# ---- mem_ctrl ----
**config.mk**
```make
export PLATFORM = sky130hd
export DESIGN_NAME = mem_ctrl
export DESIGN_NICKNAME = d
export VERILOG_FILES = /design/src/rtl/mem_ctrl.sv
export SDC_FILE = /design/constraint.sdc
export NUM_CORES = 1
export LEC_CHECK = 0
export CAP_MARGIN = 10
export CORE_MARGIN = 2
export CORE_UTILIZATION = 40
export CTS_CLUSTER_SIZE = 10
export DETAILED_ROUTE_END_ITERATION = 10
export PLACE_DENSITY_LB_ADDON = 0.15
export RECOVER_POWER = 25
export SYNTH_ARGS = -nofsm -noshare
export SYNTH_HDL_FRONTEND = slang
export SYNTH_SLANG_ARGS = --single-unit
export TNS_END_PERCENT = 30
```
**constraint.sdc**
```tcl
create_clock -name clk -period 5.05 [get_ports clk]
set_input_delay 1.515 -clock clk [delete_from_list [all_inputs] [get_ports clk]]
set_output_delay 1.515 -clock clk [all_outputs]
set_load 0.02 [all_outputs]
```
**src/rtl/mem_ctrl.sv**
```systemverilog
// mem_ctrl: load/store unit bridging the EX stage to a request/response bus with timeout and misalignment faults
module mem_ctrl #(
    parameter int TIMEOUT = 255
) (
    input  logic        clk,
    input  logic        rst,
    input  logic        ex_valid,
    input  logic        ex_mem_re,
    input  logic        ex_mem_we,
    input  logic [1:0]  ex_size,
    input  logic        ex_unsigned,
    input  logic [31:0] ex_addr,
    input  logic [31:0] ex_wdata,
    input  logic        ex_rd_we,
    input  logic [4:0]  ex_rd_addr,
    input  logic [31:0] ex_rd_data,
    input  logic        flush_i,
    output logic        bus_req,
    output logic        bus_we,
    output logic [31:0] bus_addr,
    output logic [31:0] bus_wdata,
    output logic [3:0]  bus_be,
    input  logic        bus_gnt,
    input  logic        bus_rvalid,
    input  logic [31:0] bus_rdata,
    output logic        rd_we_o,
    output logic [4:0]  rd_addr_o,
    output logic [31:0] rd_data_o,
    output logic        stall_o,
    output logic [1:0]  exc_o
);

    localparam logic [1:0] S_IDLE = 2'd0;
    localparam logic [1:0] S_REQ  = 2'd1;
    localparam logic [1:0] S_RESP = 2'd2;

    logic [1:0]  r_state;
    logic [7:0]  r_cnt;
    logic [1:0]  r_size;
    logic [1:0]  r_lane;
    logic        r_unsigned;
    logic        r_load;
    logic        r_flush;
    logic [4:0]  r_rd_addr;

    logic        w_mem;
    logic        w_mis;
    logic [3:0]  w_be;
    logic [31:0] w_wdata;
    logic        w_done;
    logic        w_tout;
    logic [31:0] w_rsh;
    logic [31:0] w_ldata;

    // Size 11 behaves as a word everywhere, so only bit 1 distinguishes word accesses.
    assign w_mem   = ex_mem_re | ex_mem_we;
    assign w_mis   = (ex_size == 2'b01 && ex_addr[0]) || (ex_size[1] && ex_addr[1:0] != 2'b00);
    assign w_be    = ex_size[1] ? 4'b1111 : ((ex_size[0] ? 4'b0011 : 4'b0001) << ex_addr[1:0]);
    assign w_wdata = ex_size[1] ? ex_wdata : (ex_size[0] ? {2{ex_wdata[15:0]}} : {4{ex_wdata[7:0]}});
    assign w_done  = (r_state == S_RESP) && bus_rvalid;
    assign w_tout  = (r_state != S_IDLE) && !w_done && (r_cnt == 8'(TIMEOUT - 1));
    assign w_rsh   = bus_rdata >> {r_lane, 3'b000};
    assign w_ldata = r_size[1] ? bus_rdata :
                     r_size[0] ? {{16{!r_unsigned & w_rsh[15]}}, w_rsh[15:0]} :
                                 {{24{!r_unsigned & w_rsh[7]}}, w_rsh[7:0]};

    // Access FSM: accept in IDLE, hold the request until granted, wait for the response or time out.
    always_ff @(posedge clk or posedge rst) begin
        if (rst) begin
            r_state    <= S_IDLE;
            r_cnt      <= 8'd0;
            r_size     <= 2'd0;
            r_lane     <= 2'd0;
            r_unsigned <= 1'b0;
            r_load     <= 1'b0;
            r_flush    <= 1'b0;
            r_rd_addr  <= 5'd0;
            bus_req    <= 1'b0;
            bus_we     <= 1'b0;
            bus_addr   <= 32'd0;
            bus_wdata  <= 32'd0;
            bus_be     <= 4'd0;
            rd_we_o    <= 1'b0;
            rd_addr_o  <= 5'd0;
            rd_data_o  <= 32'd0;
            stall_o    <= 1'b0;
            exc_o      <= 2'b00;
        end else begin
            exc_o <= 2'b00;
            if (r_state == S_IDLE) begin
                if (ex_valid && w_mem) begin
                    rd_we_o <= 1'b0;
                    if (w_mis) begin
                        exc_o <= 2'b01;
                    end else begin
                        r_state    <= S_REQ;
                        r_cnt      <= 8'd0;
                        r_size     <= ex_size;
                        r_lane     <= ex_addr[1:0];
                        r_unsigned <= ex_unsigned;
                        r_load     <= ex_mem_re;
                        r_flush    <= 1'b0;
                        r_rd_addr  <= ex_rd_addr;
                        bus_req    <= 1'b1;
                        bus_we     <= ex_mem_we;
                        bus_addr   <= {ex_addr[31:2], 2'b00};
                        bus_wdata  <= w_wdata;
                        bus_be     <= w_be;
                        stall_o    <= 1'b1;
                    end
                end else if (ex_valid) begin
                    rd_we_o   <= ex_rd_we & !flush_i;
                    rd_addr_o <= ex_rd_addr;
                    rd_data_o <= ex_rd_data;
                end else begin
                    rd_we_o <= 1'b0;
                end
            end else begin
                rd_we_o <= 1'b0;
                r_flush <= r_flush | flush_i;
                r_cnt   <= r_cnt + 8'd1;
                if (w_done) begin
                    r_state <= S_IDLE;
                    stall_o <= 1'b0;
                    if (r_load) begin
                        rd_we_o   <= !(r_flush | flush_i);
                        rd_addr_o <= r_rd_addr;
                        rd_data_o <= w_ldata;
                    end
                end else if (w_tout) begin
                    r_state <= S_IDLE;
                    bus_req <= 1'b0;
                    stall_o <= 1'b0;
                    exc_o   <= 2'b10;
                end else if (r_state == S_REQ && bus_gnt) begin
                    bus_req <= 1'b0;
                    r_state <= S_RESP;
                end
            end
        end
    end

endmodule

```
# ---- ws2812_frame_sched_flat ----
===== config.mk =====
export PLATFORM = sky130hd
export DESIGN_NAME = ws2812_frame_sched_flat
export DESIGN_NICKNAME = d
export VERILOG_FILES = /design/src/rtl/ws2812_pkg.sv /design/src/rtl/ws2812_frame_sched_if.sv /design/src/rtl/ws2812_bit_tx.sv /design/src/rtl/ws2812_frame_sched.sv /design/src/flat_wrapper.sv
export SDC_FILE = /design/constraint.sdc
export NUM_CORES = 1
export LEC_CHECK = 0
export ABC_AREA = 1
export CORE_MARGIN = 2
export CORE_UTILIZATION = 45
export CTS_CLUSTER_DIAMETER = 150
export DETAILED_ROUTE_END_ITERATION = 12
export PLACE_DENSITY = 0.72
export SLEW_MARGIN = 20
export SYNTH_ARGS = -nofsm -noshare
export SYNTH_HDL_FRONTEND = slang
export SYNTH_SLANG_ARGS = --single-unit

===== constraint.sdc =====
create_clock -name clk -period 21.2 [get_ports clk]
set_input_delay 4.24 -clock clk [delete_from_list [all_inputs] [get_ports clk]]
set_output_delay 4.24 -clock clk [all_outputs]
set_load 0.005 [all_outputs]

===== src/rtl/ws2812_pkg.sv =====
// ws2812_pkg: shared pixel types, FSM states and default 12 MHz WS2812 timing.
package ws2812_pkg;
    localparam int NUM_LEDS_DEF  = 7;
    localparam int T0H_CYC_DEF   = 4;
    localparam int T1H_CYC_DEF   = 8;
    localparam int TBIT_CYC_DEF  = 15;
    localparam int LATCH_CYC_DEF = 3600;

    typedef struct packed {
        logic [7:0] r;
        logic [7:0] g;
        logic [7:0] b;
    } rgb_t;

    typedef enum logic [1:0] {IDLE, HIGH, LOW, LATCH} ws_state_e;

    function automatic logic [23:0] grb_order(rgb_t p);
        return {p.g, p.r, p.b};
    endfunction
endpackage


===== src/rtl/ws2812_frame_sched_if.sv =====
// ws2812_frame_sched_if: pixel bus, frame handshake and ws line; adds bright when WS_BRIGHTNESS_EN is defined.
interface ws2812_frame_sched_if #(parameter int NUM_LEDS = 7);
    logic [24*NUM_LEDS-1:0] rgb_flat;
    logic                   frame_req;
    logic                   busy;
    logic                   frame_done;
    logic                   ws;
`ifdef WS_BRIGHTNESS_EN
    logic [2:0]             bright;
    modport master (output rgb_flat, frame_req, bright, input busy, frame_done, ws);
    modport slave (input rgb_flat, frame_req, bright, output busy, frame_done, ws);
`else
    modport master (output rgb_flat, frame_req, input busy, frame_done, ws);
    modport slave (input rgb_flat, frame_req, output busy, frame_done, ws);
`endif
endinterface


===== src/rtl/ws2812_bit_tx.sv =====
// ws2812_bit_tx: per-bit HIGH/LOW timing counter, flags end of high phase and end of bit.
module ws2812_bit_tx #(
    parameter int T0H_CYC  = 4,
    parameter int T1H_CYC  = 8,
    parameter int TBIT_CYC = 15
) (
    input  logic clk,
    input  logic rst,
    input  logic bit_valid_i,
    input  logic bit_val_i,
    output logic hi_done_o,
    output logic bit_done_o
);
    localparam int CW = $clog2(TBIT_CYC);

    logic [CW-1:0] cnt_q, cnt_d, th_m1;

    always_comb begin
        th_m1      = bit_val_i ? CW'(T1H_CYC - 1) : CW'(T0H_CYC - 1);
        hi_done_o  = bit_valid_i && cnt_q == th_m1;
        bit_done_o = bit_valid_i && cnt_q == CW'(TBIT_CYC - 1);
        cnt_d      = bit_valid_i && !bit_done_o ? cnt_q + 1'b1 : '0;
    end

    always_ff @(posedge clk) begin
        if (rst) cnt_q <= '0;
        else     cnt_q <= cnt_d;
    end
endmodule


===== src/rtl/ws2812_frame_sched.sv =====
// ws2812_frame_sched: snapshots NUM_LEDS pixels and sends one GRB WS2812 frame plus latch gap.
// WS_BRIGHTNESS_EN adds a 3-bit per-frame right shift of every channel.
module ws2812_frame_sched
    import ws2812_pkg::*;
#(
    parameter int NUM_LEDS  = NUM_LEDS_DEF,
    parameter int T0H_CYC   = T0H_CYC_DEF,
    parameter int T1H_CYC   = T1H_CYC_DEF,
    parameter int TBIT_CYC  = TBIT_CYC_DEF,
    parameter int LATCH_CYC = LATCH_CYC_DEF
) (
    input logic                 clk,
    input logic                 rst,
    ws2812_frame_sched_if.slave bus
);
    localparam int PW = $clog2(NUM_LEDS > 1 ? NUM_LEDS : 2);
    localparam int LW = $clog2(LATCH_CYC > 1 ? LATCH_CYC : 2);

    ws_state_e     state_q, state_d;
    rgb_t          shadow_q [NUM_LEDS];
    rgb_t          snap_d [NUM_LEDS];
    logic [PW-1:0] pix_q, pix_d;
    logic [4:0]    bit_q, bit_d;
    logic [LW-1:0] lat_q, lat_d;
    logic          pend_q, pend_d, ws_q, ws_d, done_q, done_d;
    logic          start, last_bit, adv, lat_end, hi_done, bit_done;
    logic [23:0]   cur_word;

    always_comb begin
        for (int i = 0; i < NUM_LEDS; i++) begin
            snap_d[i] = bus.rgb_flat[24*i +: 24];
`ifdef WS_BRIGHTNESS_EN
            snap_d[i].r = snap_d[i].r >> bus.bright;
            snap_d[i].g = snap_d[i].g >> bus.bright;
            snap_d[i].b = snap_d[i].b >> bus.bright;
`endif
        end
    end

    assign cur_word = grb_order(shadow_q[pix_q]);
    assign start    = state_q == IDLE && (bus.frame_req || pend_q);
    assign last_bit = pix_q == PW'(NUM_LEDS - 1) && bit_q == '0;
    assign adv      = state_q == LOW && bit_done && !last_bit;
    assign lat_end  = lat_q == LW'(LATCH_CYC - 1);

    ws2812_bit_tx #(
        .T0H_CYC (T0H_CYC),
        .T1H_CYC (T1H_CYC),
        .TBIT_CYC(TBIT_CYC)
    ) u_bit_tx (
        .clk        (clk),
        .rst        (rst),
        .bit_valid_i(state_q == HIGH || state_q == LOW),
        .bit_val_i  (cur_word[bit_q]),
        .hi_done_o  (hi_done),
        .bit_done_o (bit_done)
    );

    always_comb begin
        state_d = state_q == IDLE ? (start ? HIGH : IDLE)
                : state_q == HIGH ? (hi_done ? LOW : HIGH)
                : state_q == LOW  ? (bit_done ? (last_bit ? LATCH : HIGH) : LOW)
                : (lat_end ? IDLE : LATCH);
        // requests seen while a frame is running collapse into one pending frame
        pend_d  = !start && (pend_q || (bus.frame_req && state_q != IDLE));
        pix_d   = start ? '0 : adv && bit_q == '0 ? pix_q + 1'b1 : pix_q;
        bit_d   = start ? 5'd23 : adv ? (bit_q == '0 ? 5'd23 : bit_q - 1'b1) : bit_q;
        lat_d   = state_q == LATCH && !lat_end ? lat_q + 1'b1 : '0;
    end

    always_comb begin
        ws_d   = state_d == HIGH;
        done_d = state_q == LATCH && lat_end;
    end

    always_ff @(posedge clk) begin
        if (rst) begin
            state_q <= IDLE;
            pix_q   <= '0;
            bit_q   <= '0;
            lat_q   <= '0;
            pend_q  <= 1'b0;
            ws_q    <= 1'b0;
            done_q  <= 1'b0;
        end else begin
            state_q <= state_d;
            pix_q   <= pix_d;
            bit_q   <= bit_d;
            lat_q   <= lat_d;
            pend_q  <= pend_d;
            ws_q    <= ws_d;
            done_q  <= done_d;
        end
    end

    always_ff @(posedge clk) begin
        if (start) shadow_q <= snap_d;
    end

    assign bus.ws         = ws_q;
    assign bus.busy       = state_q != IDLE;
    assign bus.frame_done = done_q;
endmodule


===== src/flat_wrapper.sv =====
// flat-port wrapper written by rule: the top's interface ports become plain ports
module ws2812_frame_sched_flat import ws2812_pkg::*;
#(
    parameter int NUM_LEDS  = NUM_LEDS_DEF,
    parameter int T0H_CYC   = T0H_CYC_DEF,
    parameter int T1H_CYC   = T1H_CYC_DEF,
    parameter int TBIT_CYC  = TBIT_CYC_DEF,
    parameter int LATCH_CYC = LATCH_CYC_DEF
)
  (clk, rst, bus_rgb_flat, bus_frame_req, bus_busy, bus_frame_done, bus_ws);
  ws2812_frame_sched_if #(.NUM_LEDS(NUM_LEDS)) bus_i ();
  input logic clk;
  input logic rst;
  input wire logic [$bits(bus_i.rgb_flat)-1:0] bus_rgb_flat;
  input wire logic [$bits(bus_i.frame_req)-1:0] bus_frame_req;
  output wire logic [$bits(bus_i.busy)-1:0] bus_busy;
  output wire logic [$bits(bus_i.frame_done)-1:0] bus_frame_done;
  output wire logic [$bits(bus_i.ws)-1:0] bus_ws;
  assign bus_i.rgb_flat = bus_rgb_flat;
  assign bus_i.frame_req = bus_frame_req;
  assign bus_busy = bus_i.busy;
  assign bus_frame_done = bus_i.frame_done;
  assign bus_ws = bus_i.ws;
  ws2812_frame_sched #(.NUM_LEDS(NUM_LEDS), .T0H_CYC(T0H_CYC), .T1H_CYC(T1H_CYC), .TBIT_CYC(TBIT_CYC), .LATCH_CYC(LATCH_CYC)) u_core (.clk(clk), .rst(rst), .bus(bus_i));
endmodule

# ---- rf_writeback ----
--- src/rtl/risc_pkg.sv ---
// Shared register-file widths and the write-queue entry type used by the writeback path.
package risc_pkg;
  localparam int REG_W      = 16;
  localparam int REG_ADDR_W = 3;
  localparam int NUM_REGS   = 8;

  typedef struct packed {
    logic [REG_ADDR_W-1:0] tgt;
    logic [REG_W-1:0]      data;
  } wb_entry_t;

  localparam int ENTRY_W = $bits(wb_entry_t);

  function automatic logic [NUM_REGS-1:0] reg_onehot(input logic [REG_ADDR_W-1:0] r);
    reg_onehot    = '0;
    reg_onehot[r] = 1'b1;
  endfunction
endpackage

--- src/rtl/wb_fifo.sv ---
// Writeback queue: two pushes (push0 older) and one pop per cycle; an empty queue passes the
// oldest push straight to the pop port in the same cycle. Entries are exposed oldest-first.
module wb_fifo
  import risc_pkg::*;
#(
  parameter int DEPTH = 4,
  localparam int PTR_W = $clog2(DEPTH),
  localparam int CNT_W = $clog2(DEPTH + 1)
) (
  input  logic                       clk,
  input  logic                       rst_n,
  input  logic                       push0_vld,
  input  logic [ENTRY_W-1:0]         push0_dat,
  input  logic                       push1_vld,
  input  logic [ENTRY_W-1:0]         push1_dat,
  output logic                       pop_vld,
  output logic [ENTRY_W-1:0]         pop_dat,
  output logic [CNT_W-1:0]           count,
  output logic [DEPTH-1:0]           ord_vld,
  output logic [DEPTH*ENTRY_W-1:0]   ord_dat
);

  wb_entry_t        mem_q [DEPTH];
  logic [PTR_W-1:0] rd_ptr_q, rd_ptr_d;
  logic [PTR_W-1:0] wr_ptr_q, wr_ptr_d;
  logic [CNT_W-1:0] count_q, count_d;
  logic [1:0]       n_push, enq_n;
  logic             q_nonempty;
  wb_entry_t        first, enq0, enq1;

  always_comb begin
    q_nonempty = (count_q != '0);
    n_push     = {1'b0, push0_vld} + {1'b0, push1_vld};
    first      = push0_vld ? push0_dat : push1_dat;
    pop_vld    = q_nonempty || (n_push != 2'd0);
    pop_dat    = q_nonempty ? mem_q[rd_ptr_q] : first;
    // With an empty queue the oldest push is the pop, so only the second push is stored.
    if (q_nonempty) begin
      enq_n = n_push;
      enq0  = first;
      enq1  = push1_dat;
    end else begin
      enq_n = (n_push == 2'd2) ? 2'd1 : 2'd0;
      enq0  = push1_dat;
      enq1  = push1_dat;
    end
    wr_ptr_d = wr_ptr_q + PTR_W'(enq_n);
    rd_ptr_d = rd_ptr_q + PTR_W'(q_nonempty);
    count_d  = count_q + CNT_W'(enq_n) - CNT_W'(q_nonempty);
  end

  always_ff @(posedge clk or negedge rst_n) begin
    if (!rst_n) begin
      rd_ptr_q <= '0;
      wr_ptr_q <= '0;
      count_q  <= '0;
    end else begin
      rd_ptr_q <= rd_ptr_d;
      wr_ptr_q <= wr_ptr_d;
      count_q  <= count_d;
    end
  end

  always_ff @(posedge clk) begin
    if (enq_n != 2'd0) mem_q[wr_ptr_q] <= enq0;
    if (enq_n == 2'd2) mem_q[wr_ptr_q + PTR_W'(1)] <= enq1;
  end

  assign count = count_q;

  for (genvar i = 0; i < DEPTH; i++) begin : g_ord
    logic [PTR_W-1:0] idx;
    assign idx                            = rd_ptr_q + PTR_W'(i);
    assign ord_dat[i*ENTRY_W +: ENTRY_W]  = mem_q[idx];
    assign ord_vld[i]                     = (CNT_W'(i) < count_q);
  end

endmodule

--- src/rtl/rf_writeback.sv ---
// Merges ALU and load results into a write queue draining one register write per cycle
// (1-cycle latency when idle); in_ready drops below two free slots. Forwards queued operands.
module rf_writeback
  import risc_pkg::*;
#(
  parameter int DEPTH = 4
) (
  input  logic                  clk,
  input  logic                  rst_n,
  input  logic                  alu_valid,
  input  logic [REG_ADDR_W-1:0] alu_tgt,
  input  logic [REG_W-1:0]      alu_data,
  input  logic                  mem_valid,
  input  logic [REG_ADDR_W-1:0] mem_tgt,
  input  logic [REG_W-1:0]      mem_data,
  output logic                  in_ready,
  output logic                  we_reg,
  output logic [REG_ADDR_W-1:0] tgt,
  output logic [REG_W-1:0]      write_data,
  input  logic [REG_ADDR_W-1:0] src1,
  input  logic [REG_ADDR_W-1:0] src2,
  input  logic [REG_W-1:0]      rf_src1_val,
  input  logic [REG_W-1:0]      rf_src2_val,
  output logic [REG_W-1:0]      src1_val,
  output logic [REG_W-1:0]      src2_val,
  output logic [NUM_REGS-1:0]   pending
);

  localparam int CNT_W = $clog2(DEPTH + 1);

  logic [CNT_W-1:0]         count;
  logic                     mem_acc, alu_acc;
  wb_entry_t                mem_ent, alu_ent, pop_ent;
  logic                     pop_vld;
  logic [DEPTH-1:0]         ord_vld;
  logic [DEPTH*ENTRY_W-1:0] ord_dat;

  logic                     we_q, we_d;
  logic [REG_ADDR_W-1:0]    tgt_q, tgt_d;
  logic [REG_W-1:0]         wdata_q, wdata_d;

  assign in_ready = ((CNT_W'(DEPTH) - count) >= CNT_W'(2));
  // Writes to r0 are architecturally void, so they never occupy a slot.
  assign mem_acc  = mem_valid && in_ready && (mem_tgt != '0);
  assign alu_acc  = alu_valid && in_ready && (alu_tgt != '0);
  assign mem_ent  = '{tgt: mem_tgt, data: mem_data};
  assign alu_ent  = '{tgt: alu_tgt, data: alu_data};

  wb_fifo #(.DEPTH(DEPTH)) u_fifo (
    .clk       (clk),
    .rst_n     (rst_n),
    .push0_vld (mem_acc),
    .push0_dat (mem_ent),
    .push1_vld (alu_acc),
    .push1_dat (alu_ent),
    .pop_vld   (pop_vld),
    .pop_dat   (pop_ent),
    .count     (count),
    .ord_vld   (ord_vld),
    .ord_dat   (ord_dat)
  );

  always_comb begin
    we_d    = pop_vld;
    tgt_d   = pop_vld ? pop_ent.tgt  : tgt_q;
    wdata_d = pop_vld ? pop_ent.data : wdata_q;
  end

  always_ff @(posedge clk or negedge rst_n) begin
    if (!rst_n) begin
      we_q    <= 1'b0;
      tgt_q   <= '0;
      wdata_q <= '0;
    end else begin
      we_q    <= we_d;
      tgt_q   <= tgt_d;
      wdata_q <= wdata_d;
    end
  end

  assign we_reg     = we_q;
  assign tgt        = tgt_q;
  assign write_data = wdata_q;

  // Priority rises with age order: write port, then queue oldest to youngest.
  function automatic logic [REG_W-1:0] fwd_val(
    input logic [REG_ADDR_W-1:0]    src,
    input logic [REG_W-1:0]         rf_val,
    input logic [DEPTH-1:0]         vld,
    input logic [DEPTH*ENTRY_W-1:0] dat,
    input logic                     wp_we,
    input logic [REG_ADDR_W-1:0]    wp_tgt,
    input logic [REG_W-1:0]         wp_data
  );
    wb_entry_t e;
    fwd_val = rf_val;
    if (wp_we && (wp_tgt == src)) fwd_val = wp_data;
    for (int i = 0; i < DEPTH; i++) begin
      e = dat[i*ENTRY_W +: ENTRY_W];
      if (vld[i] && (e.tgt == src)) fwd_val = e.data;
    end
    if (src == '0) fwd_val = '0;
  endfunction

  assign src1_val = fwd_val(src1, rf_src1_val, ord_vld, ord_dat, we_q, tgt_q, wdata_q);
  assign src2_val = fwd_val(src2, rf_src2_val, ord_vld, ord_dat, we_q, tgt_q, wdata_q);

  wb_entry_t           pend_e;
  logic [NUM_REGS-1:0] pend;

  always_comb begin
    pend   = '0;
    pend_e = '0;
    if (we_q) pend = pend | reg_onehot(tgt_q);
    for (int i = 0; i < DEPTH; i++) begin
      pend_e = ord_dat[i*ENTRY_W +: ENTRY_W];
      if (ord_vld[i]) pend = pend | reg_onehot(pend_e.tgt);
    end
    pend[0] = 1'b0;
  end

  assign pending = pend;

  // Upstream must stall while in_ready is low; a valid here would be silently dropped.
  a_no_drop: assert property (@(posedge clk) disable iff (!rst_n)
                              (alu_valid || mem_valid) |-> in_ready);

endmodule
--- config.mk ---
export PLATFORM = sky130hd
export DESIGN_NAME = rf_writeback
export DESIGN_NICKNAME = d
export VERILOG_FILES = /design/src/rtl/risc_pkg.sv /design/src/rtl/wb_fifo.sv /design/src/rtl/rf_writeback.sv
export SDC_FILE = /design/constraint.sdc
export NUM_CORES = 1
export LEC_CHECK = 0
export CORE_UTILIZATION = 51
export DETAILED_ROUTE_END_ITERATION = 7
export PLACE_DENSITY = 0.84
export SLEW_MARGIN = 5
export SYNTH_ARGS = -nofsm -noshare
export SYNTH_HDL_FRONTEND = slang
export SYNTH_HIERARCHICAL = 1
export SYNTH_SLANG_ARGS = --single-unit
export TNS_END_PERCENT = 1
--- constraint.sdc ---
create_clock -name clk -period 4.3 [get_ports clk]
set_input_delay 0.86 -clock clk [delete_from_list [all_inputs] [get_ports clk]]
set_output_delay 0.86 -clock clk [all_outputs]
set_load 0.005 [all_outputs]
# ---- pll_lock_sequencer ----
===== src/rtl/pll_lock_sequencer.sv =====
// rtl/pll_lock_sequencer.sv - PLL reset/lock sequencer with staggered downstream reset release
// Optional build macro: PLL_LOCK_GLITCH_FILTER_EN (RUN-state lock-loss glitch filter)
module pll_lock_sequencer #(
    parameter int unsigned PLL_RST_CYCLES      = 16,
    parameter int unsigned LOCK_TIMEOUT_CYCLES = 1048576,
    parameter int unsigned LOCK_STABLE_CYCLES  = 1024,
    parameter int unsigned RELEASE_GAP         = 8
) (
    input  logic       clk_74a,
    input  logic       reset_n,
    input  logic       pll_locked,
    output logic       pll_rst,
    output logic       video_reset_n,
    output logic       core_reset_n,
    output logic       lock_ok,
    output logic       lock_lost,
    output logic [7:0] retry_count
);

    // Shared counter is sized for the largest interval it must reach.
    localparam int unsigned MAX_AB = (PLL_RST_CYCLES > LOCK_TIMEOUT_CYCLES) ?
                                     PLL_RST_CYCLES : LOCK_TIMEOUT_CYCLES;
    localparam int unsigned MAX_CD = (LOCK_STABLE_CYCLES > RELEASE_GAP) ?
                                     LOCK_STABLE_CYCLES : RELEASE_GAP;
    localparam int unsigned MAX_P  = (MAX_AB > MAX_CD) ? MAX_AB : MAX_CD;
    localparam int          CNT_W  = $clog2(MAX_P) + 1;

    localparam logic [CNT_W-1:0] RST_LAST     = CNT_W'(PLL_RST_CYCLES - 1);
    localparam logic [CNT_W-1:0] TIMEOUT_CNT  = CNT_W'(LOCK_TIMEOUT_CYCLES);
    localparam logic [CNT_W-1:0] STABLE_CNT   = CNT_W'(LOCK_STABLE_CYCLES);
    localparam logic [CNT_W-1:0] GAP_LAST     = CNT_W'(RELEASE_GAP - 1);

`ifdef PLL_LOCK_GLITCH_FILTER_EN
    // Four consecutive low samples are needed before RUN declares loss.
    localparam logic [CNT_W-1:0] FILT_LAST    = CNT_W'(3);
`else
    // The first low sample in RUN is already a loss.
    localparam logic [CNT_W-1:0] FILT_LAST    = CNT_W'(0);
`endif

    localparam logic [2:0] ST_PLL_RESET = 3'd0;
    localparam logic [2:0] ST_WAIT_LOCK = 3'd1;
    localparam logic [2:0] ST_STABLE    = 3'd2;
    localparam logic [2:0] ST_RELEASE   = 3'd3;
    localparam logic [2:0] ST_RUN       = 3'd4;

    logic             sync1_q;
    logic             lk_s_q;
    logic [2:0]       state_q, state_d;
    logic [CNT_W-1:0] cnt_q, cnt_d;
    logic [7:0]       retry_q, retry_d;
    logic             pll_rst_q, video_q, core_q, lock_ok_q, lock_lost_q;
    logic             lock_lost_d;

    // Two-flop synchroniser for the asynchronous PLL locked output.
    always_ff @(posedge clk_74a or negedge reset_n) begin
        if (!reset_n) begin
            sync1_q <= 1'b0;
            lk_s_q  <= 1'b0;
        end else begin
            sync1_q <= pll_locked;
            lk_s_q  <= sync1_q;
        end
    end

    // Next-state, shared counter and retry bookkeeping; counter clears on every state entry.
    always_comb begin
        state_d     = state_q;
        cnt_d       = cnt_q + CNT_W'(1);
        retry_d     = retry_q;
        lock_lost_d = 1'b0;
        case (state_q)
            ST_PLL_RESET: begin
                if (cnt_q == RST_LAST) begin
                    state_d = ST_WAIT_LOCK;
                    cnt_d   = '0;
                end
            end
            ST_WAIT_LOCK: begin
                // Lock takes priority over a simultaneous timeout.
                if (lk_s_q) begin
                    state_d = ST_STABLE;
                    cnt_d   = '0;
                end else if (cnt_q == TIMEOUT_CNT) begin
                    state_d = ST_PLL_RESET;
                    cnt_d   = '0;
                    if (retry_q != 8'hFF) begin
                        retry_d = retry_q + 8'd1;
                    end
                end
            end
            ST_STABLE: begin
                if (!lk_s_q) begin
                    state_d = ST_WAIT_LOCK;
                    cnt_d   = '0;
                end else if (cnt_q == STABLE_CNT) begin
                    state_d = ST_RELEASE;
                    cnt_d   = '0;
                end
            end
            ST_RELEASE: begin
                // Loss while releasing restarts the PLL quietly, without a lock_lost pulse.
                if (!lk_s_q) begin
                    state_d = ST_PLL_RESET;
                    cnt_d   = '0;
                end else if (cnt_q == GAP_LAST) begin
                    state_d = ST_RUN;
                    cnt_d   = '0;
                end
            end
            ST_RUN: begin
                // In RUN the counter tracks consecutive low lock samples.
                if (lk_s_q) begin
                    cnt_d = '0;
                end else if (cnt_q == FILT_LAST) begin
                    state_d     = ST_PLL_RESET;
                    cnt_d       = '0;
                    lock_lost_d = 1'b1;
                end
            end
            default: begin
                state_d = ST_PLL_RESET;
                cnt_d   = '0;
            end
        endcase
    end

    // State, counter and registered outputs; outputs follow the state being entered.
    always_ff @(posedge clk_74a or negedge reset_n) begin
        if (!reset_n) begin
            state_q     <= ST_PLL_RESET;
            cnt_q       <= '0;
            retry_q     <= 8'd0;
            pll_rst_q   <= 1'b1;
            video_q     <= 1'b0;
            core_q      <= 1'b0;
            lock_ok_q   <= 1'b0;
            lock_lost_q <= 1'b0;
        end else begin
            state_q     <= state_d;
            cnt_q       <= cnt_d;
            retry_q     <= retry_d;
            pll_rst_q   <= (state_d == ST_PLL_RESET);
            video_q     <= (state_d == ST_RELEASE) || (state_d == ST_RUN);
            core_q      <= (state_d == ST_RUN);
            lock_ok_q   <= (state_d == ST_RUN);
            lock_lost_q <= lock_lost_d;
        end
    end

    assign pll_rst       = pll_rst_q;
    assign video_reset_n = video_q;
    assign core_reset_n  = core_q;
    assign lock_ok       = lock_ok_q;
    assign lock_lost     = lock_lost_q;
    assign retry_count   = retry_q;

endmodule


===== config.mk =====
export PLATFORM = sky130hd
export DESIGN_NAME = pll_lock_sequencer
export DESIGN_NICKNAME = d
export VERILOG_FILES = /design/src/rtl/pll_lock_sequencer.sv
export SDC_FILE = /design/constraint.sdc
export NUM_CORES = 1
export LEC_CHECK = 0
export CORE_AREA = 8 8 75 77
export CTS_CLUSTER_DIAMETER = 30
export DETAILED_ROUTE_END_ITERATION = 7
export DIE_AREA = 0 0 83 85
export REMOVE_ABC_BUFFERS = 1
export SYNTH_ARGS = -nofsm -noshare
export SYNTH_HDL_FRONTEND = slang
export SYNTH_SLANG_ARGS = --single-unit

===== constraint.sdc =====
create_clock -name clk_74a -period 5.4 [get_ports clk_74a]
set_input_delay 0.54 -clock clk_74a [delete_from_list [all_inputs] [get_ports clk_74a]]
set_output_delay 0.54 -clock clk_74a [all_outputs]
set_load 0.03 [all_outputs]

rf_writeback/detail.png
Window x 22 to 47, y 91 to 116 um. Cells in gray, sequential cells in the stronger gray; small squares are vias.
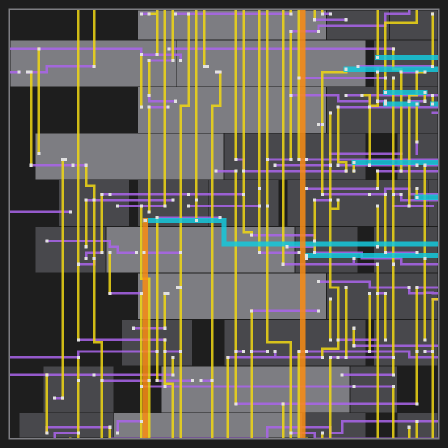
layer	color
metal 3	cyan
metal 2	yellow
metal 4	orange
metal 1	purple
netlist names of flops here include	`u_fifo/mem_q` (9)
most frequent	edfxtp_1 (9), mux2_2 (7), mux4_2 (5)
sequential cells in the window	9
cells with their middle in the window	26

==> flow_metrics.env, rf_writeback <==
# yosys + openroad results
export IMPL_die_height_um=138
export IMPL_multiInputCombCellCount=569
export IMPL_ff2ff_path_depth=9
export IMPL_yosys_area_um2=9380
export IMPL_maxSlewViolCount=0
export IMPL_critPathBufInv=3
export IMPL_warnings=30
export IMPL_firstDrtPassIters=6
export IMPL_crit_cells=8
export IMPL_dp_hpwl_mm=19.2
export IMPL_ys_sh_xor_pct=4.32
export IMPL_largest_area_cell="edfxtp_1"
export IMPL_worst_setup_path_type="flip-flop to primary output"
export IMPL_regToRegStartpoint="u_fifo/count[0]"
export IMPL_crit_path_max_fanout=17
export IMPL_synth_edff_count=76
export IMPL_slowest_delay_ns=0.68
export IMPL_syn_nets=855
export IMPL_rsz0062_at_grt="true"
export IMPL_grt_pass1_vias=7141
export IMPL_lay_top_count="clkdlybuf4s50_1"
export IMPL_rrSetupSlack_ns=0.82
export IMPL_outcome="completed"
export IMPL_yosysWarnings=6
export IMPL_adder_share_pct=1.41
export IMPL_syn2layout_area_growth_pct=19.3
export IMPL_logic_area_um2=5850
export IMPL_power_leader="combinational cells"
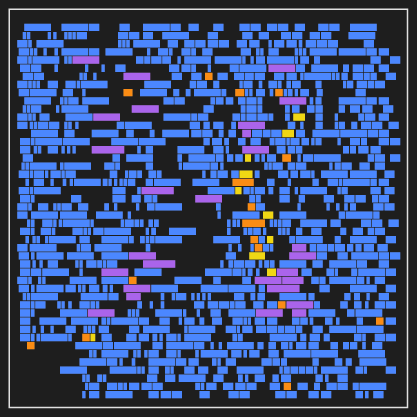
mem_ctrl/sizes.png
Drawn at 3 px/um.
size	color	cells
_0 and _1 cells	blue	906
_6 and larger	purple	27
_2 cells	yellow	10
_3 and _4 cells	orange	16
Final WS setup: 1.12 ns
Design Area, Final: 9850 um^2
bufs w/o clock: 263

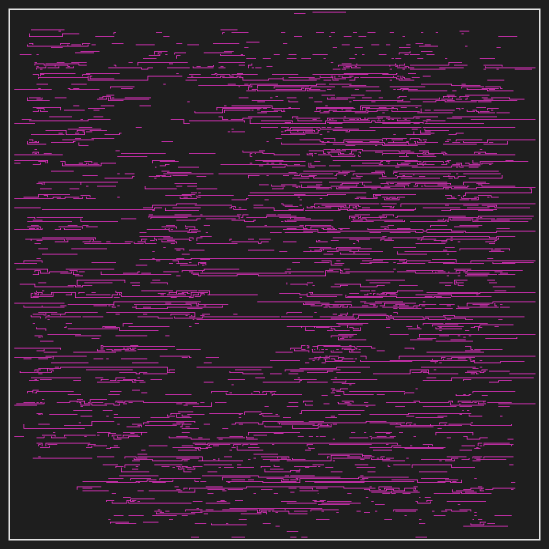
mem_ctrl/layer_met1.png
Drawn at 4 px/um.
share of all routed wire	45%
longest straight run	47.4 um
wire length on this layer	8780 um
main direction	horizontal
wirelength, routed: 19.5 mm
met1 Use GR: 30.9%

==> flow_metrics.env, mem_ctrl <==
# yosys + openroad results
export IMPL_outcome="finished with violations"
export IMPL_violations="max-capacitance violations, max-slew violations"
export IMPL_topCellsByArea="dfrtp_1 50%, nand2_1 12%, mux2i_1 6.2%"
export IMPL_hp_class="flip-flop to flip-flop"
export IMPL_busiest_layer="met2"
export IMPL_highest_layer="met4"
export IMPL_fin_util_pct=61.6
export IMPL_setup_tns_ns=0
export IMPL_seq_area_share_pct=33.3
export IMPL_synth_cell_types=58
export IMPL_maxSlewViolCount=85
export IMPL_grt_pass1_wl_mm=31.8
export IMPL_slowest_delay_ns=0.99
export IMPL_placedCellCount=1143
export IMPL_synthFlopType="dfrtp_1"
export IMPL_worst_setup_path_type="primary input to flip-flop"
export IMPL_htreeDepth=4
export IMPL_synth_cells_most_frequent="213 x nand2_1, 131 x dfrtp_1, 41 x mux2i_1"
export IMPL_lay_top_count="clkdlybuf4s50_1"
export IMPL_dieWidth_um=132
export IMPL_drv_cap=1
export IMPL_fmax_mhz=254
export IMPL_worst_setup_path_end_kind="flip-flop"
export IMPL_switching_power_mw=2.39
export IMPL_clock_area_share_pct=6.55
export IMPL_routed_via_count=6033
export IMPL_grt_overflow=0
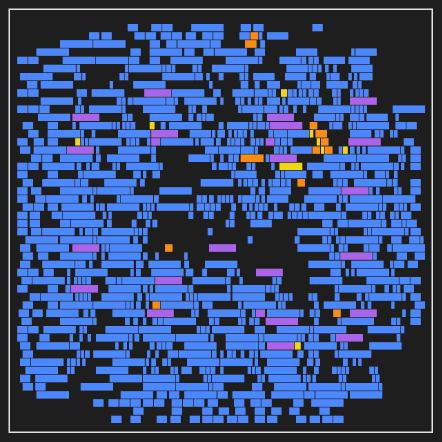
ws2812_frame_sched_flat/sizes.png
Drawn at 3 px/um.
size	color	cells
_3 and _4 cells	orange	12
_2 cells	yellow	9
_6 and larger	purple	24
_0 and _1 cells	blue	909
bufs w/o clock: 180
Final WS setup: 14.53 ns
Area Overhead vs Synth: 29.1%
Design Area, Final: 10800 um^2

==> flow_metrics.env, ws2812_frame_sched_flat <==
# yosys + openroad results
export IMPL_power_density_nw_per_um2=102
export IMPL_pg_seq_mw=0.571
export IMPL_wl_met1_mm=8.17
export IMPL_synthFlopType="edfxtp_1"
export IMPL_p_seq_share_pct=51.9
export IMPL_drt_wl_total_mm=19.5
export IMPL_critPathSlowestCell="buf_4"
export IMPL_outcome="completed"
export IMPL_crit_path_max_fanout=87
export IMPL_switching_share_pct=26.2
export IMPL_drive_gt1_share_pct=4.72
export IMPL_grt_use_met3_pct=4.58
export IMPL_endpoint="u_core.shadow_q[33]"
export IMPL_antenna_found_initial=0
export IMPL_placed_area_um2=10200
export IMPL_regToRegStartpoint="u_core.pix_q[0]"
export IMPL_gr_usage_all_layers_pct=20.4
export IMPL_highest_layer="met4"
export IMPL_synthCells=778
export IMPL_die_area_um2=19700
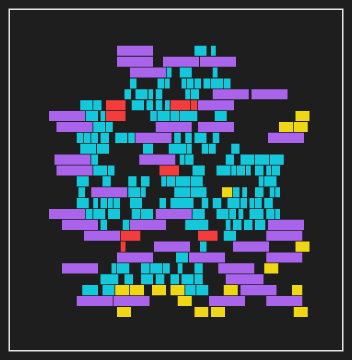
pll_lock_sequencer/placement_by_type.png
Drawn at 4 px/um.
class	color	cells	share of their area
clock drivers and dummy loads	red	8	4.2%
sequential cells	purple	38	44%
remaining buffers and delay cells	yellow	17	7.6%
combinational and other logic	cyan	145	44%
Design Area, Final: 2240 um^2
fin util: 49.4%
row count: 25
Core Footprint: 4540 um^2

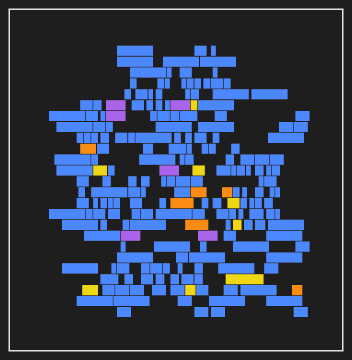
pll_lock_sequencer/sizes.png
Drawn at 4 px/um.
size	color	cells
_0 and _1 cells	blue	188
_2 cells	yellow	8
_3 and _4 cells	orange	6
_6 and larger	purple	6
Area Overhead vs Synth: 14.7%
Final WS setup: 2.74 ns

==> flow_metrics.env, pll_lock_sequencer <==
# yosys + openroad results
export IMPL_drive_gt1_share_pct=9.62
export IMPL_ys_flops=38
export IMPL_diodes=0
export IMPL_outcome="completed"
export IMPL_dp_hpwl_mm=2.82
export IMPL_pg_seq_mw=0.357
export IMPL_critPathBufInv=0
export IMPL_crit_arrival_ns=2.78
export IMPL_maxSlewViolCount=0
export IMPL_firstDrtPassIters=4
export IMPL_post_cts_resized=0
export IMPL_clock_buffers=7
export IMPL_crit_family="simple AND/OR/NAND/NOR gates"
export IMPL_power_leader="registers"
export IMPL_ff2ff_path_depth=5

==> screenshots <==
Congestion heat map.
picture 1
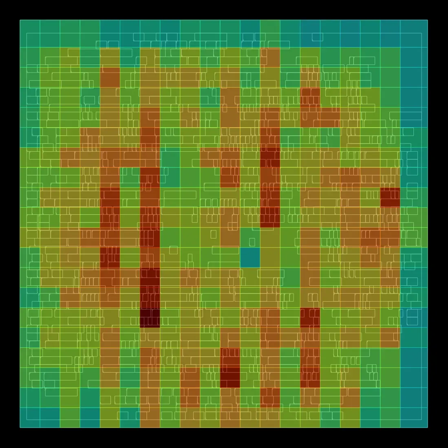
picture 2
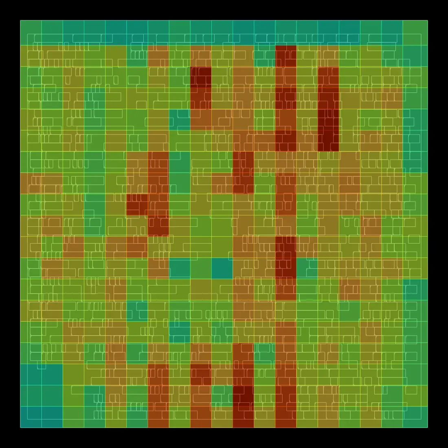
picture 3
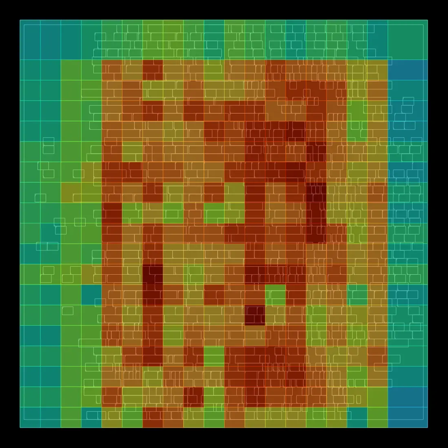
Picture 1 comes from ws2812_frame_sched_flat.
Picture 3 comes from rf_writeback.
Picture 2 comes from mem_ctrl.
Of these, highest track usage: picture 3
Of these, most wire per cell: picture 3


# ---- game_flow_ctrl ----
game_flow_ctrl/detail.png
Window x 19 to 44, y 82 to 107 um. Cells in gray, sequential cells in the stronger gray; small squares are vias.
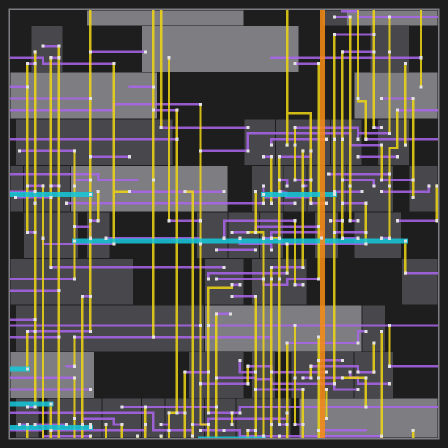

===== config.mk =====
export PLATFORM = sky130hd
export DESIGN_NAME = game_flow_ctrl
export DESIGN_NICKNAME = d
export VERILOG_FILES = /design/src/rtl/game_pkg.sv /design/src/rtl/game_flow_ctrl_debounce.sv /design/src/rtl/game_flow_ctrl.sv
export SDC_FILE = /design/constraint.sdc
export NUM_CORES = 1
export LEC_CHECK = 0
export CAP_MARGIN = 10
export CORE_MARGIN = 5
export CORE_UTILIZATION = 50
export CTS_CLUSTER_SIZE = 30
export DETAILED_ROUTE_END_ITERATION = 16
export PLACE_DENSITY = 0.77
export SLEW_MARGIN = 10
export SYNTH_ARGS = -nofsm -noshare
export SYNTH_HDL_FRONTEND = slang
export SYNTH_SLANG_ARGS = --single-unit

===== constraint.sdc =====
create_clock -name clk -period 5.59 [get_ports clk]
set_clock_uncertainty 0.15 [all_clocks]
set_input_delay 1.118 -clock clk [delete_from_list [all_inputs] [get_ports clk]]
set_output_delay 1.118 -clock clk [all_outputs]
set_load 0.03 [all_outputs]

===== src/rtl/game_pkg.sv =====
// Shared types and constants for the falling-platform game sequencer.
// Imported by the flow controller and its button debouncers.
package game_pkg;

    typedef enum logic [2:0] {
        S_IDLE  = 3'd0,
        S_DROP  = 3'd1,
        S_PLAY  = 3'd2,
        S_PAUSE = 3'd3,
        S_OVER  = 3'd4
    } state_t;

    localparam logic [1:0]  DIR_LEFT  = 2'b10;
    localparam logic [1:0]  DIR_RIGHT = 2'b01;
    localparam logic [1:0]  DIR_NONE  = 2'b00;

    localparam logic [11:0] LAND_Y    = 12'd379;
    localparam int          SCREEN_W  = 640;
    localparam int          PLAT_W    = 100;

    // Both or neither pressed means hold.
    function automatic logic [1:0] steer(input logic l, input logic r);
        logic [1:0] d;
        d = DIR_NONE;
        if (l && !r) d = DIR_LEFT;
        if (r && !l) d = DIR_RIGHT;
        return d;
    endfunction

endpackage


===== src/rtl/game_flow_ctrl_debounce.sv =====
// Button conditioner: 2-FF synchroniser, equal-sample debounce counter,
// registered debounced level and one-cycle rising-edge pulse.
module btn_debounce
    import game_pkg::*;
#(
    parameter int DEB_CYCLES = 1000000
) (
    input  logic clk,
    input  logic rst,
    input  logic i_btn,
    output logic o_level,
    output logic o_rise
);

    localparam int            CW   = (DEB_CYCLES > 1) ? $clog2(DEB_CYCLES) : 1;
    localparam logic [CW-1:0] CMAX = CW'(DEB_CYCLES - 1);

    logic          r_s1;
    logic          r_s2;
    logic          r_level;
    logic          r_rise;
    logic [CW-1:0] r_cnt;
    logic          w_diff;
    logic          w_done;

    assign w_diff  = r_s2 ^ r_level;
    assign w_done  = w_diff && (r_cnt == CMAX);
    assign o_level = r_level;
    assign o_rise  = r_rise;

    // Bring the raw asynchronous button into the clk domain.
    always_ff @(posedge clk or negedge rst) begin
        if (!rst) begin
            r_s1 <= 1'b0;
            r_s2 <= 1'b0;
        end else begin
            r_s1 <= i_btn;
            r_s2 <= r_s1;
        end
    end

    // Count differing samples; flip the level on the last one, clear on any match.
    always_ff @(posedge clk or negedge rst) begin
        if (!rst) begin
            r_cnt   <= '0;
            r_level <= 1'b0;
            r_rise  <= 1'b0;
        end else begin
            if (!w_diff || w_done) r_cnt <= '0;
            else                   r_cnt <= r_cnt + 1'b1;
            if (w_done) r_level <= r_s2;
            r_rise <= w_done & r_s2;
        end
    end

endmodule


===== src/rtl/game_flow_ctrl.sv =====
// Game sequencer: frame tick divider, IDLE/DROP/PLAY/PAUSE/OVER FSM,
// datapath control (ena, dir, pos_rst), score and lives.
module game_flow_ctrl #(
    parameter int          TICK_DIV   = 2097152,
    parameter int          DEB_CYCLES = 1000000,
    parameter logic [11:0] LAND_Y     = game_pkg::LAND_Y,
    parameter int          LIVES      = 3
) (
    input  logic        clk,
    input  logic        rst,
    input  logic        btn_left,
    input  logic        btn_right,
    input  logic        btn_start,
    input  logic        btn_pause,
    input  logic [11:0] y_pos,
    input  logic        hit,
    output logic        tick,
    output logic [1:0]  dir,
    output logic        ena,
    output logic        pos_rst,
    output logic [2:0]  state,
    output logic [15:0] score,
    output logic [1:0]  lives
);

    import game_pkg::*;

    localparam int            DW         = $clog2(TICK_DIV);
    localparam logic [DW-1:0] DIV_LAST   = DW'(TICK_DIV - 1);
    localparam logic [DW-1:0] DIV_PRE    = DW'(TICK_DIV - 2);
    localparam logic [1:0]    LIVES_INIT = 2'(LIVES);
    localparam logic [15:0]   SCORE_MAX  = 16'hFFFF;

    logic w_lvl_left, w_lvl_right, w_lvl_start, w_lvl_pause;
    logic w_rise_left, w_rise_right, w_rise_start, w_rise_pause;
    logic w_unused;

    logic [DW-1:0] r_div;
    logic          r_tick;
    state_t        r_state;
    logic [1:0]    r_lives;
    logic [15:0]   r_score;
    logic          r_pos_rst;
    logic [1:0]    r_dir;
    logic          r_ena;

    state_t        w_state_nxt;
    logic [1:0]    w_lives_nxt;
    logic [15:0]   w_score_nxt;
    logic          w_pos_rst_nxt;
    logic [1:0]    w_dir_nxt;
    logic          w_ena_nxt;

    btn_debounce #(.DEB_CYCLES(DEB_CYCLES)) u_deb_left (
        .clk(clk), .rst(rst), .i_btn(btn_left),
        .o_level(w_lvl_left), .o_rise(w_rise_left));
    btn_debounce #(.DEB_CYCLES(DEB_CYCLES)) u_deb_right (
        .clk(clk), .rst(rst), .i_btn(btn_right),
        .o_level(w_lvl_right), .o_rise(w_rise_right));
    btn_debounce #(.DEB_CYCLES(DEB_CYCLES)) u_deb_start (
        .clk(clk), .rst(rst), .i_btn(btn_start),
        .o_level(w_lvl_start), .o_rise(w_rise_start));
    btn_debounce #(.DEB_CYCLES(DEB_CYCLES)) u_deb_pause (
        .clk(clk), .rst(rst), .i_btn(btn_pause),
        .o_level(w_lvl_pause), .o_rise(w_rise_pause));

    assign w_unused = ^{w_rise_left, w_rise_right, w_lvl_start, w_lvl_pause};

    assign tick    = r_tick;
    assign dir     = r_dir;
    assign ena     = r_ena;
    assign pos_rst = r_pos_rst;
    assign state   = r_state;
    assign score   = r_score;
    assign lives   = r_lives;

    // Free-running frame divider; tick is registered to line up with the last count.
    always_ff @(posedge clk or negedge rst) begin
        if (!rst) begin
            r_div  <= '0;
            r_tick <= 1'b0;
        end else begin
            r_div  <= (r_div == DIV_LAST) ? '0 : r_div + 1'b1;
            r_tick <= (r_div == DIV_PRE);
        end
    end

    // Next state, score, lives and datapath controls.
    always_comb begin
        w_state_nxt   = r_state;
        w_lives_nxt   = r_lives;
        w_score_nxt   = r_score;
        w_pos_rst_nxt = 1'b0;
        if (r_state == S_PLAY && r_tick && r_score != SCORE_MAX)
            w_score_nxt = r_score + 16'd1;
        case (r_state)
            S_IDLE:  if (w_rise_start) w_state_nxt = S_DROP;
            S_DROP:  if (y_pos == LAND_Y) w_state_nxt = S_PLAY;
            S_PLAY: begin
                if (hit) begin
                    if (r_lives > 2'd1) begin
                        w_lives_nxt = r_lives - 2'd1;
                    end else begin
                        w_lives_nxt = 2'd0;
                        w_state_nxt = S_OVER;
                    end
                end else if (w_rise_pause) begin
                    w_state_nxt = S_PAUSE;
                end
            end
            S_PAUSE: if (w_rise_pause) w_state_nxt = S_PLAY;
            S_OVER: begin
                if (w_rise_start) begin
                    w_state_nxt   = S_IDLE;
                    w_lives_nxt   = LIVES_INIT;
                    w_score_nxt   = '0;
                    w_pos_rst_nxt = 1'b1;
                end
            end
            default: w_state_nxt = S_IDLE;
        endcase
        w_ena_nxt = !(w_state_nxt == S_DROP || w_state_nxt == S_PLAY);
        w_dir_nxt = (w_state_nxt == S_PLAY) ? steer(w_lvl_left, w_lvl_right)
                                            : DIR_NONE;
    end

    // Register state and every output so they move together one clk after the event.
    always_ff @(posedge clk or negedge rst) begin
        if (!rst) begin
            r_state   <= S_IDLE;
            r_lives   <= LIVES_INIT;
            r_score   <= '0;
            r_pos_rst <= 1'b0;
            r_dir     <= DIR_NONE;
            r_ena     <= 1'b1;
        end else begin
            r_state   <= w_state_nxt;
            r_lives   <= w_lives_nxt;
            r_score   <= w_score_nxt;
            r_pos_rst <= w_pos_rst_nxt;
            r_dir     <= w_dir_nxt;
            r_ena     <= w_ena_nxt;
        end
    end

endmodule


# ---- fix_engine ----
<file path="config.mk">
export PLATFORM = sky130hd
export DESIGN_NAME = fix_engine
export DESIGN_NICKNAME = d
export VERILOG_FILES = /design/src/rtl/fix_pkg.sv /design/src/rtl/fix_tx_framer.sv /design/src/rtl/fix_engine.sv
export SDC_FILE = /design/constraint.sdc
export NUM_CORES = 1
export LEC_CHECK = 0
export ABC_CLOCK_PERIOD_IN_PS = 7830
export CORE_MARGIN = 3
export CORE_UTILIZATION = 25
export DETAILED_ROUTE_END_ITERATION = 16
export GPL_TIMING_DRIVEN = 0
export PLACE_DENSITY = 0.49
export RECOVER_POWER = 25
export SYNTH_ARGS = -nofsm -noshare
export SYNTH_HDL_FRONTEND = slang
export SYNTH_SLANG_ARGS = --single-unit
</file>
<file path="constraint.sdc">
create_clock -name clk -period 7.83 [get_ports clk]
set_clock_uncertainty 0.05 [all_clocks]
set_input_delay 0.783 -clock clk [delete_from_list [all_inputs] [get_ports clk]]
set_output_delay 0.783 -clock clk [all_outputs]
set_load 0.01 [all_outputs]
</file>
<file path="src/rtl/fix_pkg.sv">
// Shared constants, frame template, state enums and byte helpers for the FIX engine.
package fix_pkg;

    localparam logic [7:0] SOH         = 8'h01;
    localparam logic [7:0] CONNECT_CMD = 8'h80;

    // Common frame header "8=FIX.4.2^9=5^35="
    localparam int HDR_LEN = 17;
    localparam logic [7:0] HDR [0:16] = '{
        8'h38, 8'h3D, 8'h46, 8'h49, 8'h58, 8'h2E, 8'h34, 8'h2E, 8'h32, 8'h01,
        8'h39, 8'h3D, 8'h35, 8'h01, 8'h33, 8'h35, 8'h3D
    };

    localparam logic [7:0] MT_LOGON     = 8'h41;  // 'A'
    localparam logic [7:0] MT_HEARTBEAT = 8'h30;  // '0'
    localparam logic [7:0] MT_TESTREQ   = 8'h31;  // '1'
    localparam logic [7:0] MT_LOGOUT    = 8'h35;  // '5'

    // Byte positions inside a 26-byte frame
    localparam logic [4:0] IDX_SUM_LAST = 5'd18;  // last byte covered by the checksum
    localparam logic [4:0] IDX_LAST     = 5'd25;  // trailing SOH

    typedef enum logic [2:0] {
        S_IDLE      = 3'd0,
        S_CONN_REQ  = 3'd1,
        S_WAIT_CONN = 3'd2,
        S_LOGON_TX  = 3'd3,
        S_ACTIVE    = 3'd4
    } sess_state_e;

    typedef enum logic [1:0] {
        TX_IDLE  = 2'd0,
        TX_CMD   = 2'd1,
        TX_FRAME = 2'd2
    } tx_state_e;

    typedef enum logic [1:0] {
        RX_TAG  = 2'd0,
        RX_VAL  = 2'd1,
        RX_SKIP = 2'd2
    } rx_state_e;

    // ASCII decimal digit of an 8-bit value: pos 0 = hundreds, 1 = tens, 2 = units
    function automatic logic [7:0] dec_digit(input logic [7:0] v, input logic [1:0] pos);
        logic [7:0] d;
        case (pos)
            2'd0:    d = v / 8'd100;
            2'd1:    d = (v / 8'd10) % 8'd10;
            default: d = v % 8'd10;
        endcase
        return 8'h30 + d;
    endfunction

    // Byte at position idx of a frame with the given MsgType and checksum
    function automatic logic [7:0] frame_byte(input logic [4:0] idx, input logic [7:0] mt,
                                              input logic [7:0] sum);
        logic [7:0] b;
        if (idx < 5'd17) begin
            b = HDR[idx];
        end else begin
            case (idx)
                5'd17:   b = mt;
                5'd18:   b = SOH;
                5'd19:   b = 8'h31;  // '1'
                5'd20:   b = 8'h30;  // '0'
                5'd21:   b = 8'h3D;  // '='
                5'd22:   b = dec_digit(sum, 2'd0);
                5'd23:   b = dec_digit(sum, 2'd1);
                5'd24:   b = dec_digit(sum, 2'd2);
                5'd25:   b = SOH;
                default: b = 8'h00;
            endcase
        end
        return b;
    endfunction

endpackage

</file>
<file path="src/rtl/fix_tx_framer.sv">
// Outbound framer: emits either a one-byte connect command or a full FIX frame
// with checksum trailer. message_o always shows the byte currently offered; it
// is written (and the pointer advances) only in cycles where the FIFO is not full.
module fix_tx_framer
    import fix_pkg::*;
(
    input  logic       clk,
    input  logic       rst,
    input  logic       start_i,
    input  logic [7:0] type_i,
    input  logic       cmd_i,
    input  logic [1:0] host_i,
    input  logic       fifo_full_i,
    output logic       fifo_write_o,
    output logic [7:0] message_o,
    output logic       busy_o,
    output logic       done_o,
    output logic [7:0] type_o
);

    tx_state_e  state_q, state_d;
    logic [4:0] idx_q, idx_d;
    logic [7:0] sum_q, sum_d;
    logic [7:0] byte_q, byte_d;
    logic [7:0] type_q, type_d;
    logic       accept_s;
    logic       done_s;

    assign accept_s     = (state_q != TX_IDLE) && !fifo_full_i;
    assign fifo_write_o = accept_s;
    assign message_o    = byte_q;
    assign busy_o       = (state_q != TX_IDLE);
    assign done_o       = done_s;
    assign type_o       = type_q;

    // Next-state: load on start, advance pointer and checksum on each accepted byte
    always_comb begin
        state_d = state_q;
        idx_d   = idx_q;
        sum_d   = sum_q;
        byte_d  = byte_q;
        type_d  = type_q;
        done_s  = 1'b0;
        case (state_q)
            TX_IDLE: begin
                if (start_i) begin
                    idx_d = 5'd0;
                    sum_d = 8'd0;
                    if (cmd_i) begin
                        state_d = TX_CMD;
                        byte_d  = CONNECT_CMD | {6'd0, host_i};
                        type_d  = 8'h00;
                    end else begin
                        state_d = TX_FRAME;
                        byte_d  = HDR[0];
                        type_d  = type_i;
                    end
                end else begin
                    byte_d = 8'h00;
                end
            end
            TX_CMD: begin
                if (accept_s) begin
                    done_s  = 1'b1;
                    state_d = TX_IDLE;
                    byte_d  = 8'h00;
                end else begin
                    done_s = 1'b0;
                end
            end
            TX_FRAME: begin
                if (accept_s) begin
                    if (idx_q <= IDX_SUM_LAST) begin
                        sum_d = sum_q + byte_q;
                    end else begin
                        sum_d = sum_q;
                    end
                    if (idx_q == IDX_LAST) begin
                        done_s  = 1'b1;
                        state_d = TX_IDLE;
                        byte_d  = 8'h00;
                    end else begin
                        idx_d  = idx_q + 5'd1;
                        byte_d = frame_byte(idx_d, type_q, sum_d);
                    end
                end else begin
                    done_s = 1'b0;
                end
            end
            default: begin
                state_d = TX_IDLE;
                byte_d  = 8'h00;
            end
        endcase
    end

    // Framer registers with synchronous reset; reset abandons any frame in flight
    always_ff @(posedge clk) begin
        if (rst) begin
            state_q <= TX_IDLE;
            idx_q   <= 5'd0;
            sum_q   <= 8'd0;
            byte_q  <= 8'h00;
            type_q  <= 8'h00;
        end else begin
            state_q <= state_d;
            idx_q   <= idx_d;
            sum_q   <= sum_d;
            byte_q  <= byte_d;
            type_q  <= type_d;
        end
    end

endmodule

</file>
<file path="src/rtl/fix_engine.sv">
// FIX session engine: session FSM, inbound tag/value parser and response
// scheduling; outbound bytes are produced by fix_tx_framer.
module fix_engine
    import fix_pkg::*;
(
    input  logic       clk,
    input  logic       rst,
    input  logic       connect_i,
    input  logic [1:0] connect_to_host_i,
    input  logic       connected_i,
    input  logic [1:0] connected_host_addr_i,
    input  logic [7:0] message_i,
    input  logic       valid_i,
    input  logic       fifo_full_i,
    input  logic       new_message_i,
    output logic       fifo_write_o,
    output logic [7:0] message_o
);

    sess_state_e state_q, state_d;
    logic [1:0]  host_q, host_d;
    logic        start_q, start_d;
    logic        start_cmd_q, start_cmd_d;
    logic [7:0]  start_type_q, start_type_d;
    logic        pend_q, pend_d;
    logic [7:0]  pend_type_q, pend_type_d;

    rx_state_e   rx_state_q, rx_state_d;
    logic [7:0]  tag_q, tag_d;
    logic        first_q, first_d;
    logic [7:0]  msgtype_q, msgtype_d;
    logic        resp_valid_s;
    logic [7:0]  resp_type_s;
    logic        is_digit_s;

    logic        tx_busy_s;
    logic        tx_done_s;
    logic [7:0]  tx_type_s;

    assign is_digit_s = (message_i >= 8'h30) && (message_i <= 8'h39);

    // Inbound parser: decimal tag accumulation, MsgType capture, end on tag 10
    always_comb begin
        rx_state_d   = rx_state_q;
        tag_d        = tag_q;
        first_d      = first_q;
        msgtype_d    = msgtype_q;
        resp_valid_s = 1'b0;
        resp_type_s  = 8'h00;
        if ((state_q != S_ACTIVE) || new_message_i) begin
            rx_state_d = RX_TAG;
            tag_d      = 8'd0;
            first_d    = 1'b0;
            msgtype_d  = 8'h00;
        end else begin
            rx_state_d = rx_state_q;
        end
        if ((state_q == S_ACTIVE) && valid_i) begin
            case (rx_state_d)
                RX_TAG: begin
                    if (is_digit_s) begin
                        // saturate long tags so they never alias onto 10 or 35
                        if (tag_d > 8'd24) begin
                            tag_d = 8'd255;
                        end else begin
                            tag_d = (tag_d * 8'd10) + {4'd0, message_i[3:0]};
                        end
                    end else if (message_i == 8'h3D) begin
                        rx_state_d = RX_VAL;
                        first_d    = 1'b1;
                    end else if (message_i == SOH) begin
                        tag_d = 8'd0;
                    end else begin
                        rx_state_d = RX_SKIP;
                    end
                end
                RX_VAL: begin
                    if (message_i == SOH) begin
                        if (tag_d == 8'd10) begin
                            if (msgtype_d == MT_TESTREQ) begin
                                resp_valid_s = 1'b1;
                                resp_type_s  = MT_HEARTBEAT;
                            end else if (msgtype_d == MT_LOGOUT) begin
                                resp_valid_s = 1'b1;
                                resp_type_s  = MT_LOGOUT;
                            end else begin
                                resp_valid_s = 1'b0;
                            end
                            msgtype_d = 8'h00;
                        end else begin
                            msgtype_d = msgtype_d;
                        end
                        rx_state_d = RX_TAG;
                        tag_d      = 8'd0;
                        first_d    = 1'b0;
                    end else begin
                        if (first_d && (tag_d == 8'd35)) begin
                            msgtype_d = message_i;
                        end else begin
                            msgtype_d = msgtype_d;
                        end
                        first_d = 1'b0;
                    end
                end
                RX_SKIP: begin
                    if (message_i == SOH) begin
                        rx_state_d = RX_TAG;
                        tag_d      = 8'd0;
                    end else begin
                        rx_state_d = RX_SKIP;
                    end
                end
                default: begin
                    rx_state_d = RX_TAG;
                    tag_d      = 8'd0;
                end
            endcase
        end else begin
            resp_valid_s = 1'b0;
        end
    end

    // Session FSM next-state, frame launch and single-entry response queue
    always_comb begin
        state_d      = state_q;
        host_d       = host_q;
        start_d      = 1'b0;
        start_cmd_d  = start_cmd_q;
        start_type_d = start_type_q;
        pend_d       = pend_q;
        pend_type_d  = pend_type_q;
        case (state_q)
            S_IDLE: begin
                pend_d = 1'b0;
                if (connect_i) begin
                    host_d      = connect_to_host_i;
                    start_d     = 1'b1;
                    start_cmd_d = 1'b1;
                    state_d     = S_CONN_REQ;
                end else begin
                    state_d = S_IDLE;
                end
            end
            S_CONN_REQ: begin
                if (tx_done_s) begin
                    state_d = S_WAIT_CONN;
                end else begin
                    state_d = S_CONN_REQ;
                end
            end
            S_WAIT_CONN: begin
                if (connected_i && (connected_host_addr_i == host_q)) begin
                    start_d      = 1'b1;
                    start_cmd_d  = 1'b0;
                    start_type_d = MT_LOGON;
                    state_d      = S_LOGON_TX;
                end else begin
                    state_d = S_WAIT_CONN;
                end
            end
            S_LOGON_TX: begin
                if (tx_done_s) begin
                    state_d = S_ACTIVE;
                end else begin
                    state_d = S_LOGON_TX;
                end
            end
            S_ACTIVE: begin
                if (resp_valid_s) begin
                    pend_d      = 1'b1;
                    pend_type_d = resp_type_s;
                end else begin
                    pend_d = pend_q;
                end
                if (tx_done_s && (tx_type_s == MT_LOGOUT)) begin
                    state_d = S_IDLE;
                    pend_d  = 1'b0;
                end else if (pend_d && !tx_busy_s && !start_q) begin
                    start_d      = 1'b1;
                    start_cmd_d  = 1'b0;
                    start_type_d = pend_type_d;
                    pend_d       = 1'b0;
                end else begin
                    state_d = S_ACTIVE;
                end
            end
            default: begin
                state_d = S_IDLE;
            end
        endcase
    end

    // Session, launch and parser registers with synchronous reset
    always_ff @(posedge clk) begin
        if (rst) begin
            state_q      <= S_IDLE;
            host_q       <= 2'd0;
            start_q      <= 1'b0;
            start_cmd_q  <= 1'b0;
            start_type_q <= 8'h00;
            pend_q       <= 1'b0;
            pend_type_q  <= 8'h00;
            rx_state_q   <= RX_TAG;
            tag_q        <= 8'd0;
            first_q      <= 1'b0;
            msgtype_q    <= 8'h00;
        end else begin
            state_q      <= state_d;
            host_q       <= host_d;
            start_q      <= start_d;
            start_cmd_q  <= start_cmd_d;
            start_type_q <= start_type_d;
            pend_q       <= pend_d;
            pend_type_q  <= pend_type_d;
            rx_state_q   <= rx_state_d;
            tag_q        <= tag_d;
            first_q      <= first_d;
            msgtype_q    <= msgtype_d;
        end
    end

    fix_tx_framer u_framer (
        .clk          (clk),
        .rst          (rst),
        .start_i      (start_q),
        .type_i       (start_type_q),
        .cmd_i        (start_cmd_q),
        .host_i       (host_q),
        .fifo_full_i  (fifo_full_i),
        .fifo_write_o (fifo_write_o),
        .message_o    (message_o),
        .busy_o       (tx_busy_s),
        .done_o       (tx_done_s),
        .type_o       (tx_type_s)
    );

endmodule

</file>
# ---- decode_stage ----
===== config.mk =====
export PLATFORM = sky130hd
export DESIGN_NAME = decode_stage
export DESIGN_NICKNAME = d
export VERILOG_FILES = /design/src/rtl/decode_pkg.sv /design/src/rtl/reg_scoreboard.sv /design/src/rtl/decode_stage.sv
export SDC_FILE = /design/constraint.sdc
export NUM_CORES = 1
export LEC_CHECK = 0
export CAP_MARGIN = 25
export CORE_MARGIN = 2
export CORE_UTILIZATION = 43
export DETAILED_ROUTE_END_ITERATION = 10
export HOLD_SLACK_MARGIN = 0.06
export PLACE_DENSITY = 0.89
export SLEW_MARGIN = 10
export SYNTH_ARGS = -nofsm -noshare
export SYNTH_HDL_FRONTEND = slang
export SYNTH_HIERARCHICAL = 1
export SYNTH_SLANG_ARGS = --single-unit

===== constraint.sdc =====
create_clock -name clk -period 3.6 [get_ports clk]
set_clock_uncertainty 0.15 [all_clocks]
set_input_delay 0.36 -clock clk [delete_from_list [all_inputs] [get_ports clk]]
set_output_delay 0.36 -clock clk [all_outputs]
set_load 0.05 [all_outputs]

===== src/rtl/decode_pkg.sv =====
// Opcode/funct constants, ALU op encoding and the decoded control bundle shared
// by decode_stage and its scoreboard.
package decode_pkg;

    localparam logic [5:0] OP_RTYPE = 6'h00;
    localparam logic [5:0] OP_BEQ   = 6'h04;
    localparam logic [5:0] OP_ADDI  = 6'h08;
    localparam logic [5:0] OP_LW    = 6'h23;
    localparam logic [5:0] OP_SW    = 6'h2B;

    localparam logic [5:0] FN_ADD = 6'h20;
    localparam logic [5:0] FN_SUB = 6'h22;
    localparam logic [5:0] FN_AND = 6'h24;
    localparam logic [5:0] FN_OR  = 6'h25;
    localparam logic [5:0] FN_SLT = 6'h2A;

    typedef enum logic [3:0] {
        ALU_ADD = 4'd0,
        ALU_SUB = 4'd1,
        ALU_AND = 4'd2,
        ALU_OR  = 4'd3,
        ALU_SLT = 4'd4
    } aluOp_e;

    typedef struct packed {
        logic   hasDest;
        logic   memRead;
        logic   memWrite;
        logic   branch;
        logic   aluSrc;
        logic   illegal;
        aluOp_e aluOp;
        logic   useRs;
        logic   useRt;
        logic   destIsRd;
    } ctrl_t;

    // Anything not recognised decodes to illegal with every other field clear.
    function automatic ctrl_t decodeOp(input logic [5:0] op, input logic [5:0] funct);
        ctrl_t c;
        c = '0;
        c.aluOp = ALU_ADD;
        case (op)
            OP_RTYPE: begin
                c.hasDest  = 1'b1;
                c.destIsRd = 1'b1;
                c.useRs    = 1'b1;
                c.useRt    = 1'b1;
                case (funct)
                    FN_ADD:  c.aluOp = ALU_ADD;
                    FN_SUB:  c.aluOp = ALU_SUB;
                    FN_AND:  c.aluOp = ALU_AND;
                    FN_OR:   c.aluOp = ALU_OR;
                    FN_SLT:  c.aluOp = ALU_SLT;
                    default: begin
                        c = '0;
                        c.aluOp   = ALU_ADD;
                        c.illegal = 1'b1;
                    end
                endcase
            end
            OP_ADDI: begin
                c.hasDest = 1'b1;
                c.aluSrc  = 1'b1;
                c.useRs   = 1'b1;
            end
            OP_LW: begin
                c.hasDest = 1'b1;
                c.aluSrc  = 1'b1;
                c.memRead = 1'b1;
                c.useRs   = 1'b1;
            end
            OP_SW: begin
                c.aluSrc   = 1'b1;
                c.memWrite = 1'b1;
                c.useRs    = 1'b1;
                c.useRt    = 1'b1;
            end
            OP_BEQ: begin
                c.aluOp  = ALU_SUB;
                c.branch = 1'b1;
                c.useRs  = 1'b1;
                c.useRt  = 1'b1;
            end
            default: c.illegal = 1'b1;
        endcase
        return c;
    endfunction

endpackage


===== src/rtl/reg_scoreboard.sv =====
// Per-register busy bits tracking in-flight writes; hazard detection only.
module reg_scoreboard
    import decode_pkg::*;
#(
    parameter int unsigned AW = 5
) (
    input  logic          clk,
    input  logic          resetN,
    input  logic          setEn,
    input  logic [AW-1:0] setReg,
    input  logic          clrEn,
    input  logic [AW-1:0] clrReg,
    input  logic [AW-1:0] src1Reg,
    input  logic [AW-1:0] src2Reg,
    input  logic [AW-1:0] destReg,
    output logic          src1Busy,
    output logic          src2Busy,
    output logic          destBusy
);

    localparam int unsigned NREG = 1 << AW;

    logic [NREG-1:0] busy;
    logic [NREG-1:0] busyNext;

    // Set is applied after clear so a same-register collision leaves the bit set.
    always_comb begin
        busyNext = busy;
        if (clrEn) busyNext[clrReg] = 1'b0;
        if (setEn) busyNext[setReg] = 1'b1;
        busyNext[0] = 1'b0;
    end

    always_ff @(posedge clk or negedge resetN) begin
        if (!resetN) busy <= '0;
        else         busy <= busyNext;
    end

    assign src1Busy = busy[src1Reg];
    assign src2Busy = busy[src2Reg];
    assign destBusy = busy[destReg];

endmodule


===== src/rtl/decode_stage.sv =====
// Instruction decode with scoreboard interlock and ID/EX pipeline register.
// Optional WB_BYPASS_EN forwards same-cycle writeback data to operands.
module decode_stage
    import decode_pkg::*;
#(
    parameter int unsigned AW = 5,
    parameter int unsigned DW = 32
) (
    input  logic          clk,
    input  logic          resetN,
    input  logic          instrValid,
    input  logic [DW-1:0] instr,
    input  logic [DW-1:0] pcPlus4,
    output logic          instrReady,
    output logic [AW-1:0] readRegister1,
    output logic [AW-1:0] readRegister2,
    input  logic [DW-1:0] readData1,
    input  logic [DW-1:0] readData2,
    input  logic          wbRegWrite,
    input  logic [AW-1:0] wbWriteRegister,
    input  logic [DW-1:0] wbWriteData,
    output logic          exValid,
    input  logic          exReady,
    output logic [DW-1:0] exReadData1,
    output logic [DW-1:0] exReadData2,
    output logic [DW-1:0] exImm,
    output logic [DW-1:0] exPcPlus4,
    output logic [AW-1:0] exDestReg,
    output logic          exRegWrite,
    output logic          exMemRead,
    output logic          exMemWrite,
    output logic          exBranch,
    output logic          exAluSrc,
    output logic          exIllegal,
    output logic [3:0]    exAluOp
);

    ctrl_t         ctrl;
    logic [AW-1:0] rs, rt, rd, dest;
    logic          regWrite;
    logic          src1Busy, src2Busy, destBusy;
    logic          bypass1, bypass2;
    logic [DW-1:0] operand1, operand2, immExt;
    logic          hazard, accept;
    logic          unusedShamt;

    assign rs          = instr[25:21];
    assign rt          = instr[20:16];
    assign rd          = instr[15:11];
    assign unusedShamt = ^instr[10:6];
    assign ctrl        = decodeOp(instr[31:26], instr[5:0]);
    assign dest        = ctrl.hasDest ? (ctrl.destIsRd ? rd : rt) : '0;
    assign regWrite    = (dest != '0);
    assign immExt      = {{(DW-16){instr[15]}}, instr[15:0]};

    assign readRegister1 = rs;
    assign readRegister2 = rt;

`ifdef WB_BYPASS_EN
    assign bypass1 = wbRegWrite && (wbWriteRegister == rs) && (rs != '0);
    assign bypass2 = wbRegWrite && (wbWriteRegister == rt) && (rt != '0);
`else
    assign bypass1 = 1'b0;
    assign bypass2 = 1'b0;
`endif

    assign operand1 = bypass1 ? wbWriteData : readData1;
    assign operand2 = bypass2 ? wbWriteData : readData2;

    reg_scoreboard #(.AW(AW)) scoreboard (
        .clk      (clk),
        .resetN   (resetN),
        .setEn    (accept && regWrite),
        .setReg   (dest),
        .clrEn    (wbRegWrite),
        .clrReg   (wbWriteRegister),
        .src1Reg  (rs),
        .src2Reg  (rt),
        .destReg  (dest),
        .src1Busy (src1Busy),
        .src2Busy (src2Busy),
        .destBusy (destBusy)
    );

    // WAW is never bypassed: the pending write must retire before a new one issues.
    assign hazard = (ctrl.useRs && src1Busy && !bypass1)
                 || (ctrl.useRt && src2Busy && !bypass2)
                 || (regWrite && destBusy);

    assign instrReady = resetN && !hazard && (!exValid || exReady);
    assign accept     = instrValid && instrReady;

    always_ff @(posedge clk or negedge resetN) begin
        if (!resetN) begin
            exValid     <= 1'b0;
            exReadData1 <= '0;
            exReadData2 <= '0;
            exImm       <= '0;
            exPcPlus4   <= '0;
            exDestReg   <= '0;
            exRegWrite  <= 1'b0;
            exMemRead   <= 1'b0;
            exMemWrite  <= 1'b0;
            exBranch    <= 1'b0;
            exAluSrc    <= 1'b0;
            exIllegal   <= 1'b0;
            exAluOp     <= '0;
        end else if (accept) begin
            exValid     <= 1'b1;
            exReadData1 <= operand1;
            exReadData2 <= operand2;
            exImm       <= immExt;
            exPcPlus4   <= pcPlus4;
            exDestReg   <= dest;
            exRegWrite  <= regWrite;
            exMemRead   <= ctrl.memRead;
            exMemWrite  <= ctrl.memWrite;
            exBranch    <= ctrl.branch;
            exAluSrc    <= ctrl.aluSrc;
            exIllegal   <= ctrl.illegal;
            exAluOp     <= ctrl.aluOp;
        end else if (exReady) begin
            exValid <= 1'b0;
        end
    end

endmodule



==> gallery <==
Congestion heat map.
image #1
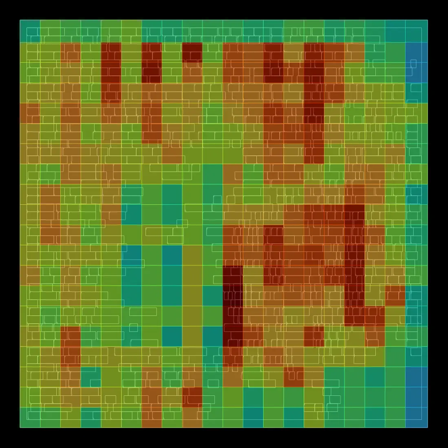
image #2
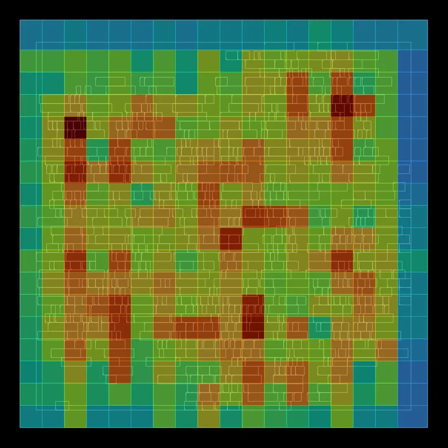
image #3
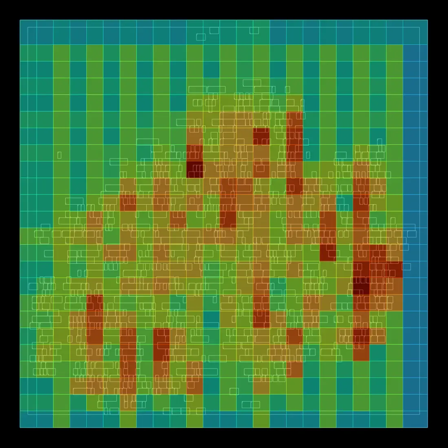
The one with the highest track usage is image #1.
Image #3 is fix_engine.
Image #1 is decode_stage.
Image #2 is game_flow_ctrl.

decode_stage/detail.png
Window x 22 to 47, y 92 to 117 um. Cells in gray, sequential cells in the stronger gray; small squares are vias.
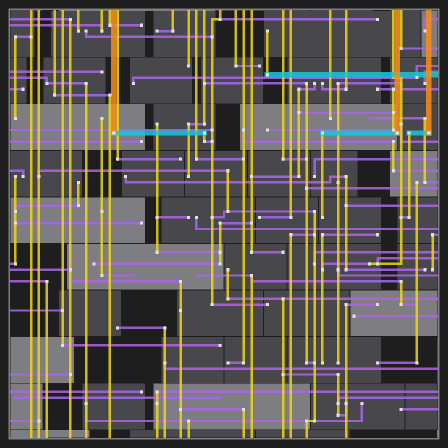
layer	color
metal 4	orange
metal 1	purple
metal 3	cyan
metal 2	yellow
netlist names of flops here include	`exPcPlus4` (5), `exReadData2` (1)
sequential cells in the window	6
most frequent	clkdlybuf4s50_1 (17), mux2_4 (8), dfrtp_1 (6)
cells with their middle in the window	36

==> flow_metrics.env, decode_stage <==
# yosys + openroad results
export IMPL_placed_area_um2=11200
export IMPL_slew_headroom_pct=56.2
export IMPL_synth_edff_count=0
export IMPL_holdWs_ns=0.146
export IMPL_routed_via_count=6314
export IMPL_post_route_cell_area_um2=12000
export IMPL_seq_area_um2=3950
export IMPL_synthFlopType="dfrtp_1"
export IMPL_most_common_cell="dfrtp_1"
export IMPL_startpoint="instr[28]"
export IMPL_min_delay_start="instr[5]"
export IMPL_hp_class="primary input to flip-flop"
export IMPL_die_height_um=139
export IMPL_ff2ff_path_depth=10
export IMPL_inv_count=4
export IMPL_nets=1085
export IMPL_highest_layer="met4"
export IMPL_grt_overflow=0
export IMPL_mostFrequentLayoutCells="277 x clkdlybuf4s50_1, 158 x dfrtp_1, 98 x mux2_4"
export IMPL_use_met1_pct=28.7
export IMPL_outcome="completed"
export IMPL_r2r_end="exPcPlus4[13]"
export IMPL_drt_wl_total_mm=23.8
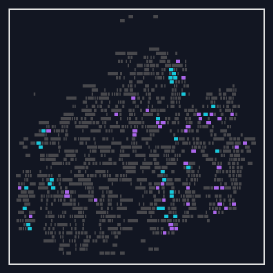
fix_engine/logic_types.png
Drawn at 1.5 px/um.
family	color	cells
xor and xnor cells	cyan	29
non-inverting ao/oa cells	purple	44
Comb/total area: 63.7%
fin cells: 1298

==> flow_metrics.env, fix_engine <==
# yosys + openroad results
export IMPL_syn_nets=979
export IMPL_grt_max_degree=14
export IMPL_worst_setup_path_type="flip-flop to flip-flop"
export IMPL_seq_area_share_pct=19.1
export IMPL_clkPwrFrac_pct=43.2
export IMPL_clock_area_share_pct=3.76
export IMPL_outcome="completed"
export IMPL_drt_initial_drc_count=567
export IMPL_grt_pass1_wl_mm=33.9
export IMPL_switching_power_mw=0.269
export IMPL_multiInputCombCellCount=765
export IMPL_wl_met3_um=687
export IMPL_cts_buffers=9
export IMPL_dp_hpwl_mm=16.3
export IMPL_ff2ff_path_depth=31
export IMPL_pg_seq_mw=0.388
export IMPL_fp_util_pct=25.5
export IMPL_logic_area_um2=4940
export IMPL_drt_wl_total_mm=21.1
export IMPL_syn_cell_area_um2=6640
export IMPL_mostFrequentLayoutCells="105 x nor2_1, 100 x nand2_1, 78 x a21oi_1"
export IMPL_ff_count=74
export IMPL_buf_share_pct=6.46
export IMPL_cts_setup_buffers=0
export IMPL_drv_cap=0
export IMPL_seq_area_um2=1480
export IMPL_slew_headroom_pct=21.5
export IMPL_use_met1_pct=19.8
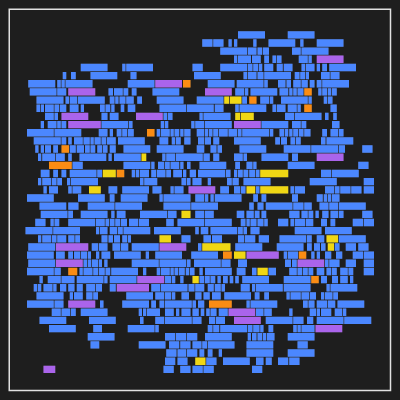
game_flow_ctrl/sizes.png
Drawn at 3 px/um.
size	color	cells	most used
_3 and _4 cells	orange	13	clkinvlp_4
_6 and larger	purple	22	clkbuf_16
_2 cells	yellow	19	mux2_2
_0 and _1 cells	blue	695	dfrtp_1
Area Overhead vs Synth: 18.4%
bufs w/o clock: 47

Notes on game_flow_ctrl/detail.png above:
layer	color
metal 2	yellow
metal 1	purple
metal 3	cyan
metal 4	orange
sequential cells in the window	7
netlist names of flops here include	`u_deb_left.r_cnt` (7)
cells with their middle in the window	45
most frequent	dfrtp_1 (7), nand2_1 (5), a21oi_1 (5)

==> flow_metrics.env, game_flow_ctrl <==
# yosys + openroad results
export IMPL_outcome="completed"
export IMPL_ys_sh_xor_pct=9.02
export IMPL_tightestPinTransition_ns=1.11
export IMPL_firstDrtPassIters=5
export IMPL_post_drt_wl_per_cell_um=15.4
export IMPL_holdPathEnd="u_deb_right.r_s2"
export IMPL_hold_depth=0
export IMPL_worstSkewPairLatency_ns=0.43
export IMPL_wl_met3_um=680
export IMPL_synthFlopType="dfrtp_1"
export IMPL_synth_seq_share_pct=52.0
export IMPL_cts_setup_buffers=0
export IMPL_dp_hpwl_mm=9.71
export IMPL_topCellsByArea="dfrtp_1 51%, xnor2_1 5.9%, nor2_1 4.4%"
export IMPL_path_cells="clkdlybuf4s50_1"
export IMPL_switching_share_pct=22.1
export IMPL_drv_cap=0


## Gallery

The metal 1 layer.
Plate I
Drawn at 3 px/um.
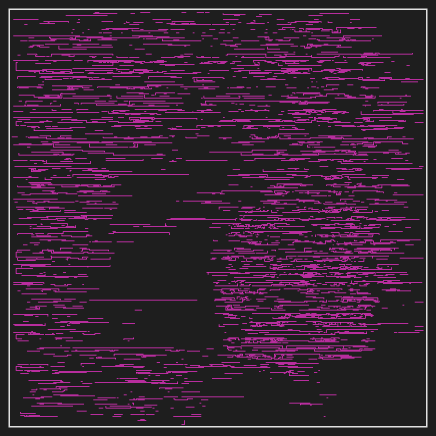
Plate II
Drawn at 3 px/um.
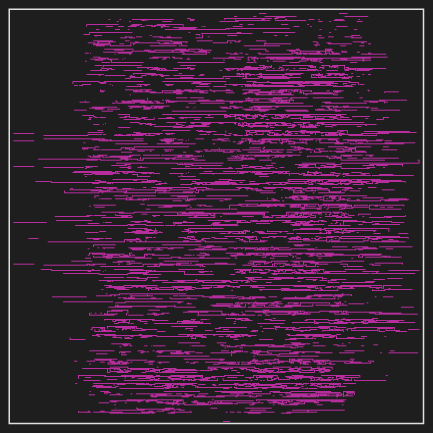
Plate III
Drawn at 3 px/um.
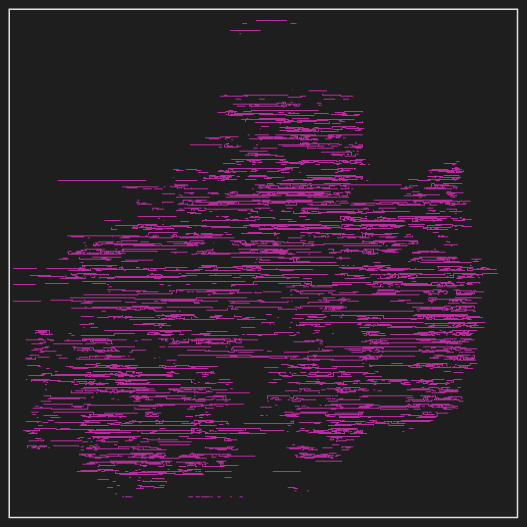
Plate IV
Drawn at 6 px/um.
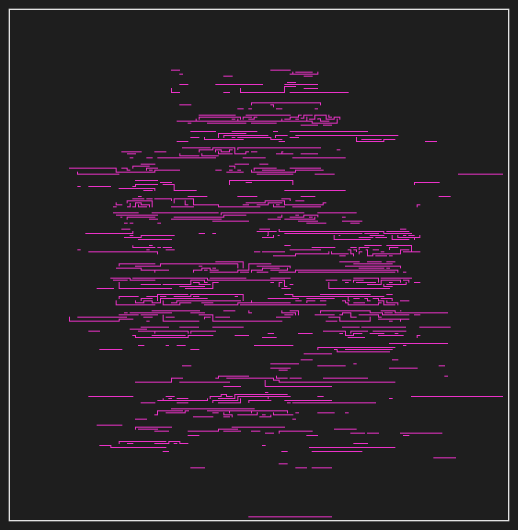
Plate V
Drawn at 4 px/um.
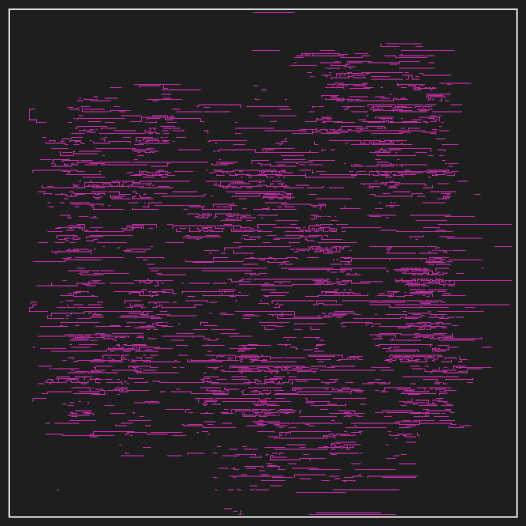
Plate VI
Drawn at 3 px/um.
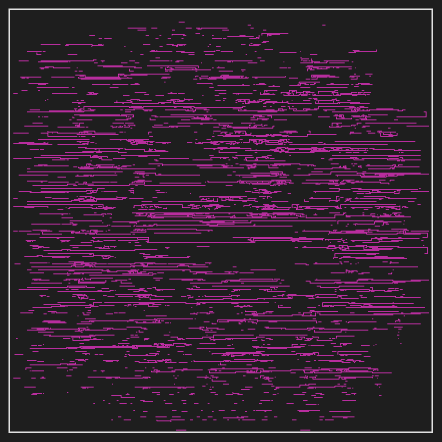
For decode_stage, see Plate I.
For pll_lock_sequencer, see Plate IV.
For ws2812_frame_sched_flat, see Plate VI.
For fix_engine, see Plate III.
For game_flow_ctrl, see Plate V.
For rf_writeback, see Plate II.
- largest die: Plate III
- smallest die: Plate IV


==> layout pictures side by side <==
Cell classes on the final placement.
panel A
Drawn at 3 px/um.
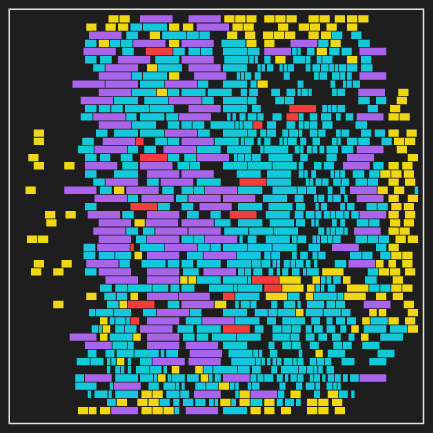
panel B
Drawn at 3 px/um.
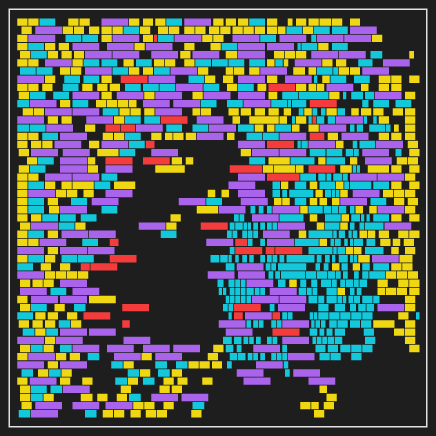
panel C
Drawn at 3 px/um.
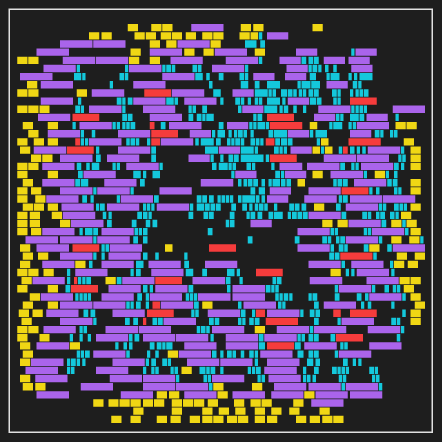
panel D
Drawn at 2 px/um.
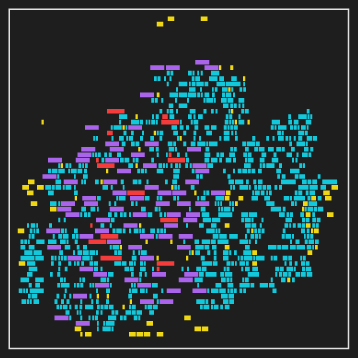
panel E
Drawn at 3 px/um.
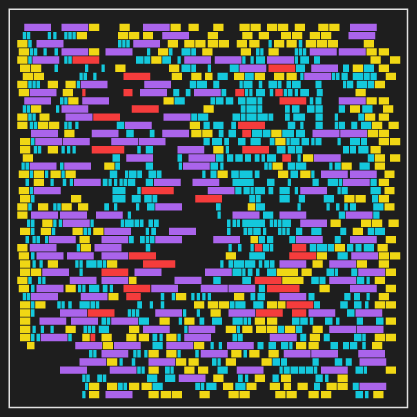
| from | picture |
|---|---|
| mem_ctrl | panel E |
| ws2812_frame_sched_flat | panel C |
| fix_engine | panel D |
| rf_writeback | panel A |
| decode_stage | panel B |
The one with the lowest utilization is panel D.
The one with the largest die is panel D.

